==================== io_input_debounce_flat
`src/rtl/io_input_debounce_if.sv`:
```
// Port bundle for the input debouncer. The stimulus side drives raw_in and ack.
// The debouncer side returns the clean word and its change indicators.
interface io_input_debounce_if #(
  parameter int WIDTH = 16
);
  logic [WIDTH-1:0] raw_in;
  logic             ack;
  logic [WIDTH-1:0] data_out;
  logic             data_changed;
  logic             change_pending;
  logic [WIDTH-1:0] change_mask;

  modport master (
    output raw_in,
    output ack,
    input  data_out,
    input  data_changed,
    input  change_pending,
    input  change_mask
  );

  modport slave (
    input  raw_in,
    input  ack,
    output data_out,
    output data_changed,
    output change_pending,
    output change_mask
  );
endinterface

```
`src/rtl/io_input_debounce.sv`:
```
// Two-flop synchroniser plus whole-word debouncer feeding external_I1_input.
// A word is committed only after it has been stable for DEBOUNCE_CYCLES clocks.
module io_input_debounce #(
  parameter int WIDTH           = 16,
  parameter int DEBOUNCE_CYCLES = 4,
  parameter int CNT_W           = 8
) (
  input  logic               DB_clock,
  input  logic               DB_reset,
  io_input_debounce_if.slave db_if
);

  localparam logic [CNT_W-1:0] CNT_ZERO = {CNT_W{1'b0}};
  localparam logic [CNT_W-1:0] CNT_ONE  = CNT_W'(1);
  localparam logic [CNT_W-1:0] CNT_LAST = CNT_W'(DEBOUNCE_CYCLES - 1);
  localparam logic [WIDTH-1:0] WORD_ZERO = {WIDTH{1'b0}};

  logic [WIDTH-1:0] sync1_q, sync1_d;
  logic [WIDTH-1:0] sync2_q, sync2_d;
  logic [WIDTH-1:0] cand_q, cand_d;
  logic [WIDTH-1:0] data_out_q, data_out_d;
  logic [WIDTH-1:0] change_mask_q, change_mask_d;
  logic [CNT_W-1:0] cnt_q, cnt_d;
  logic             data_changed_q, data_changed_d;
  logic             change_pending_q, change_pending_d;
  logic             commit_s;

  // Next-state logic: synchroniser shift, debounce window and change flags
  always_comb begin
    sync1_d        = db_if.raw_in;
    sync2_d        = sync1_q;
    cand_d         = cand_q;
    cnt_d          = cnt_q;
    data_out_d     = data_out_q;
    change_mask_d  = change_mask_q;
    data_changed_d = 1'b0;
    commit_s       = 1'b0;

    if (sync2_q != cand_q) begin
      // Any bit moving restarts the window for the whole word.
      cand_d = sync2_q;
      cnt_d  = CNT_ZERO;
    end else if (cand_q != data_out_q) begin
      if (cnt_q == CNT_LAST) begin
        commit_s       = 1'b1;
        data_out_d     = cand_q;
        change_mask_d  = cand_q ^ data_out_q;
        data_changed_d = 1'b1;
        cnt_d          = CNT_ZERO;
      end else begin
        cnt_d = cnt_q + CNT_ONE;
      end
    end else begin
      cnt_d = CNT_ZERO;
    end

    // A commit on the same edge as ack keeps the flag set.
    if (commit_s) begin
      change_pending_d = 1'b1;
    end else if (db_if.ack) begin
      change_pending_d = 1'b0;
    end else begin
      change_pending_d = change_pending_q;
    end
  end

  // State registers, cleared asynchronously by DB_reset
  always_ff @(posedge DB_clock or negedge DB_reset) begin
    if (!DB_reset) begin
      sync1_q          <= WORD_ZERO;
      sync2_q          <= WORD_ZERO;
      cand_q           <= WORD_ZERO;
      cnt_q            <= CNT_ZERO;
      data_out_q       <= WORD_ZERO;
      change_mask_q    <= WORD_ZERO;
      data_changed_q   <= 1'b0;
      change_pending_q <= 1'b0;
    end else begin
      sync1_q          <= sync1_d;
      sync2_q          <= sync2_d;
      cand_q           <= cand_d;
      cnt_q            <= cnt_d;
      data_out_q       <= data_out_d;
      change_mask_q    <= change_mask_d;
      data_changed_q   <= data_changed_d;
      change_pending_q <= change_pending_d;
    end
  end

  assign db_if.data_out       = data_out_q;
  assign db_if.change_mask    = change_mask_q;
  assign db_if.data_changed   = data_changed_q;
  assign db_if.change_pending = change_pending_q;

endmodule

```
`src/flat_wrapper.sv`:
```
// flat-port wrapper written by rule: the top's interface ports become plain ports
module io_input_debounce_flat 
#(
  parameter int WIDTH           = 16,
  parameter int DEBOUNCE_CYCLES = 4,
  parameter int CNT_W           = 8
)
  (DB_clock, DB_reset, db_if_raw_in, db_if_ack, db_if_data_out, db_if_data_changed, db_if_change_pending, db_if_change_mask);
  io_input_debounce_if #(.WIDTH(WIDTH)) db_if_i ();
  input  logic DB_clock;
  input  logic DB_reset;
  input wire logic [$bits(db_if_i.raw_in)-1:0] db_if_raw_in;
  input wire logic [$bits(db_if_i.ack)-1:0] db_if_ack;
  output wire logic [$bits(db_if_i.data_out)-1:0] db_if_data_out;
  output wire logic [$bits(db_if_i.data_changed)-1:0] db_if_data_changed;
  output wire logic [$bits(db_if_i.change_pending)-1:0] db_if_change_pending;
  output wire logic [$bits(db_if_i.change_mask)-1:0] db_if_change_mask;
  assign db_if_i.raw_in = db_if_raw_in;
  assign db_if_i.ack = db_if_ack;
  assign db_if_data_out = db_if_i.data_out;
  assign db_if_data_changed = db_if_i.data_changed;
  assign db_if_change_pending = db_if_i.change_pending;
  assign db_if_change_mask = db_if_i.change_mask;
  io_input_debounce #(.WIDTH(WIDTH), .DEBOUNCE_CYCLES(DEBOUNCE_CYCLES), .CNT_W(CNT_W)) u_core (.DB_clock(DB_clock), .DB_reset(DB_reset), .db_if(db_if_i));
endmodule
```
`config.mk`:
```
export PLATFORM = sky130hd
export DESIGN_NAME = io_input_debounce_flat
export DESIGN_NICKNAME = d
export VERILOG_FILES = /design/src/rtl/io_input_debounce_if.sv /design/src/rtl/io_input_debounce.sv /design/src/flat_wrapper.sv
export SDC_FILE = /design/constraint.sdc
export NUM_CORES = 1
export LEC_CHECK = 0
export CAP_MARGIN = 0
export CORE_MARGIN = 5
export CORE_UTILIZATION = 53
export DETAILED_ROUTE_END_ITERATION = 6
export PLACE_DENSITY = 0.79
export SETUP_SLACK_MARGIN = 0.2
export SLEW_MARGIN = 5
export SYNTH_ARGS = -nofsm -noshare
export SYNTH_HDL_FRONTEND = slang
export SYNTH_SLANG_ARGS = --single-unit
```
`constraint.sdc`:
```
create_clock -name DB_clock -period 2.78 [get_ports DB_clock]
set_input_delay 0.695 -clock DB_clock [delete_from_list [all_inputs] [get_ports DB_clock]]
set_output_delay 0.695 -clock DB_clock [all_outputs]
set_load 0.02 [all_outputs]
```
==================== fall_spawner
`src/rtl/fall_spawner.sv`:
```
// Falling-block generator: spawns one block at an LFSR-chosen x/colour, moves it down on
// divider ticks, and retires it on catch or miss. Optional macro SPEEDUP_EN scales speed by catches.
module fall_spawner #(
  parameter int TICK_DIV    = 18,
  parameter int X_MIN       = 60,
  parameter int SPAWN_Y     = 0,
  parameter int FLOOR_Y     = 470,
  parameter int OFFSCREEN_Y = 1000,
  parameter int SPAWN_DELAY = 8,
  parameter int MAX_MISSES  = 3,
  parameter int FALL_STEP   = 2
) (
  input  logic       clk,
  input  logic       rst,
  input  logic       pause,
  input  logic       collision,
  output logic [9:0] fall_x,
  output logic [9:0] fall_y,
  output logic [1:0] fall_color,
  output logic       active,
  output logic       missed,
  output logic [7:0] catches,
  output logic       game_over,
  output logic [1:0] state_dbg
);

  // Handshake note: collision is a level qualified only in FALL; no valid/ready pairs here.
  localparam int DW = (SPAWN_DELAY > 1) ? $clog2(SPAWN_DELAY) : 1;
  localparam int MW = $clog2(MAX_MISSES + 1);

  typedef enum logic [1:0] {
    WAIT = 2'd0,
    FALL = 2'd1,
    OVER = 2'd2
  } state_t;

  state_t              state;
  logic [TICK_DIV-1:0] divider;
  logic [DW-1:0]       delay_cnt;
  logic [MW-1:0]       miss_cnt;
  logic [9:0]          lfsr;
  logic [9:0]          step;
  logic                tick;

  assign tick      = (divider == '0) && !pause;
  assign state_dbg = state;

`ifdef SPEEDUP_EN
  logic [7:0] step_raw;
  always_comb begin
    step_raw = 8'(FALL_STEP) + (catches >> 2);
    step     = (step_raw > 8'd8) ? 10'd8 : {2'b00, step_raw};
  end
`else
  always_comb begin
    step = 10'(FALL_STEP);
  end
`endif

  // The LFSR free-runs every cycle, pause included, so spawn positions depend on play timing.
  always_ff @(posedge clk) begin
    if (rst) begin
      lfsr <= 10'h2A5;
    end else begin
      lfsr <= {lfsr[8:0], lfsr[9] ^ lfsr[6]};
    end
  end

  always_ff @(posedge clk) begin
    if (rst) begin
      divider <= '0;
    end else if (!pause) begin
      divider <= divider + 1'b1;
    end
  end

  always_ff @(posedge clk) begin
    if (rst) begin
      state      <= WAIT;
      fall_x     <= 10'd0;
      fall_y     <= 10'(OFFSCREEN_Y);
      fall_color <= 2'd0;
      active     <= 1'b0;
      missed     <= 1'b0;
      catches    <= 8'd0;
      game_over  <= 1'b0;
      miss_cnt   <= '0;
      delay_cnt  <= '0;
    end else begin
      missed <= 1'b0;
      case (state)
        WAIT: begin
          fall_y <= 10'(OFFSCREEN_Y);
          active <= 1'b0;
          if (tick) begin
            if (delay_cnt == DW'(SPAWN_DELAY - 1)) begin
              state      <= FALL;
              active     <= 1'b1;
              fall_x     <= 10'(X_MIN) + {1'b0, lfsr[8:0]};
              fall_color <= (lfsr[1:0] == 2'd0) ? 2'd1 : lfsr[1:0];
              fall_y     <= 10'(SPAWN_Y);
              delay_cnt  <= '0;
            end else begin
              delay_cnt <= delay_cnt + 1'b1;
            end
          end
        end
        FALL: begin
          // Catch beats the floor test so a simultaneous hit is never scored as a miss.
          if (collision) begin
            state  <= WAIT;
            active <= 1'b0;
            fall_y <= 10'(OFFSCREEN_Y);
            if (catches != 8'hFF) catches <= catches + 8'd1;
          end else if (!pause && (fall_y >= 10'(FLOOR_Y))) begin
            active   <= 1'b0;
            missed   <= 1'b1;
            fall_y   <= 10'(OFFSCREEN_Y);
            miss_cnt <= miss_cnt + 1'b1;
            if (miss_cnt == MW'(MAX_MISSES - 1)) begin
              state     <= OVER;
              game_over <= 1'b1;
            end else begin
              state <= WAIT;
            end
          end else if (tick) begin
            fall_y <= fall_y + step;
          end
        end
        OVER: begin
          game_over <= 1'b1;
          active    <= 1'b0;
          fall_y    <= 10'(OFFSCREEN_Y);
        end
        default: begin
          state  <= WAIT;
          active <= 1'b0;
          fall_y <= 10'(OFFSCREEN_Y);
        end
      endcase
    end
  end

endmodule

```
`config.mk`:
```
export PLATFORM = sky130hd
export DESIGN_NAME = fall_spawner
export DESIGN_NICKNAME = d
export VERILOG_FILES = /design/src/rtl/fall_spawner.sv
export SDC_FILE = /design/constraint.sdc
export NUM_CORES = 1
export LEC_CHECK = 0
export ABC_CLOCK_PERIOD_IN_PS = 2000
export CORE_UTILIZATION = 49
export DETAILED_ROUTE_END_ITERATION = 8
export HOLD_SLACK_MARGIN = 0.15
export PLACE_DENSITY = 0.75
export SLEW_MARGIN = 20
export SYNTH_ARGS = -nofsm -noshare
export SYNTH_HDL_FRONTEND = slang
export SYNTH_SLANG_ARGS = --single-unit
```
`constraint.sdc`:
```
create_clock -name clk -period 2 [get_ports clk]
set_input_delay 0.3 -clock clk [delete_from_list [all_inputs] [get_ports clk]]
set_output_delay 0.3 -clock clk [all_outputs]
set_load 0.05 [all_outputs]
```
==================== video_in_pack
<file path="config.mk">
export PLATFORM = sky130hd
export DESIGN_NAME = video_in_pack
export DESIGN_NICKNAME = d
export VERILOG_FILES = /design/src/rtl/video_in_pack.sv
export SDC_FILE = /design/constraint.sdc
export NUM_CORES = 1
export LEC_CHECK = 0
export ABC_AREA = 1
export CORE_ASPECT_RATIO = 0.7
export CORE_MARGIN = 5
export CORE_UTILIZATION = 30
export CTS_CLUSTER_DIAMETER = 50
export DETAILED_ROUTE_END_ITERATION = 8
export GPL_TIMING_DRIVEN = 0
export SETUP_SLACK_MARGIN = 0.4
export SLEW_MARGIN = 20
export SYNTH_ARGS = -nofsm -noshare
export SYNTH_HDL_FRONTEND = slang
export SYNTH_SLANG_ARGS = --single-unit
</file>
<file path="constraint.sdc">
create_clock -name clk -period 1.8 [get_ports clk]
set_clock_uncertainty 0.05 [all_clocks]
set_input_delay 0.36 -clock clk [delete_from_list [all_inputs] [get_ports clk]]
set_output_delay 0.36 -clock clk [all_outputs]
set_load 0.02 [all_outputs]
</file>
<file path="src/rtl/video_in_pack.sv">
// Capture stage for the video output stream: registers the pixel bus, packs four
// pixels per 32-bit FIFO word, and checks line length and frame height.
module video_in_pack #(
  parameter int WIDTH  = 640,
  parameter int HEIGHT = 480
) (
  input  logic        clk,
  input  logic        nRST,
  input  logic [7:0]  pixel_in,
  input  logic        frame_valid,
  input  logic        line_valid,
  input  logic        clr_err,
  input  logic        fifo_full,
  output logic        w_en,
  output logic [31:0] w_data,
  output logic        frame_start,
  output logic        frame_done,
  output logic        line_err,
  output logic        ovf_err
);

  localparam int PC_W = $clog2(WIDTH + 1);
  // One extra count of headroom so a saturated line count never aliases HEIGHT.
  localparam int LC_W = $clog2(HEIGHT + 2);
  localparam logic [PC_W-1:0] PIX_MAX  = {PC_W{1'b1}};
  localparam logic [LC_W-1:0] LINE_MAX = {LC_W{1'b1}};

  typedef enum logic [1:0] {SYNC, IDLE, FRAME, LINE} state_t;

  state_t            state;
  logic              fv_q, lv_q, fv_d, lv_d;
  logic [7:0]        pix_q;
  logic [23:0]       pack;
  logic [1:0]        byte_idx;
  logic [PC_W-1:0]   pix_cnt;
  logic [LC_W-1:0]   line_cnt;
  logic [LC_W-1:0]   line_cnt_inc;
  logic              wr_pend;
  logic              fv_rise, lv_rise;

  assign fv_rise      = fv_q & ~fv_d;
  assign lv_rise      = lv_q & ~lv_d;
  assign line_cnt_inc = (line_cnt == LINE_MAX) ? line_cnt : line_cnt + 1'b1;

  // The write is held off whenever the FIFO reports full in the write cycle.
  assign w_en = wr_pend & ~fifo_full;

  always_ff @(posedge clk or negedge nRST) begin
    if (!nRST) begin
      state       <= SYNC;
      // Frame-valid history resets high so a frame already in progress at
      // reset release is not mistaken for a rising edge.
      fv_q        <= 1'b1;
      fv_d        <= 1'b1;
      lv_q        <= 1'b0;
      lv_d        <= 1'b0;
      pix_q       <= '0;
      pack        <= '0;
      byte_idx    <= '0;
      pix_cnt     <= '0;
      line_cnt    <= '0;
      wr_pend     <= 1'b0;
      w_data      <= '0;
      frame_start <= 1'b0;
      frame_done  <= 1'b0;
      line_err    <= 1'b0;
      ovf_err     <= 1'b0;
    end else begin
      fv_q        <= frame_valid;
      lv_q        <= line_valid;
      pix_q       <= pixel_in;
      fv_d        <= fv_q;
      lv_d        <= lv_q;
      frame_start <= 1'b0;
      frame_done  <= 1'b0;
      wr_pend     <= 1'b0;
      line_err    <= line_err & ~clr_err;
      ovf_err     <= ovf_err & ~clr_err;
      if (wr_pend && fifo_full) ovf_err <= 1'b1;

      case (state)
        SYNC: begin
          if (!fv_q) state <= IDLE;
        end
        IDLE: begin
          if (fv_rise) begin
            frame_start <= 1'b1;
            line_cnt    <= '0;
            if (lv_rise) begin
              state     <= LINE;
              pack[7:0] <= pix_q;
              byte_idx  <= 2'd1;
              pix_cnt   <= PC_W'(1);
            end else begin
              state <= FRAME;
            end
          end
        end
        FRAME: begin
          if (!fv_q) begin
            state      <= IDLE;
            frame_done <= 1'b1;
            if (line_cnt != LC_W'(HEIGHT)) line_err <= 1'b1;
          end else if (lv_rise) begin
            // The first pixel of the line arrives with the edge itself.
            state     <= LINE;
            pack[7:0] <= pix_q;
            byte_idx  <= 2'd1;
            pix_cnt   <= PC_W'(1);
          end
        end
        LINE: begin
          if (lv_q && fv_q) begin
            byte_idx <= byte_idx + 2'd1;
            if (pix_cnt != PIX_MAX) pix_cnt <= pix_cnt + 1'b1;
            case (byte_idx)
              2'd0:    pack[7:0]   <= pix_q;
              2'd1:    pack[15:8]  <= pix_q;
              2'd2:    pack[23:16] <= pix_q;
              default: begin
                w_data  <= {pix_q, pack};
                wr_pend <= 1'b1;
              end
            endcase
          end else begin
            // Line end first; a partial word in pack is simply abandoned.
            line_cnt <= line_cnt_inc;
            if (pix_cnt != PC_W'(WIDTH)) line_err <= 1'b1;
            if (!fv_q) begin
              state      <= IDLE;
              frame_done <= 1'b1;
              if (line_cnt_inc != LC_W'(HEIGHT)) line_err <= 1'b1;
            end else begin
              state <= FRAME;
            end
          end
        end
        default: state <= SYNC;
      endcase
    end
  end

endmodule
</file>
io_input_debounce_flat/detail.png
Window x 32 to 57, y 32 to 57 um. Cells in grey, sequential cells in the stronger grey; small squares are vias.
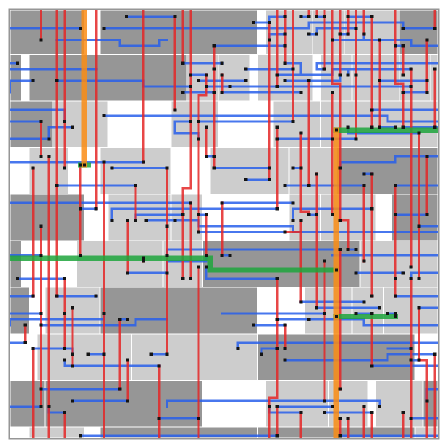
[metal 2] red
[metal 4] orange
[metal 3] green
[metal 1] blue
cells with their middle in the window: 40
sequential cells in the window: 7
most frequent: dfrtp_1 (7), nor3_1 (5), buf_4 (4)
netlist names of flops here include: u_core.cnt_q (4)

==> qor_table.md, io_input_debounce_flat <==
| Stage | Parameter | Reported |
| --- | --- | --- |
| detailed routing | WL/cell | 16.1 um |
| critical path | Cell-by-cell trace of the critical path | ha_1 > or4b_4 > nor4_4 > o211a_2 > buf_6 > mux2_2 |
| finish | Comb. cell area | 996 um2 |
| detailed routing | Routed length on met1 | 2470 um |
| detailed routing | Met3 layer wire length in the routed design | 309 um |
| logic synthesis | EDFF count, synth | 0 |
| logic synthesis | Flip-flop and latch count after synthesis | 90 |
| timing | Actual slew at the worst max-slew pin | 655 ps |
| timing | Pins Over Slew Limit | 0 |
| global routing | Pin count of the biggest net entering global routing | 56 |
| global routing | Most crowded layer after global routing | met2 |
| floorplan | Chip Width | 90.0 um |
| finish | Inverters excl. clock | 3 |
| critical path | Setup slack, reg-to-reg | 310 ps |
| logic synthesis | Post-Syn Instances | 214 |
| clock network | Maximum buffer depth of the clock tree | 2 |
| logic synthesis | Synth top area share | 66.4% |
| power and ir drop | Heaviest power group | sequential cells |
| finish | Register area | 2250 um2 |
| timing | Share of the clock period used by the worst path after layout | 89.0% |
| floorplan | Cell Rows | 29 |
| status | Outcome | finished, final reports clean |
| timing | Final setup vio count | 0 |
| logic synthesis | Most frequent cell after synthesis | sky130_fd_sc_hd__dfrtp_1 |
| placement | HPWL after detailed placement | 3950 um |
| logic synthesis | Async set-reset flop share out of synthesis | 100% |
| logic synthesis | Adders+Majority by Area | 0.369% |
[io_input_debounce_flat: through the flow]
stage / utilization, % / area, um2 / worst slack (ps) / power [uW] / hold slack [ps]
after detailed placement: 62.4 / 3920 / 274 / 1490 / 335
after global placement: 62.4 / 3920 / 369 / 1480 / 332
after global routing: 66.5 / 4180 / 214 / 2530 / 360
after floorplan: - / 3390 / 584 / 1430 / 331
final: 66.5 / 4180 / 306 / 2440 / 348
after CTS: 66.0 / 4140 / 262 / 2470 / 354
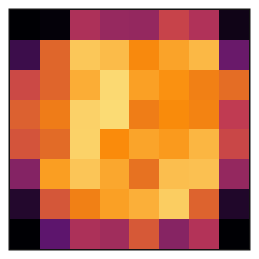
fall_spawner/cell_density.png
Scale: 3 px per um. 8 x 8 tiles, from black (low) to pale yellow (high), 0 to 100% covered.
tiles over 75% full: 34%
mean over tiles: 59%
fullest tile: 92%
nearly empty tiles: 6.2%
densest ninth of the die: middle
starting utilization of the core area: 52.3%
floorplan core area: 5640 um2

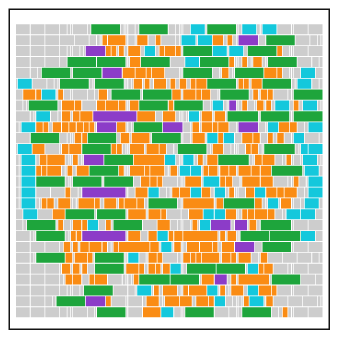
fall_spawner/placement_by_type.png
Scale: 4 px per um. Fill, decap, tap and diode cells in grey.
[clock drivers and dummy loads] purple | cells: 16 | share of their area: 6.7%
[combinational and other logic] orange | cells: 246 | share of their area: 42%
[remaining buffers and delay cells] cyan | cells: 66 | share of their area: 16%
[sequential cells] green | cells: 67 | share of their area: 36%
Final Instance Area: 3840 um2
Cell Rows: 27
sequential fraction of total cell area: 35.2%
final core utilization: 68.1%

==> qor_table.md, fall_spawner <==
| Stage | Parameter | Reported |
| --- | --- | --- |
| clock network | Insertion delay at the late pin of the worst-skew pair | 350 ps |
| logic synthesis | Top comb family, area | simple AND/OR/NAND/NOR gates |
| global routing | Via count of the first global-routing pass | 2296 |
| power and ir drop | Heaviest power group | clock |
| critical path | Critical Path Stages | 1 |
| placement | DP Cell Count | 450 |
| placement | Placed Instance Area | 3540 um2 |
| status | Outcome | finished, final reports clean |
| critical path | Slowest stage cell on the critical path | sky130_fd_sc_hd__clkdlybuf4s50_1 |
| timing | Post-route minimum period | 1960 ps |
| clock network | Root buffer selected by CTS | sky130_fd_sc_hd__clkbuf_8 |
| power and ir drop | Highest ir drop seen on vdd | 0.450 mV |
| logic synthesis | YS chip area | 2950 um2 |
| timing | Layout Skew | 8.73 ps |
| timing | RSZ-0062 raised after global routing | true |
| logic synthesis | Most frequent cell after synthesis | sky130_fd_sc_hd__dfxtp_1 |
| power and ir drop | Power density normalized to cell area | 767 nW/um2 |
| power and ir drop | Switching power of the nets | 640 uW |
| power and ir drop | Post-route total power | 2950 uW |
## fall_spawner: state kept, by name, summed over array words and instances, names as in the netlist, 2 cells and up
register    count
catches         8
delay_cnt       3
divider        18
fall_color      2
fall_x         10
fall_y          9
lfsr           10
miss_cnt        2
state_dbg       2
## fall_spawner: layout make-up
| type | count | area (um2) |
|---|---|---|
| Sequential cell | 67 | 1350 |
| Inverter | 15 | 56.3 |
| Fill cell | 448 | 1800 |
| Timing Repair Buffer | 66 | 586 |
| Clock inverter | 6 | 113 |
| Tap cell | 72 | 90.1 |
| Multi-Input combinational cell | 231 | 1510 |
| Clock buffer | 10 | 138 |
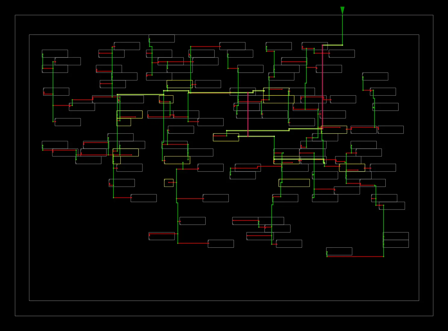
video_in_pack/clocks.png
clock sinks: 96
Power Clock: 2090 uW
number of buffers created by CTS: 9
FF+latch count: 96
insertion delay at the late pin of the worst-skew pair: 330 ps

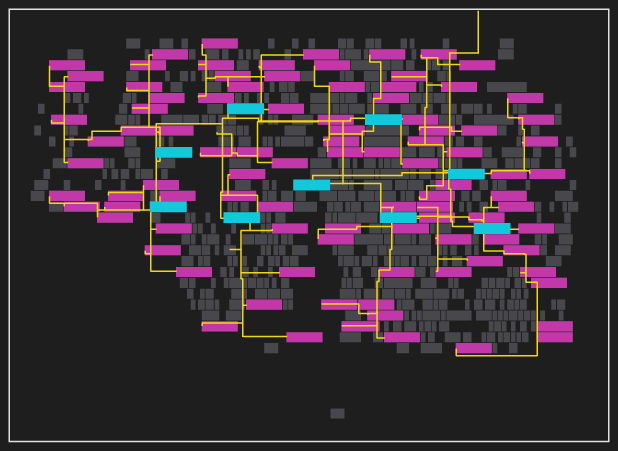
video_in_pack/clk_routes.png
Scale: 4 px per um.
[clock drivers] cyan | count: 9
[clock wires] yellow | length: 1120 um
[flip-flops] magenta | count: 96
routed clock nets: 10
clock power share: 26.3%

==> qor_table.md, video_in_pack <==
| Stage | Parameter | Reported |
| --- | --- | --- |
| status | Outcome | finished, final reports clean |
| detailed routing | Vias after detailed routing | 3498 |
| global routing | Global routing usage on met2 | 19.2% |
| detailed routing | Routed length on met1 | 5290 um |
| hold path | Hold Path Stages | 3 |
| detailed routing | Iteration tally of the first detailed-router pass | 4 |
| detailed routing | Total length of routed met2 wires | 4850 um |
| detailed routing | Avg Vias per Cell | 4.63 |
| power and ir drop | Comb power | 2710 uW |
| finish | Number of signal-net buffers in the layout | 104 |
| finish | Number of flip-flops under the largest register name | 32 |
| logic synthesis | Cell type contributing the most total cell area after synthesis | sky130_fd_sc_hd__dfrtp_1 |
| timing | Final setup vio count | 0 |
| power and ir drop | Leakage dissipation | 0.00295 uW |
| timing | Max Freq | 0.586 GHz |
| critical path | Required time at the worst-slack endpoint | 1970 ps |
| detailed routing | First DRT Iteration DRCs | 258 |
| logic synthesis | Post-Syn Instances | 462 |
| logic synthesis | Most frequently used flop master after synthesis | sky130_fd_sc_hd__dfrtp_1 |
| logic synthesis | List of most frequent post-synthesis cells | 169 x sky130_fd_sc_hd__nand2_1, 94 x sky130_fd_sc_hd__dfrtp_1, 39 x sky130_fd_sc_hd__inv_1 |
| critical path | Highest net fanout along the worst path | 8 |
| power and ir drop | Internal cell power | 5140 uW |
| logic synthesis | YS chip area | 4090 um2 |
| timing | Setup total negative slack | 0 ps |
| detailed routing | DRT antenna net count | 0 |
| finish | Final Instance Area | 6010 um2 |
| clock network | CTS tree | built |
video_in_pack: metrics by stage:
step / cells / utilization (%) / setup WS [ps] / total power (uW)
final: 755 / 45.3 / 94.2 / 7930
after global placement: 697 / 36.4 / -3200 / 5100
after CTS: 749 / 43.8 / 138 / 7660
after floorplan: 462 / - / 297 / 4310
after detailed placement: 698 / 36.6 / -107 / 5170
after global routing: 755 / 45.3 / 37.4 / 8370
video_in_pack: cell families after synthesis:
kind of cell	count (synthesis)	share of synthesized area, %
simple gates	234	23.4
flops	96	58.8
compound gates	61	7.87
buf+inv	55	5.78
xor+xnor	8	1.71
fa+ha+maj	8	2.45

==================== ram_loader
ram_loader/cell_density.png
Scale: 3 px per um. 9 x 8 tiles, from black (low) to pale yellow (high), 0 to 100% covered.
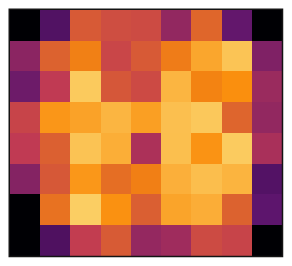

## src/rtl/ram_loader_pkg.sv

```systemverilog
// Shared definitions for the program/data RAM loader.
// Latency: n/a (types and constants only).
// Backpressure: n/a.
//
// Holds the loader state encoding and the RAM geometry that the loader and
// the 256x8 RAM both build against.
package ram_loader_pkg;

  // RAM geometry shared with the RAM itself.
  localparam int RAM_ADDR_WIDTH = 8;
  localparam int RAM_DATA_WIDTH = 8;
  localparam int RAM_DEPTH      = 1 << RAM_ADDR_WIDTH;

  // Loader sequencing: accept bytes, read them back, report once.
  typedef enum logic [1:0] {
    ST_IDLE   = 2'd0,
    ST_LOAD   = 2'd1,
    ST_VERIFY = 2'd2,
    ST_DONE   = 2'd3
  } state_t;

endpackage

```

## src/rtl/loader_addr_counter.sv

```systemverilog
// Wrapping RAM pointer plus remaining-item counter for the loader.
// Latency: load/step take effect on the next rising edge; 'last' is combinational.
// Backpressure: none; advances only when 'enable' is high, 'load' has priority.
//
// Ports:
//   clk, reset       - clock, async active-high reset
//   load             - reload pointer from load_ptr and counter from load_count
//   load_ptr         - pointer reload value (base address)
//   load_count       - counter reload value (0..2^ADDR_WIDTH)
//   enable           - step: pointer += 1 (wraps), remaining -= 1
//   ptr, remaining   - current pointer and items still to go
//   last             - the current item is the final one (remaining == 1)
module loader_addr_counter
  import ram_loader_pkg::*;
#(
  parameter int ADDR_WIDTH = RAM_ADDR_WIDTH
) (
  input  logic                  clk,
  input  logic                  reset,
  input  logic                  load,
  input  logic [ADDR_WIDTH-1:0] load_ptr,
  input  logic [ADDR_WIDTH:0]   load_count,
  input  logic                  enable,
  output logic [ADDR_WIDTH-1:0] ptr,
  output logic [ADDR_WIDTH:0]   remaining,
  output logic                  last
);

  localparam logic [ADDR_WIDTH-1:0] PTR_ONE = 1;
  localparam logic [ADDR_WIDTH:0]   CNT_ONE = 1;

  // The counter is one bit wider than the pointer so a full-RAM run
  // (2^ADDR_WIDTH items) is representable; the pointer simply wraps.
  always_ff @(posedge clk or posedge reset) begin
    if (reset) begin
      ptr       <= '0;
      remaining <= '0;
    end else if (load) begin
      ptr       <= load_ptr;
      remaining <= load_count;
    end else if (enable) begin
      ptr       <= ptr + PTR_ONE;
      remaining <= remaining - CNT_ONE;
    end
  end

  assign last = (remaining == CNT_ONE);

endmodule

```

## src/rtl/ram_loader.sv

```systemverilog
// RAM loader: streams bytes into consecutive RAM addresses, reads them back, checks an 8-bit sum.
// Latency: N-byte run with no stalls gives done at T+2N+1 after the start cycle T; length 0 gives done at T+1.
// Backpressure: inReady is high for the whole LOAD phase; inValid low stalls LOAD one cycle with no write.
//
// Ports:
//   clk, reset        - clock, async active-high reset
//   start             - begin a run (only honoured in IDLE)
//   baseAddr, length  - region start and byte count (0..256), captured with start
//   inValid/inReady   - byte-stream handshake, inData is the byte
//   ramAddr, ramDataIn, ramWriteEnable, ramReadEnable, ramDataOut - RAM pins
//   busy              - loader owns the RAM (LOAD, VERIFY, DONE)
//   done              - one-cycle end-of-run pulse
//   verifyOk          - sticky result of the last run
module ram_loader
  import ram_loader_pkg::*;
#(
  parameter int ADDR_WIDTH = RAM_ADDR_WIDTH,
  parameter int DATA_WIDTH = RAM_DATA_WIDTH
) (
  input  logic                  clk,
  input  logic                  reset,
  input  logic                  start,
  input  logic [ADDR_WIDTH-1:0] baseAddr,
  input  logic [ADDR_WIDTH:0]   length,
  input  logic                  inValid,
  input  logic [DATA_WIDTH-1:0] inData,
  output logic                  inReady,
  output logic [ADDR_WIDTH-1:0] ramAddr,
  output logic [DATA_WIDTH-1:0] ramDataIn,
  output logic                  ramWriteEnable,
  output logic                  ramReadEnable,
  input  logic [DATA_WIDTH-1:0] ramDataOut,
  output logic                  busy,
  output logic                  done,
  output logic                  verifyOk
);

  state_t state, state_nxt;

  // Run parameters kept for the reload between LOAD and VERIFY.
  logic [ADDR_WIDTH-1:0] base_q;
  logic [ADDR_WIDTH:0]   len_q;

  logic [DATA_WIDTH-1:0] wsum;
  logic [DATA_WIDTH-1:0] rsum;
  logic [DATA_WIDTH-1:0] rsum_nxt;
  logic                  ok_q;

  logic                  cnt_load;
  logic [ADDR_WIDTH-1:0] cnt_load_ptr;
  logic [ADDR_WIDTH:0]   cnt_load_count;
  logic                  cnt_en;
  logic [ADDR_WIDTH-1:0] ptr;
  logic [ADDR_WIDTH:0]   remaining;
  logic                  last;

  logic start_ok;
  logic xfer;

  assign start_ok = (state == ST_IDLE) && start;
  assign xfer     = (state == ST_LOAD) && inValid;
  assign rsum_nxt = rsum + ramDataOut;

  loader_addr_counter #(
    .ADDR_WIDTH(ADDR_WIDTH)
  ) u_cnt (
    .clk       (clk),
    .reset     (reset),
    .load      (cnt_load),
    .load_ptr  (cnt_load_ptr),
    .load_count(cnt_load_count),
    .enable    (cnt_en),
    .ptr       (ptr),
    .remaining (remaining),
    .last      (last)
  );

  always_ff @(posedge clk or posedge reset) begin
    if (reset) begin
      state <= ST_IDLE;
    end else begin
      state <= state_nxt;
    end
  end

  // Next state, counter control and RAM-side outputs. The write strobe and
  // data are combinational from the handshake so the RAM captures the byte
  // on the same edge the transfer completes.
  always_comb begin
    state_nxt      = state;
    cnt_load       = 1'b0;
    cnt_load_ptr   = baseAddr;
    cnt_load_count = length;
    cnt_en         = 1'b0;
    inReady        = 1'b0;
    ramWriteEnable = 1'b0;
    ramReadEnable  = 1'b0;
    ramAddr        = '0;
    ramDataIn      = '0;

    case (state)
      ST_IDLE: begin
        if (start) begin
          cnt_load  = 1'b1;
          state_nxt = (length == '0) ? ST_DONE : ST_LOAD;
        end
      end

      ST_LOAD: begin
        inReady        = 1'b1;
        ramWriteEnable = inValid;
        ramDataIn      = inData;
        ramAddr        = ptr;
        if (inValid) begin
          if (last) begin
            // Rewind to the region start for the read-back pass.
            cnt_load       = 1'b1;
            cnt_load_ptr   = base_q;
            cnt_load_count = len_q;
            state_nxt      = ST_VERIFY;
          end else begin
            cnt_en = 1'b1;
          end
        end
      end

      ST_VERIFY: begin
        ramReadEnable = 1'b1;
        ramAddr       = ptr;
        cnt_en        = 1'b1;
        if (last) begin
          state_nxt = ST_DONE;
        end
      end

      ST_DONE: begin
        state_nxt = ST_IDLE;
      end

      default: begin
        state_nxt = ST_IDLE;
      end
    endcase
  end

  // Checksums, captured run parameters and the sticky result.
  always_ff @(posedge clk or posedge reset) begin
    if (reset) begin
      base_q <= '0;
      len_q  <= '0;
      wsum   <= '0;
      rsum   <= '0;
      ok_q   <= 1'b0;
    end else begin
      if (start_ok) begin
        base_q <= baseAddr;
        len_q  <= length;
        wsum   <= '0;
        rsum   <= '0;
        // An empty run has nothing to disagree about.
        ok_q   <= (length == '0);
      end else if (xfer) begin
        wsum <= wsum + inData;
      end else if (state == ST_VERIFY) begin
        rsum <= rsum_nxt;
        // Result is latched on the edge into DONE (using the final read
        // folded in) so it is already valid while done is high.
        if (last) begin
          ok_q <= (wsum == rsum_nxt);
        end
      end
    end
  end

  assign busy     = (state != ST_IDLE);
  assign done     = (state == ST_DONE);
  assign verifyOk = ok_q;

endmodule

```

## config.mk

```make
export PLATFORM = sky130hd
export DESIGN_NAME = ram_loader
export DESIGN_NICKNAME = d
export VERILOG_FILES = /design/src/rtl/ram_loader_pkg.sv /design/src/rtl/loader_addr_counter.sv /design/src/rtl/ram_loader.sv
export SDC_FILE = /design/constraint.sdc
export NUM_CORES = 1
export LEC_CHECK = 0
export ABC_CLOCK_PERIOD_IN_PS = 2800
export CAP_MARGIN = 20
export CORE_ASPECT_RATIO = 0.9
export CORE_MARGIN = 2
export CORE_UTILIZATION = 54
export CTS_CLUSTER_DIAMETER = 120
export DETAILED_ROUTE_END_ITERATION = 10
export GPL_TIMING_DRIVEN = 0
export PLACE_DENSITY = 0.83
export SYNTH_ARGS = -nofsm -noshare
export SYNTH_HDL_FRONTEND = slang
export SYNTH_SLANG_ARGS = --single-unit
```

## constraint.sdc

```tcl
create_clock -name clk -period 2.8 [get_ports clk]
set_clock_uncertainty 0.05 [all_clocks]
set_input_delay 0.56 -clock clk [delete_from_list [all_inputs] [get_ports clk]]
set_output_delay 0.56 -clock clk [all_outputs]
set_load 0.1 [all_outputs]
```

==================== pipelined_cla_addsub
[src/rtl/pipelined_cla_addsub_pkg.sv]
// Shared definitions for the pipelined CLA adder/subtractor: op encodings, flag order.
// Latency: n/a (types, constants and a pure function only).
// Backpressure: n/a.
package pipelined_cla_addsub_pkg;

  typedef enum logic [1:0] {
    OP_ADD = 2'b00,
    OP_SUB = 2'b01,
    OP_ADC = 2'b10,
    OP_SBB = 2'b11
  } op_e;

  // Flag vector bit positions, packed as {N,Z,C,V}.
  localparam int FLAG_N = 3;
  localparam int FLAG_Z = 2;
  localparam int FLAG_C = 1;
  localparam int FLAG_V = 0;

  // Carry injected into the lowest segment. SUB forces 1 to complete the
  // two's complement of b; SBB treats cin = 1 as "no borrow".
  function automatic logic carry_in(input op_e op, input logic cin);
    case (op)
      OP_ADD:  return 1'b0;
      OP_SUB:  return 1'b1;
      default: return cin;
    endcase
  endfunction

endpackage

[src/rtl/pipelined_cla_addsub_cla_segment.sv]
// Combinational SEG_W-bit two-level carry-lookahead adder built from 4-bit groups.
// Latency: 0 cycles (purely combinational).
// Backpressure: none; the enclosing pipeline decides when results are captured.
// Ports: a, b, cin -> sum, cout, px (segment propagate), gx (segment generate).
module cla_segment #(
  parameter int SEG_W = 16
) (
  input  logic [SEG_W-1:0] a,
  input  logic [SEG_W-1:0] b,
  input  logic             cin,
  output logic [SEG_W-1:0] sum,
  output logic             cout,
  output logic             px,
  output logic             gx
);

  localparam int NG = SEG_W / 4;

  logic [SEG_W-1:0] p;
  logic [SEG_W-1:0] g;
  logic [SEG_W-1:0] c;
  logic [NG-1:0]    grp_p;
  logic [NG-1:0]    grp_g;
  logic [NG:0]      grp_c;

  assign p = a ^ b;
  assign g = a & b;

  // First level: propagate/generate of each 4-bit group.
  always_comb begin
    grp_p = '0;
    grp_g = '0;
    for (int j = 0; j < NG; j++) begin
      grp_p[j] = &p[4*j +: 4];
      grp_g[j] = g[4*j+3]
               | (p[4*j+3] & g[4*j+2])
               | (p[4*j+3] & p[4*j+2] & g[4*j+1])
               | (p[4*j+3] & p[4*j+2] & p[4*j+1] & g[4*j]);
    end
  end

  // Second level: every group carry and every bit carry is written as a flat
  // sum of products of generates and propagates, so no carry depends on a
  // neighbouring carry.
  always_comb begin
    logic acc;
    logic term;
    acc   = 1'b0;
    term  = 1'b0;
    grp_c = '0;
    c     = '0;
    grp_c[0] = cin;
    for (int j = 1; j <= NG; j++) begin
      acc = cin;
      for (int m = 0; m < j; m++) acc = acc & grp_p[m];
      for (int i = 0; i < j; i++) begin
        term = grp_g[i];
        for (int m = i + 1; m < j; m++) term = term & grp_p[m];
        acc = acc | term;
      end
      grp_c[j] = acc;
    end
    for (int j = 0; j < NG; j++) begin
      for (int i = 0; i < 4; i++) begin
        acc = grp_c[j];
        for (int m = 0; m < i; m++) acc = acc & p[4*j+m];
        for (int k = 0; k < i; k++) begin
          term = g[4*j+k];
          for (int m = k + 1; m < i; m++) term = term & p[4*j+m];
          acc = acc | term;
        end
        c[4*j+i] = acc;
      end
    end
  end

  // Segment-level generate: carry out of the segment assuming cin = 0.
  always_comb begin
    logic term;
    term = 1'b0;
    gx   = 1'b0;
    for (int i = 0; i < NG; i++) begin
      term = grp_g[i];
      for (int m = i + 1; m < NG; m++) term = term & grp_p[m];
      gx = gx | term;
    end
  end

  assign px   = &grp_p;
  assign cout = grp_c[NG];
  assign sum  = p ^ c;

endmodule

[src/rtl/pipelined_cla_addsub.sv]
// Pipelined ADD/SUB/ADC/SBB with NZCV flags, one CLA segment per stage; only the inter-segment carry crosses stages.
// Latency: NSEG = WIDTH/SEG_W cycles from accepted input to out_valid; one result per cycle.
// Backpressure: single global enable adv = ~out_valid | out_ready; when low every stage holds and in_ready = 0.
// Ports: clk, rst_n; in_valid/in_ready with a, b, op, cin; out_valid/out_ready with sum, flag_n/z/c/v.
module pipelined_cla_addsub
  import pipelined_cla_addsub_pkg::*;
#(
  parameter int WIDTH = 32,
  parameter int SEG_W = 16
) (
  input  logic             clk,
  input  logic             rst_n,
  input  logic             in_valid,
  output logic             in_ready,
  input  logic [WIDTH-1:0] a,
  input  logic [WIDTH-1:0] b,
  input  logic [1:0]       op,
  input  logic             cin,
  output logic             out_valid,
  input  logic             out_ready,
  output logic [WIDTH-1:0] sum,
  output logic             flag_n,
  output logic             flag_z,
  output logic             flag_c,
  output logic             flag_v
);

  localparam int NSEG = WIDTH / SEG_W;
  // Number of inter-stage register sets; kept at least 1 so arrays stay legal when NSEG = 1.
  localparam int PD   = (NSEG > 1) ? NSEG - 1 : 1;
  localparam int LAST = NSEG - 1;

  if ((WIDTH % SEG_W) != 0 || (SEG_W % 4) != 0 || WIDTH < 16 || WIDTH > 64) begin : g_bad_cfg
    $error("pipelined_cla_addsub: WIDTH must be a multiple of SEG_W in 16..64 and SEG_W a multiple of 4");
  end

  logic adv;
  assign adv       = ~out_valid | out_ready;
  assign in_ready  = adv;

  logic [WIDTH-1:0] bx;
  logic             c0;
  assign bx = op[0] ? ~b : b;
  assign c0 = carry_in(op_e'(op), cin);

  // Stage inputs (combinational view of what stage k works on this cycle).
  logic [WIDTH-1:0] st_a   [NSEG];
  logic [WIDTH-1:0] st_bx  [NSEG];
  logic [WIDTH-1:0] st_s   [NSEG];
  logic [WIDTH-1:0] nxt_s  [NSEG];
  logic             st_c   [NSEG];
  logic             st_v   [NSEG];
  logic             nxt_c  [NSEG];
  logic             seg_co [NSEG];
  logic             seg_px [NSEG];
  logic             seg_gx [NSEG];
  logic [SEG_W-1:0] seg_sum[NSEG];

  // Inter-stage registers: full-width operands and partial result travel as skew registers.
  logic [WIDTH-1:0] a_q  [PD];
  logic [WIDTH-1:0] bx_q [PD];
  logic [WIDTH-1:0] s_q  [PD];
  logic             c_q  [PD];
  logic             vld_q[PD];

  logic             ov_q;
  logic [WIDTH-1:0] sum_q;
  logic [3:0]       flag_q;

  for (genvar k = 0; k < NSEG; k++) begin : g_stage
    if (k == 0) begin : g_first
      assign st_a[k]  = a;
      assign st_bx[k] = bx;
      assign st_s[k]  = '0;
      assign st_c[k]  = c0;
      assign st_v[k]  = in_valid & adv;
    end else begin : g_next
      assign st_a[k]  = a_q[k-1];
      assign st_bx[k] = bx_q[k-1];
      assign st_s[k]  = s_q[k-1];
      assign st_c[k]  = c_q[k-1];
      assign st_v[k]  = vld_q[k-1];
    end

    cla_segment #(.SEG_W(SEG_W)) u_seg (
      .a    (st_a[k][k*SEG_W +: SEG_W]),
      .b    (st_bx[k][k*SEG_W +: SEG_W]),
      .cin  (st_c[k]),
      .sum  (seg_sum[k]),
      .cout (seg_co[k]),
      .px   (seg_px[k]),
      .gx   (seg_gx[k])
    );

    // Carry handed to the next stage, formed from segment P/G (equal to cout).
    assign nxt_c[k] = seg_gx[k] | (seg_px[k] & st_c[k]);
    // Bits above the current segment are always zero, so OR merges the new slice.
    assign nxt_s[k] = st_s[k] | (WIDTH'(seg_sum[k]) << (k * SEG_W));
  end

  logic [WIDTH-1:0] res;
  logic [3:0]       flag_d;
  assign res = nxt_s[LAST];
  always_comb begin
    flag_d         = '0;
    flag_d[FLAG_N] = res[WIDTH-1];
    flag_d[FLAG_Z] = ~|res;
    flag_d[FLAG_C] = seg_co[LAST];
    flag_d[FLAG_V] = (st_a[LAST][WIDTH-1] == st_bx[LAST][WIDTH-1]) &
                     (res[WIDTH-1] != st_a[LAST][WIDTH-1]);
  end

  always_ff @(posedge clk or negedge rst_n) begin
    if (!rst_n) begin
      for (int k = 0; k < PD; k++) begin
        vld_q[k] <= 1'b0;
        c_q[k]   <= 1'b0;
        a_q[k]   <= '0;
        bx_q[k]  <= '0;
        s_q[k]   <= '0;
      end
      ov_q   <= 1'b0;
      sum_q  <= '0;
      flag_q <= '0;
    end else if (adv) begin
      for (int k = 0; k < NSEG - 1; k++) begin
        vld_q[k] <= st_v[k];
        c_q[k]   <= nxt_c[k];
        a_q[k]   <= st_a[k];
        bx_q[k]  <= st_bx[k];
        s_q[k]   <= nxt_s[k];
      end
      ov_q <= st_v[LAST];
      // Bubbles leave the visible result untouched.
      if (st_v[LAST]) begin
        sum_q  <= res;
        flag_q <= flag_d;
      end
    end
  end

  assign out_valid = ov_q;
  assign sum       = sum_q;
  assign flag_n    = flag_q[FLAG_N];
  assign flag_z    = flag_q[FLAG_Z];
  assign flag_c    = flag_q[FLAG_C];
  assign flag_v    = flag_q[FLAG_V];

endmodule

[config.mk]
export PLATFORM = sky130hd
export DESIGN_NAME = pipelined_cla_addsub
export DESIGN_NICKNAME = d
export VERILOG_FILES = /design/src/rtl/pipelined_cla_addsub_pkg.sv /design/src/rtl/pipelined_cla_addsub_cla_segment.sv /design/src/rtl/pipelined_cla_addsub.sv
export SDC_FILE = /design/constraint.sdc
export NUM_CORES = 1
export LEC_CHECK = 0
export CAP_MARGIN = 0
export CORE_ASPECT_RATIO = 0.75
export CORE_UTILIZATION = 56
export DETAILED_ROUTE_END_ITERATION = 10
export GPL_TIMING_DRIVEN = 0
export MAX_ROUTING_LAYER = met4
export PLACE_DENSITY_LB_ADDON = 0.2
export SLEW_MARGIN = 30
export SYNTH_ARGS = -nofsm -noshare
export SYNTH_HDL_FRONTEND = slang
export SYNTH_HIERARCHICAL = 1
export SYNTH_SLANG_ARGS = --single-unit
[constraint.sdc]
create_clock -name clk -period 7.2 [get_ports clk]
set_clock_uncertainty 0.1 [all_clocks]
set_input_delay 1.08 -clock clk [delete_from_list [all_inputs] [get_ports clk]]
set_output_delay 1.08 -clock clk [all_outputs]
set_load 0.05 [all_outputs]
==================== frac_search_grid_flat
$ cat config.mk
export PLATFORM = sky130hd
export DESIGN_NAME = frac_search_grid_flat
export DESIGN_NICKNAME = d
export VERILOG_FILES = /design/src/rtl/frac_search_pkg.sv /design/src/rtl/frac_search_grid_if.sv /design/src/rtl/frac_search_grid_row_sad.sv /design/src/rtl/frac_search_grid.sv /design/src/flat_wrapper.sv
export SDC_FILE = /design/constraint.sdc
export NUM_CORES = 1
export LEC_CHECK = 0
export CAP_MARGIN = 10
export CORE_AREA = 3 3 179 111
export CTS_BUF_LIST = sky130_fd_sc_hd__clkbuf_8 sky130_fd_sc_hd__clkbuf_16
export DETAILED_ROUTE_END_ITERATION = 6
export DIE_AREA = 0 0 182 114
export PLACE_DENSITY = 0.78
export SYNTH_ARGS = -nofsm -noshare
export SYNTH_HDL_FRONTEND = slang
export SYNTH_SLANG_ARGS = --single-unit
$ cat constraint.sdc
create_clock -name clk -period 18.3 [get_ports clk]
set_input_delay 2.745 -clock clk [delete_from_list [all_inputs] [get_ports clk]]
set_output_delay 2.745 -clock clk [all_outputs]
set_load 0.005 [all_outputs]
$ cat src/rtl/frac_search_pkg.sv
// Shared types and width helpers for the fractional-MV SAD search.
// Optional feature macro: FRAC_SEARCH_CENTER_BIAS_EN (see frac_search_grid.sv).
package frac_search_pkg;

  typedef enum logic {
    ACCUM  = 1'b0,
    RESULT = 1'b1
  } state_e;

  function automatic int clog2(input int v);
    int r;
    r = 0;
    for (int k = 0; k < 32; k++) begin
      if ((64'(1) << r) < 64'(v)) begin
        r = r + 1;
      end
    end
    return r;
  endfunction

  // Counter/index width, never below one bit.
  function automatic int cnt_w(input int n);
    return (n <= 1) ? 1 : clog2(n);
  endfunction

  function automatic int sad_w(input int pix_w, input int row_pix, input int rows);
    return pix_w + clog2(row_pix * rows);
  endfunction

  function automatic int mv_w(input int grid);
    return cnt_w(grid);
  endfunction

  function automatic int center_idx(input int grid);
    return (grid * grid - 1) / 2;
  endfunction

endpackage

$ cat src/rtl/frac_search_grid_if.sv
// Row-beat stream in, winning fractional MV out; master drives beats, slave is the searcher.
interface frac_search_grid_if
  import frac_search_pkg::*;
#(
  parameter int PIX_W   = 8,
  parameter int ROW_PIX = 8,
  parameter int ROWS    = 8,
  parameter int GRID    = 3
);
  localparam int SAD_W = sad_w(PIX_W, ROW_PIX, ROWS);
  localparam int MV_W  = mv_w(GRID);

  logic [ROW_PIX*PIX_W-1:0] filter_pix;
  logic [ROW_PIX*PIX_W-1:0] ref_pix;
  logic                     input_ready;
  logic                     in_ready;
  logic [MV_W-1:0]          mvx;
  logic [MV_W-1:0]          mvy;
  logic [SAD_W-1:0]         best_sad;
  logic                     mv_valid;

  modport master (
    output filter_pix, ref_pix, input_ready,
    input  in_ready, mvx, mvy, best_sad, mv_valid
  );

  modport slave (
    input  filter_pix, ref_pix, input_ready,
    output in_ready, mvx, mvy, best_sad, mv_valid
  );

endinterface

$ cat src/rtl/frac_search_grid_row_sad.sv
// Combinational sum of absolute pixel differences across one row beat.
module row_sad
  import frac_search_pkg::*;
#(
  parameter int PIX_W   = 8,
  parameter int ROW_PIX = 8,
  localparam int OUT_W  = PIX_W + clog2(ROW_PIX)
) (
  input  logic [ROW_PIX*PIX_W-1:0] a,
  input  logic [ROW_PIX*PIX_W-1:0] b,
  output logic [OUT_W-1:0]         sad
);

  logic [PIX_W-1:0] pa;
  logic [PIX_W-1:0] pb;
  logic [PIX_W-1:0] diff;
  logic [OUT_W-1:0] sum;

  always_comb begin
    pa   = '0;
    pb   = '0;
    diff = '0;
    sum  = '0;
    for (int i = 0; i < ROW_PIX; i++) begin
      pa   = a[i*PIX_W +: PIX_W];
      pb   = b[i*PIX_W +: PIX_W];
      diff = (pa > pb) ? (pa - pb) : (pb - pa);
      sum  = sum + OUT_W'(diff);
    end
  end

  assign sad = sum;

endmodule

$ cat src/rtl/frac_search_grid.sv
// Per-candidate SAD accumulation over a GRID x GRID fractional grid with min tracking.
// Define FRAC_SEARCH_CENTER_BIAS_EN to let the centre candidate win ties against the current best.
module frac_search_grid
  import frac_search_pkg::*;
#(
  parameter int PIX_W   = 8,
  parameter int ROW_PIX = 8,
  parameter int ROWS    = 8,
  parameter int GRID    = 3
) (
  input  logic               clk,
  input  logic               reset,
  frac_search_grid_if.slave  bus
);

  localparam int NUM_CAND = GRID * GRID;
  localparam int SAD_W    = sad_w(PIX_W, ROW_PIX, ROWS);
  localparam int RS_W     = PIX_W + clog2(ROW_PIX);
  localparam int MV_W     = mv_w(GRID);
  localparam int ROW_W    = cnt_w(ROWS);
  localparam int CAND_W   = cnt_w(NUM_CAND);
  localparam int CENTER   = center_idx(GRID);

  state_e            state_q, state_d;
  logic [ROW_W-1:0]  row_q, row_d;
  logic [CAND_W-1:0] cand_q, cand_d;
  logic [SAD_W-1:0]  acc_q, acc_d;
  logic [SAD_W-1:0]  best_q, best_d;
  logic [CAND_W-1:0] best_idx_q, best_idx_d;
  logic [MV_W-1:0]   mvx_q, mvx_d;
  logic [MV_W-1:0]   mvy_q, mvy_d;
  logic [SAD_W-1:0]  best_sad_q, best_sad_d;
  logic              mv_valid_q, mv_valid_d;
  logic              in_ready_q, in_ready_d;

  logic [RS_W-1:0]   row_sad_s;
  logic [SAD_W-1:0]  total_s;
  logic              accept_s;
  logic              last_row_s;
  logic              last_cand_s;
  logic              take_s;
  logic [CAND_W-1:0] win_idx_s;
  logic [SAD_W-1:0]  win_sad_s;

  row_sad #(
    .PIX_W   (PIX_W),
    .ROW_PIX (ROW_PIX)
  ) u_row_sad (
    .a   (bus.filter_pix),
    .b   (bus.ref_pix),
    .sad (row_sad_s)
  );

  assign accept_s    = bus.input_ready && (state_q == ACCUM);
  assign total_s     = acc_q + SAD_W'(row_sad_s);
  assign last_row_s  = (row_q == ROW_W'(ROWS - 1));
  assign last_cand_s = (cand_q == CAND_W'(NUM_CAND - 1));

  // Candidate 0 seeds the best; later ones must be strictly better (or the centre on a tie).
`ifdef FRAC_SEARCH_CENTER_BIAS_EN
  assign take_s = (cand_q == '0) || (total_s < best_q) ||
                  ((cand_q == CAND_W'(CENTER)) && (total_s == best_q));
`else
  assign take_s = (cand_q == '0) || (total_s < best_q);
`endif

  assign win_idx_s = take_s ? cand_q : best_idx_q;
  assign win_sad_s = take_s ? total_s : best_q;

  // Next-state and next-output computation.
  always_comb begin
    state_d    = state_q;
    row_d      = row_q;
    cand_d     = cand_q;
    acc_d      = acc_q;
    best_d     = best_q;
    best_idx_d = best_idx_q;
    mvx_d      = mvx_q;
    mvy_d      = mvy_q;
    best_sad_d = best_sad_q;
    mv_valid_d = 1'b0;
    case (state_q)
      ACCUM: begin
        if (accept_s) begin
          if (last_row_s) begin
            acc_d      = '0;
            row_d      = '0;
            best_d     = win_sad_s;
            best_idx_d = win_idx_s;
            if (last_cand_s) begin
              cand_d     = '0;
              state_d    = RESULT;
              mv_valid_d = 1'b1;
              mvx_d      = MV_W'(int'(win_idx_s) % GRID);
              mvy_d      = MV_W'(int'(win_idx_s) / GRID);
              best_sad_d = win_sad_s;
            end else begin
              cand_d = cand_q + CAND_W'(1);
            end
          end else begin
            acc_d = total_s;
            row_d = row_q + ROW_W'(1);
          end
        end else begin
          state_d = ACCUM;
        end
      end
      RESULT: begin
        state_d = ACCUM;
      end
      default: begin
        state_d = ACCUM;
      end
    endcase
    in_ready_d = (state_d == ACCUM);
  end

  // State, datapath and registered outputs.
  always_ff @(posedge clk) begin
    if (reset) begin
      state_q    <= ACCUM;
      row_q      <= '0;
      cand_q     <= '0;
      acc_q      <= '0;
      best_q     <= '0;
      best_idx_q <= '0;
      mvx_q      <= '0;
      mvy_q      <= '0;
      best_sad_q <= '0;
      mv_valid_q <= 1'b0;
      in_ready_q <= 1'b1;
    end else begin
      state_q    <= state_d;
      row_q      <= row_d;
      cand_q     <= cand_d;
      acc_q      <= acc_d;
      best_q     <= best_d;
      best_idx_q <= best_idx_d;
      mvx_q      <= mvx_d;
      mvy_q      <= mvy_d;
      best_sad_q <= best_sad_d;
      mv_valid_q <= mv_valid_d;
      in_ready_q <= in_ready_d;
    end
  end

  assign bus.in_ready = in_ready_q;
  assign bus.mvx      = mvx_q;
  assign bus.mvy      = mvy_q;
  assign bus.best_sad = best_sad_q;
  assign bus.mv_valid = mv_valid_q;

endmodule

$ cat src/flat_wrapper.sv
// flat-port wrapper written by rule: the top's interface ports become plain ports
module frac_search_grid_flat import frac_search_pkg::*;
#(
  parameter int PIX_W   = 8,
  parameter int ROW_PIX = 8,
  parameter int ROWS    = 8,
  parameter int GRID    = 3
)
  (clk, reset, bus_filter_pix, bus_ref_pix, bus_input_ready, bus_in_ready, bus_mvx, bus_mvy, bus_best_sad, bus_mv_valid);
  frac_search_grid_if #(.PIX_W(PIX_W), .ROW_PIX(ROW_PIX), .ROWS(ROWS), .GRID(GRID)) bus_i ();
  input  logic clk;
  input  logic reset;
  input wire logic [$bits(bus_i.filter_pix)-1:0] bus_filter_pix;
  input wire logic [$bits(bus_i.ref_pix)-1:0] bus_ref_pix;
  input wire logic [$bits(bus_i.input_ready)-1:0] bus_input_ready;
  output wire logic [$bits(bus_i.in_ready)-1:0] bus_in_ready;
  output wire logic [$bits(bus_i.mvx)-1:0] bus_mvx;
  output wire logic [$bits(bus_i.mvy)-1:0] bus_mvy;
  output wire logic [$bits(bus_i.best_sad)-1:0] bus_best_sad;
  output wire logic [$bits(bus_i.mv_valid)-1:0] bus_mv_valid;
  assign bus_i.filter_pix = bus_filter_pix;
  assign bus_i.ref_pix = bus_ref_pix;
  assign bus_i.input_ready = bus_input_ready;
  assign bus_in_ready = bus_i.in_ready;
  assign bus_mvx = bus_i.mvx;
  assign bus_mvy = bus_i.mvy;
  assign bus_best_sad = bus_i.best_sad;
  assign bus_mv_valid = bus_i.mv_valid;
  frac_search_grid #(.PIX_W(PIX_W), .ROW_PIX(ROW_PIX), .ROWS(ROWS), .GRID(GRID)) u_core (.clk(clk), .reset(reset), .bus(bus_i));
endmodule
==================== udp_tx_arbiter
<file path="src/rtl/udp_tx_arbiter.sv">
// rtl/udp_tx_arbiter.sv - frame-granular round-robin arbiter feeding the UDP TX header inserter
// Optional build macro: TX_ARB_PRIO_EN gives source 0 strict priority over the round-robin.
module udp_tx_arbiter #(
  parameter int N_SRC      = 4,
  parameter int IFG_CYCLES = 12,
  parameter int CNT_W      = 32,
  localparam int SEL_W     = (N_SRC <= 2) ? 1 : $clog2(N_SRC)
) (
  input  logic               clk,
  input  logic               rst,
  input  logic [N_SRC*8-1:0] s_tdata,
  input  logic [N_SRC-1:0]   s_tvalid,
  output logic [N_SRC-1:0]   s_tready,
  input  logic [N_SRC-1:0]   s_tlast,
  output logic [7:0]         m_tdata,
  output logic               m_tvalid,
  input  logic               m_tready,
  output logic               m_tlast,
  output logic [SEL_W-1:0]   grant_id,
  output logic               busy,
  output logic [CNT_W-1:0]   frame_cnt
);

  // gap counter holds IFG_CYCLES-1 down to 0
  localparam int GAP_W    = (IFG_CYCLES <= 1) ? 1 : $clog2(IFG_CYCLES);
  localparam int GAP_INIT = (IFG_CYCLES > 0) ? IFG_CYCLES - 1 : 0;

  typedef enum logic [1:0] {
    ST_IDLE = 2'd0,
    ST_PASS = 2'd1,
    ST_GAP  = 2'd2
  } state_t;

  state_t             r_state;
  state_t             w_next;
  logic [SEL_W-1:0]   r_grant;
  logic [SEL_W-1:0]   r_rr_ptr;
  logic [GAP_W-1:0]   r_gap_cnt;
  logic [CNT_W-1:0]   r_frame_cnt;

  logic [N_SRC-1:0]   w_cand;
  logic               w_hi_found;
  logic [SEL_W-1:0]   w_hi_idx;
  logic [SEL_W-1:0]   w_lo_idx;
  logic [SEL_W-1:0]   w_winner;
  logic               w_eof;

  assign grant_id  = r_grant;
  assign frame_cnt = r_frame_cnt;
  assign w_eof     = (r_state == ST_PASS) & m_tvalid & m_tready & m_tlast;

  // Round-robin pick: lowest candidate above rr_ptr, else lowest candidate at or below it
  always_comb begin
    w_cand = s_tvalid;
`ifdef TX_ARB_PRIO_EN
    w_cand[0] = 1'b0;
`endif
    w_hi_found = 1'b0;
    w_hi_idx   = '0;
    w_lo_idx   = '0;
    for (int i = N_SRC - 1; i >= 0; i--) begin
      if (w_cand[i]) begin
        if (SEL_W'(i) > r_rr_ptr) begin
          w_hi_found = 1'b1;
          w_hi_idx   = SEL_W'(i);
        end else begin
          w_lo_idx   = SEL_W'(i);
        end
      end
    end
    w_winner = w_hi_found ? w_hi_idx : w_lo_idx;
`ifdef TX_ARB_PRIO_EN
    if (s_tvalid[0]) begin
      w_winner = '0;
    end
`endif
  end

  // State register
  always_ff @(posedge clk) begin
    if (rst) begin
      r_state <= ST_IDLE;
    end else begin
      r_state <= w_next;
    end
  end

  // Next-state: grant on any request, release on tlast, then wait out the idle gap
  always_comb begin
    w_next = r_state;
    case (r_state)
      ST_IDLE: if (|s_tvalid) w_next = ST_PASS;
      ST_PASS: if (w_eof) w_next = (IFG_CYCLES > 0) ? ST_GAP : ST_IDLE;
      ST_GAP:  if (r_gap_cnt == '0) w_next = ST_IDLE;
      default: w_next = ST_IDLE;
    endcase
  end

  // Outputs: passthrough from the granted source only while in PASS
  always_comb begin
    m_tdata  = '0;
    m_tvalid = 1'b0;
    m_tlast  = 1'b0;
    s_tready = '0;
    busy     = (r_state != ST_IDLE);
    if (r_state == ST_PASS) begin
      for (int i = 0; i < N_SRC; i++) begin
        if (r_grant == SEL_W'(i)) begin
          m_tdata     = s_tdata[i*8 +: 8];
          m_tvalid    = s_tvalid[i];
          m_tlast     = s_tlast[i];
          s_tready[i] = m_tready;
        end
      end
    end
  end

  // Grant latch, round-robin pointer, gap countdown and completed-frame counter
  always_ff @(posedge clk) begin
    if (rst) begin
      r_grant     <= '0;
      r_rr_ptr    <= SEL_W'(N_SRC - 1);
      r_gap_cnt   <= '0;
      r_frame_cnt <= '0;
    end else begin
      if ((r_state == ST_IDLE) && (|s_tvalid)) begin
        r_grant <= w_winner;
      end
      if (w_eof) begin
        r_frame_cnt <= r_frame_cnt + 1'b1;
        r_gap_cnt   <= GAP_W'(GAP_INIT);
`ifdef TX_ARB_PRIO_EN
        if (r_grant != '0) begin
          r_rr_ptr <= r_grant;
        end
`else
        r_rr_ptr <= r_grant;
`endif
      end else if ((r_state == ST_GAP) && (r_gap_cnt != '0)) begin
        r_gap_cnt <= r_gap_cnt - 1'b1;
      end
    end
  end

endmodule

</file>
<file path="config.mk">
export PLATFORM = sky130hd
export DESIGN_NAME = udp_tx_arbiter
export DESIGN_NICKNAME = d
export VERILOG_FILES = /design/src/rtl/udp_tx_arbiter.sv
export SDC_FILE = /design/constraint.sdc
export NUM_CORES = 1
export LEC_CHECK = 0
export CAP_MARGIN = 20
export CORE_ASPECT_RATIO = 0.9
export CORE_MARGIN = 10
export CORE_UTILIZATION = 50
export CTS_BUF_LIST = sky130_fd_sc_hd__clkbuf_4
export DETAILED_ROUTE_END_ITERATION = 6
export PLACE_DENSITY_LB_ADDON = 0.25
export SLEW_MARGIN = 5
export SYNTH_ARGS = -nofsm -noshare
export SYNTH_HDL_FRONTEND = slang
export SYNTH_SLANG_ARGS = --single-unit
</file>
<file path="constraint.sdc">
create_clock -name clk -period 3.8 [get_ports clk]
set_clock_uncertainty 0.15 [all_clocks]
set_input_delay 0.38 -clock clk [delete_from_list [all_inputs] [get_ports clk]]
set_output_delay 0.38 -clock clk [all_outputs]
set_load 0.03 [all_outputs]
</file>

==> notes/layouts.md <==
Pictures saved along the way, in no particular order.

Clock distribution.
image #1
Scale: 6 px per um.
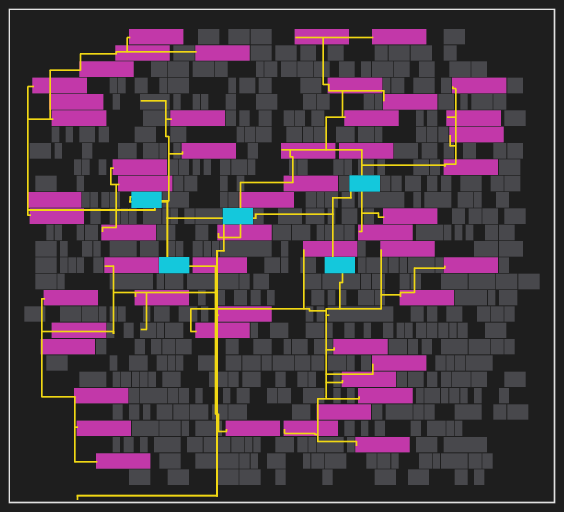
image #2
Scale: 4 px per um.
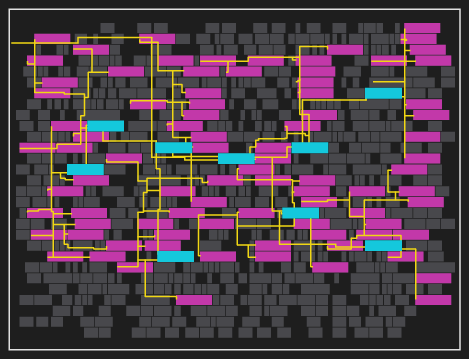
image #3
Scale: 6 px per um.
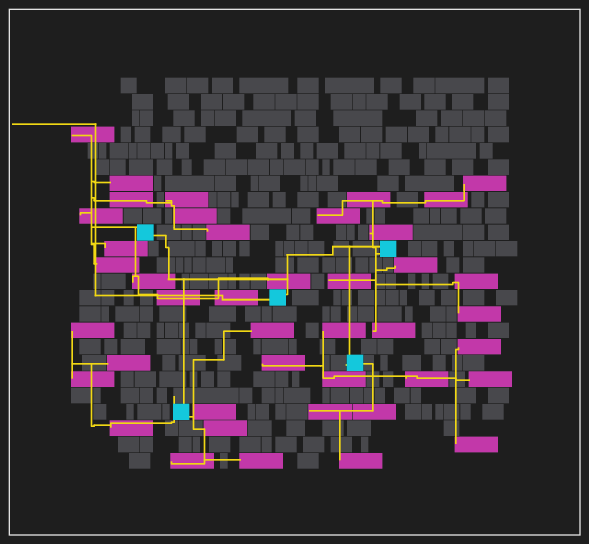
image #4
Scale: 3 px per um.
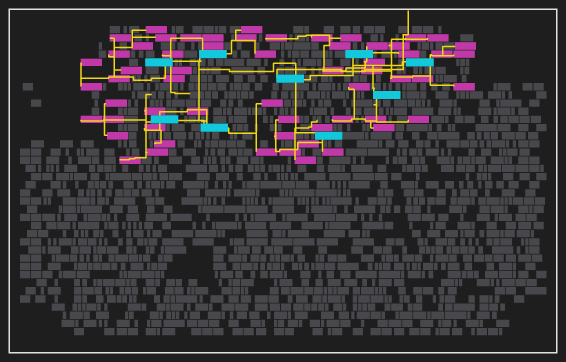
The one with the largest die is image #4.
The one with the fewest sequential cells is image #3.
- image #1 = ram_loader
- image #4 = frac_search_grid_flat
- image #3 = udp_tx_arbiter
- image #2 = pipelined_cla_addsub

pipelined_cla_addsub/clocks.png
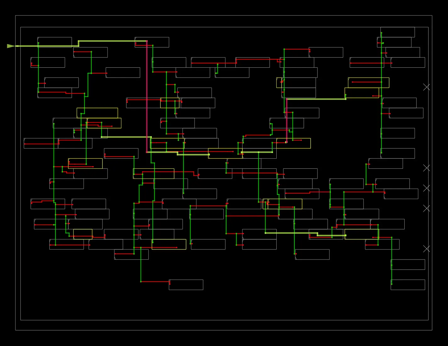
FF+latch count: 86
number of buffers created by CTS: 9

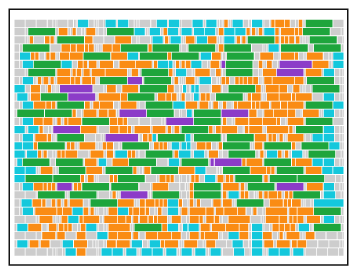
pipelined_cla_addsub/placement_by_type.png
Scale: 3 px per um. Fill, decap, tap and diode cells in grey.
[combinational and other logic] orange | cells: 383 | share of their area: 43%
[remaining buffers and delay cells] cyan | cells: 127 | share of their area: 19%
[clock drivers and dummy loads] purple | cells: 16 | share of their area: 5.3%
[sequential cells] green | cells: 86 | share of their area: 33%
final core utilization: 77.2%
Cell Rows: 29
Final Instance Area: 6700 um2
floorplan core area: 8670 um2

==> qor_table.md, pipelined_cla_addsub <==
| Stage | Parameter | Reported |
| --- | --- | --- |
| critical path | Critical path data arrival time | 3090 ps |
| status | Violated checks | DRC |
| placement | DP Cell Count | 704 |
| clock network | Post-CTS Repair Setup Buffers | 0 |
| floorplan | Chip Width | 112 um |
| clock network | Root buffer selected by CTS | sky130_fd_sc_hd__clkbuf_16 |
| global routing | First-pass GRT wire length | 19800 um |
| floorplan | Starting utilization of the core area | 59.0% |
| critical path | Sort of element at the start of the critical path | input pin |
| detailed routing | Final routed DRC violation total | 5 |
| critical path | Delay of the slowest cell on the worst path | 880 ps |
| placement | Number of port buffers | 107 |
| detailed routing | Met3 layer wire length in the routed design | 542 um |
| global routing | Most crowded layer after global routing | met2 |
| finish | Final #Nets | 726 |
| global routing | Global-route track usage on met3 | 5.63% |
| floorplan | I/O Pins | 109 |
| hold path | Launch point of the worst hold path | a_q[30]$_DFFE_PN0N_ |
| detailed routing | Routed length on met1 | 5360 um |
| status | Outcome | finished with violations |
==> pipelined_cla_addsub: state kept, by name (all words and copies together) (netlist names) <==
register,count
vld_q,1
out_valid,1
c_q,1
sum,32
bx_q,16
a_q,16
flag_q,3
s_q,16
==> pipelined_cla_addsub: worst max path at each step <==
stage,from,endpoint,depth (start not counted)
6_report,out_ready,in_ready,6
5_1_grt,out_ready,in_ready,6
4_1_cts,out_ready,in_ready,6
3_5_place_dp,out_ready,in_ready,6
3_3_place_gp,rst_n,bx_q[26]$_DFFE_PN0N_,1
2_1_floorplan,op[0],s_q[15]$_DFFE_PN0N_,15
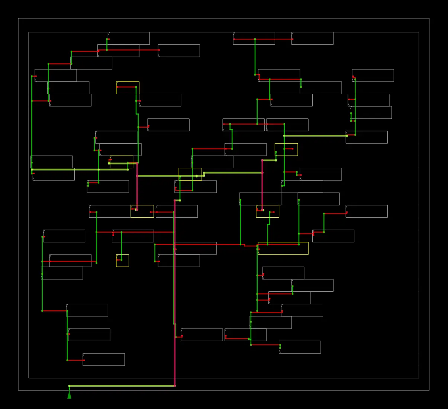
ram_loader/clocks.png
clock buffer instance count of the final layout: 6
insertion delay at the late pin of the worst-skew pair: 310 ps

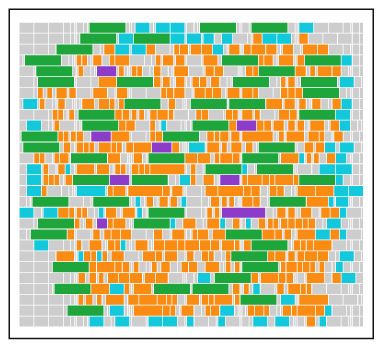
ram_loader/placement_by_type.png
Scale: 4 px per um. Fill, decap, tap and diode cells in grey.
[clock drivers and dummy loads] purple | cells: 8 | share of their area: 2.8%
[remaining buffers and delay cells] cyan | cells: 77 | share of their area: 14%
[combinational and other logic] orange | cells: 354 | share of their area: 52%
[sequential cells] green | cells: 53 | share of their area: 31%
Final Instance Area: 4420 um2
floorplan core area: 6550 um2
sequential fraction of total cell area: 30.0%

Notes on ram_loader/cell_density.png above:
mean over tiles: 58%
fullest tile: 89%
tiles over 75% full: 33%
densest ninth of the die: middle
starting utilization of the core area: 55.7%
final core utilization: 67.4%

==> qor_table.md, ram_loader <==
| Stage | Parameter | Reported |
| --- | --- | --- |
| logic synthesis | Adders+Majority by Area | 8.65% |
| critical path | Required time at the worst-slack endpoint | 2190 ps |
| finish | Top cell class by occupied area | multi-input combinational cells |
| status | Outcome | finished, final reports clean |
| global routing | Final global-route overflow total | 0 |
| timing | Share of the clock period used by the worst path after layout | 97.0% |
| clock network | CTS tree | built |
| logic synthesis | Number of warnings printed during yosys synthesis | 0 |
| critical path | Highest net fanout along the worst path | 7 |
| global routing | Most crowded layer after global routing | met2 |
| timing | Relative slew margins | 35.7% |
| placement | HPWL after detailed placement | 7190 um |
| floorplan | I/O Pins | 59 |
| floorplan | Well tap count | 90 |
| floorplan | Height of the chip | 82.0 um |
[ram_loader: worst max-delay path: stages (launching register included)]
cell,delay (ps)
sky130_fd_sc_hd__dfrtp_1,420
sky130_fd_sc_hd__inv_1,140
sky130_fd_sc_hd__ha_1,330
sky130_fd_sc_hd__dlygate4sd2_1,900
[ram_loader: per-stage QoR]
step / hold WS, ps / cell area [um2]
floorplan: 390 / 3650
global placement: 404 / 4340
detailed placement: 409 / 4360
CTS: 433 / 4430
global route: 457 / 4420
finish: 429 / 4420
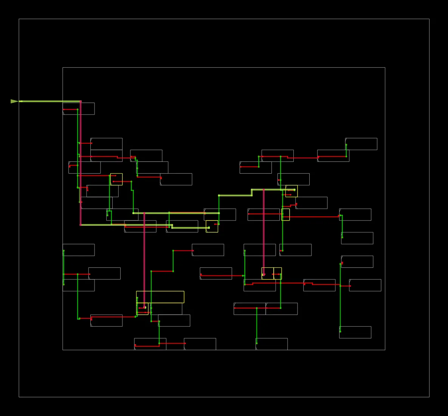
udp_tx_arbiter/clocks.png
clock sinks: 42
insertion delay at the late pin of the worst-skew pair: 370 ps

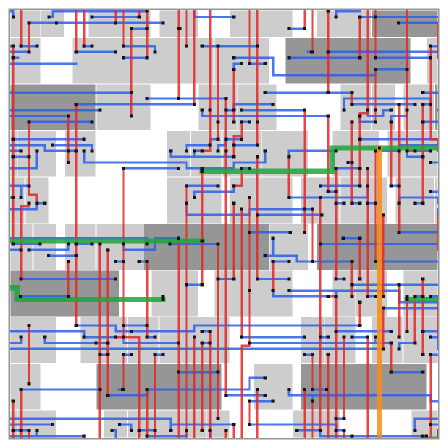
udp_tx_arbiter/detail.png
Window x 35 to 60, y 31 to 56 um. Cells in grey, sequential cells in the stronger grey; small squares are vias.
[metal 4] orange
[metal 1] blue
[metal 3] green
[metal 2] red
sequential cells in the window: 8
netlist names of flops here include: frame_cnt (6), r_gap_cnt (2)
cells with their middle in the window: 61
most frequent: dfxtp_1 (8)

==> qor_table.md, udp_tx_arbiter <==
| Stage | Parameter | Reported |
| --- | --- | --- |
| finish | Comb. cell area | 1540 um2 |
| timing | Share of the clock period used by the worst path after layout | 75.2% |
| logic synthesis | Top comb family, area | simple AND/OR/NAND/NOR gates |
| floorplan | Height of the chip | 87.4 um |
| critical path | Sort of element at the start of the critical path | register |
| critical path | Setup slack, reg-to-reg | 1270 ps |
| clock network | Number of levels the H-tree was split into | 2 |
| finish | Relative area change from synthesis to final layout | 39.8% |
| clock network | Post_cts resized | 0 |
| global routing | Final global-route overflow total | 0 |
| finish | Inverters excl. clock | 15 |
| placement | DP Cell Count | 425 |
| global routing | Pin count of the biggest net entering global routing | 55 |
| clock network | Number of buffers created by CTS | 5 |
| placement | HPWL after detailed placement | 5610 um |
| finish | Final #Nets | 412 |
| logic synthesis | Share of synthesized area occupied by flip-flops and latches | 33.3% |
| floorplan | I/O Pins | 92 |
| finish | Proportion of cell area occupied by multi-input gates | 43.7% |
| status | Outcome | finished, final reports clean |
| logic synthesis | Yosys cell count | 284 |
| detailed routing | Final routed DRC violation total | 0 |
| finish | Final Instance Count excl. Fillers | 433 |
[udp_tx_arbiter: per-layer routing]
| layer | part of all wire [%] | GRT usage, % | up-vias | wire, um |
|---|---|---|---|---|
| met2 | 55 | 30.6 | 36 | 3980 |
| met4 | 1.2 | 5.30 | 0 | 90 |
| li1 | - | - | 1217 | - |
| met1 | 39 | 19.9 | 1160 | 2850 |
| met5 | 0 | 0 | - | 0 |
| met3 | 4.3 | 4.22 | 8 | 310 |
[udp_tx_arbiter: state kept, by name (all words and copies together), names as in the netlist]
name and flops:
frame_cnt 32, r_gap_cnt 4, grant_id 2, r_rr_ptr 2, r_state 2
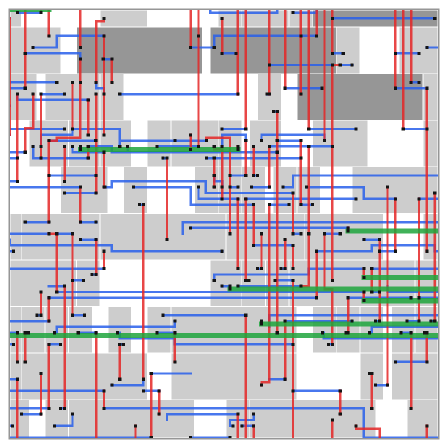
frac_search_grid_flat/detail.png
Window x 78 to 103, y 44 to 69 um. Cells in grey, sequential cells in the stronger grey; small squares are vias.
[metal 3] green
[metal 1] blue
[metal 2] red
netlist names of flops here include: u_core.acc_q (2), u_core.best_q (1)
sequential cells in the window: 3
most frequent: inv_1 (24), fa_1 (9)
cells with their middle in the window: 54

==> qor_table.md, frac_search_grid_flat <==
| Stage | Parameter | Reported |
| --- | --- | --- |
| finish | Sequential fraction of total cell area | 9.96% |
| timing | Post-route minimum period | 13490 ps |
| floorplan | Floorplan core area | 18200 um2 |
| clock network | Maximum buffer depth of the clock tree | 2 |
| run | Stage-log warning count | 84 |
| logic synthesis | Simple-gate area share of the yosys netlist | 12.6% |
| clock network | Root buffer selected by CTS | sky130_fd_sc_hd__clkbuf_16 |
| logic synthesis | Yosys cell count | 1253 |
| global routing | Via count of the first global-routing pass | 8669 |
| logic synthesis | Mapped Area | 10100 um2 |
| finish | Inverters excl. clock | 263 |
| logic synthesis | Xor/xnor cell area share of the yosys netlist | 4.94% |
| critical path | Critical path data arrival time | 13730 ps |
| finish | Final core utilization | 66.4% |
| critical path | Worst setup EP type | register |
| placement | GPL Wtd Cong | 0.956 |
| hold path | Hold worst-path end | u_core.bus.best_sad[13]$_SDFFE_PP0P_ |
| status | Outcome | finished, final reports clean |
==> frac_search_grid_flat: metal layers <==
layer | global-route usage [%] | share of wire, % | up-vias | wire (um)
li1 | - | - | 4463 | -
met1 | 40.0 | 50 | 4335 | 13400
met2 | 35.6 | 39 | 396 | 10300
met3 | 7.55 | 10 | 24 | 2680
met4 | 2.38 | 0.66 | 0 | 175
met5 | 0 | 0 | - | 0


==> gallery <==
Local utilization.
panel A
Scale: 2 px per um. 15 x 11 tiles, from black (low) to pale yellow (high), 0 to 100% covered.
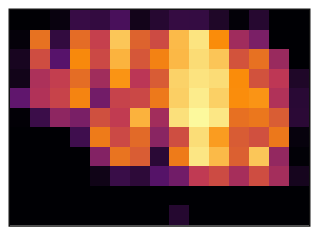
panel B
Scale: 2 px per um. 11 x 8 tiles, from black (low) to pale yellow (high), 0 to 100% covered.
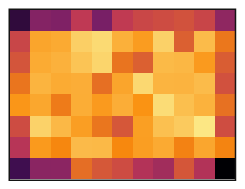
panel C
Scale: 3 px per um. 9 x 9 tiles, from black (low) to pale yellow (high), 0 to 100% covered.
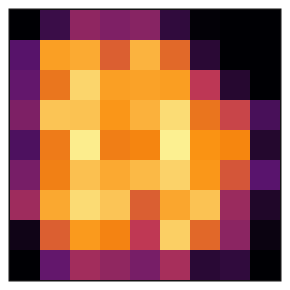
panel D
Scale: 3 px per um. 9 x 9 tiles, from black (low) to pale yellow (high), 0 to 100% covered.
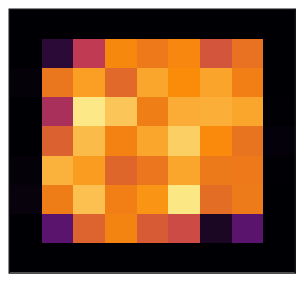
panel E
Scale: 1.5 px per um. 18 x 11 tiles, from black (low) to pale yellow (high), 0 to 100% covered.
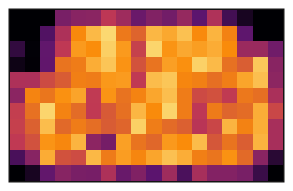
io_input_debounce_flat: panel C
pipelined_cla_addsub: panel B
udp_tx_arbiter: panel D
video_in_pack: panel A
frac_search_grid_flat: panel E


==> notes/layouts.md <==
Pictures saved along the way, in no particular order.

Placed cells, one colour a class.
shot_01.png
Scale: 4 px per um. Fill, decap, tap and diode cells in grey.
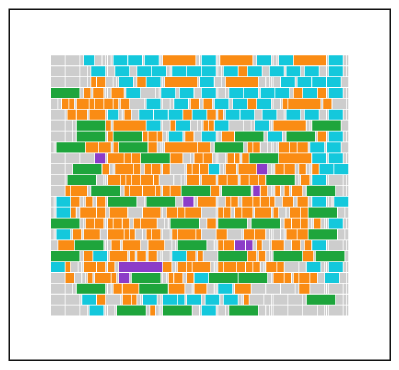
shot_02.png
Scale: 4 px per um. Fill, decap, tap and diode cells in grey.
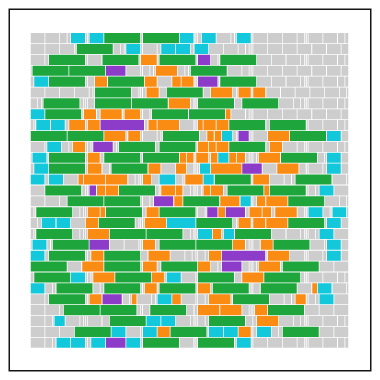
shot_03.png
Scale: 2 px per um. Fill, decap, tap and diode cells in grey.
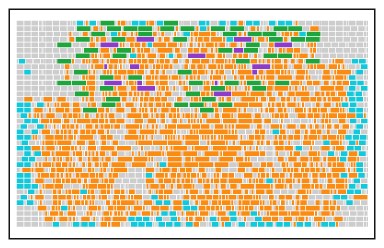
shot_04.png
Scale: 2 px per um. Fill, decap, tap and diode cells in grey.
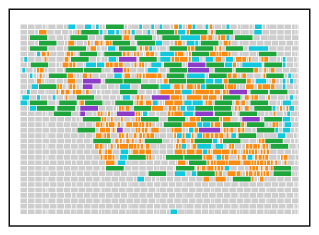
io_input_debounce_flat: shot_02.png
video_in_pack: shot_04.png
udp_tx_arbiter: shot_01.png
frac_search_grid_flat: shot_03.png
The one with the most cells is shot_03.png.
The one with the fewest sequential cells is shot_01.png.

Key to shot_01.png:
[clock drivers and dummy loads] purple | cells: 8 | share of their area: 2.3%
[sequential cells] green | cells: 42 | share of their area: 24%
[combinational and other logic] orange | cells: 224 | share of their area: 46%
[remaining buffers and delay cells] cyan | cells: 94 | share of their area: 27%

Power and IR drop assume default switching activity.
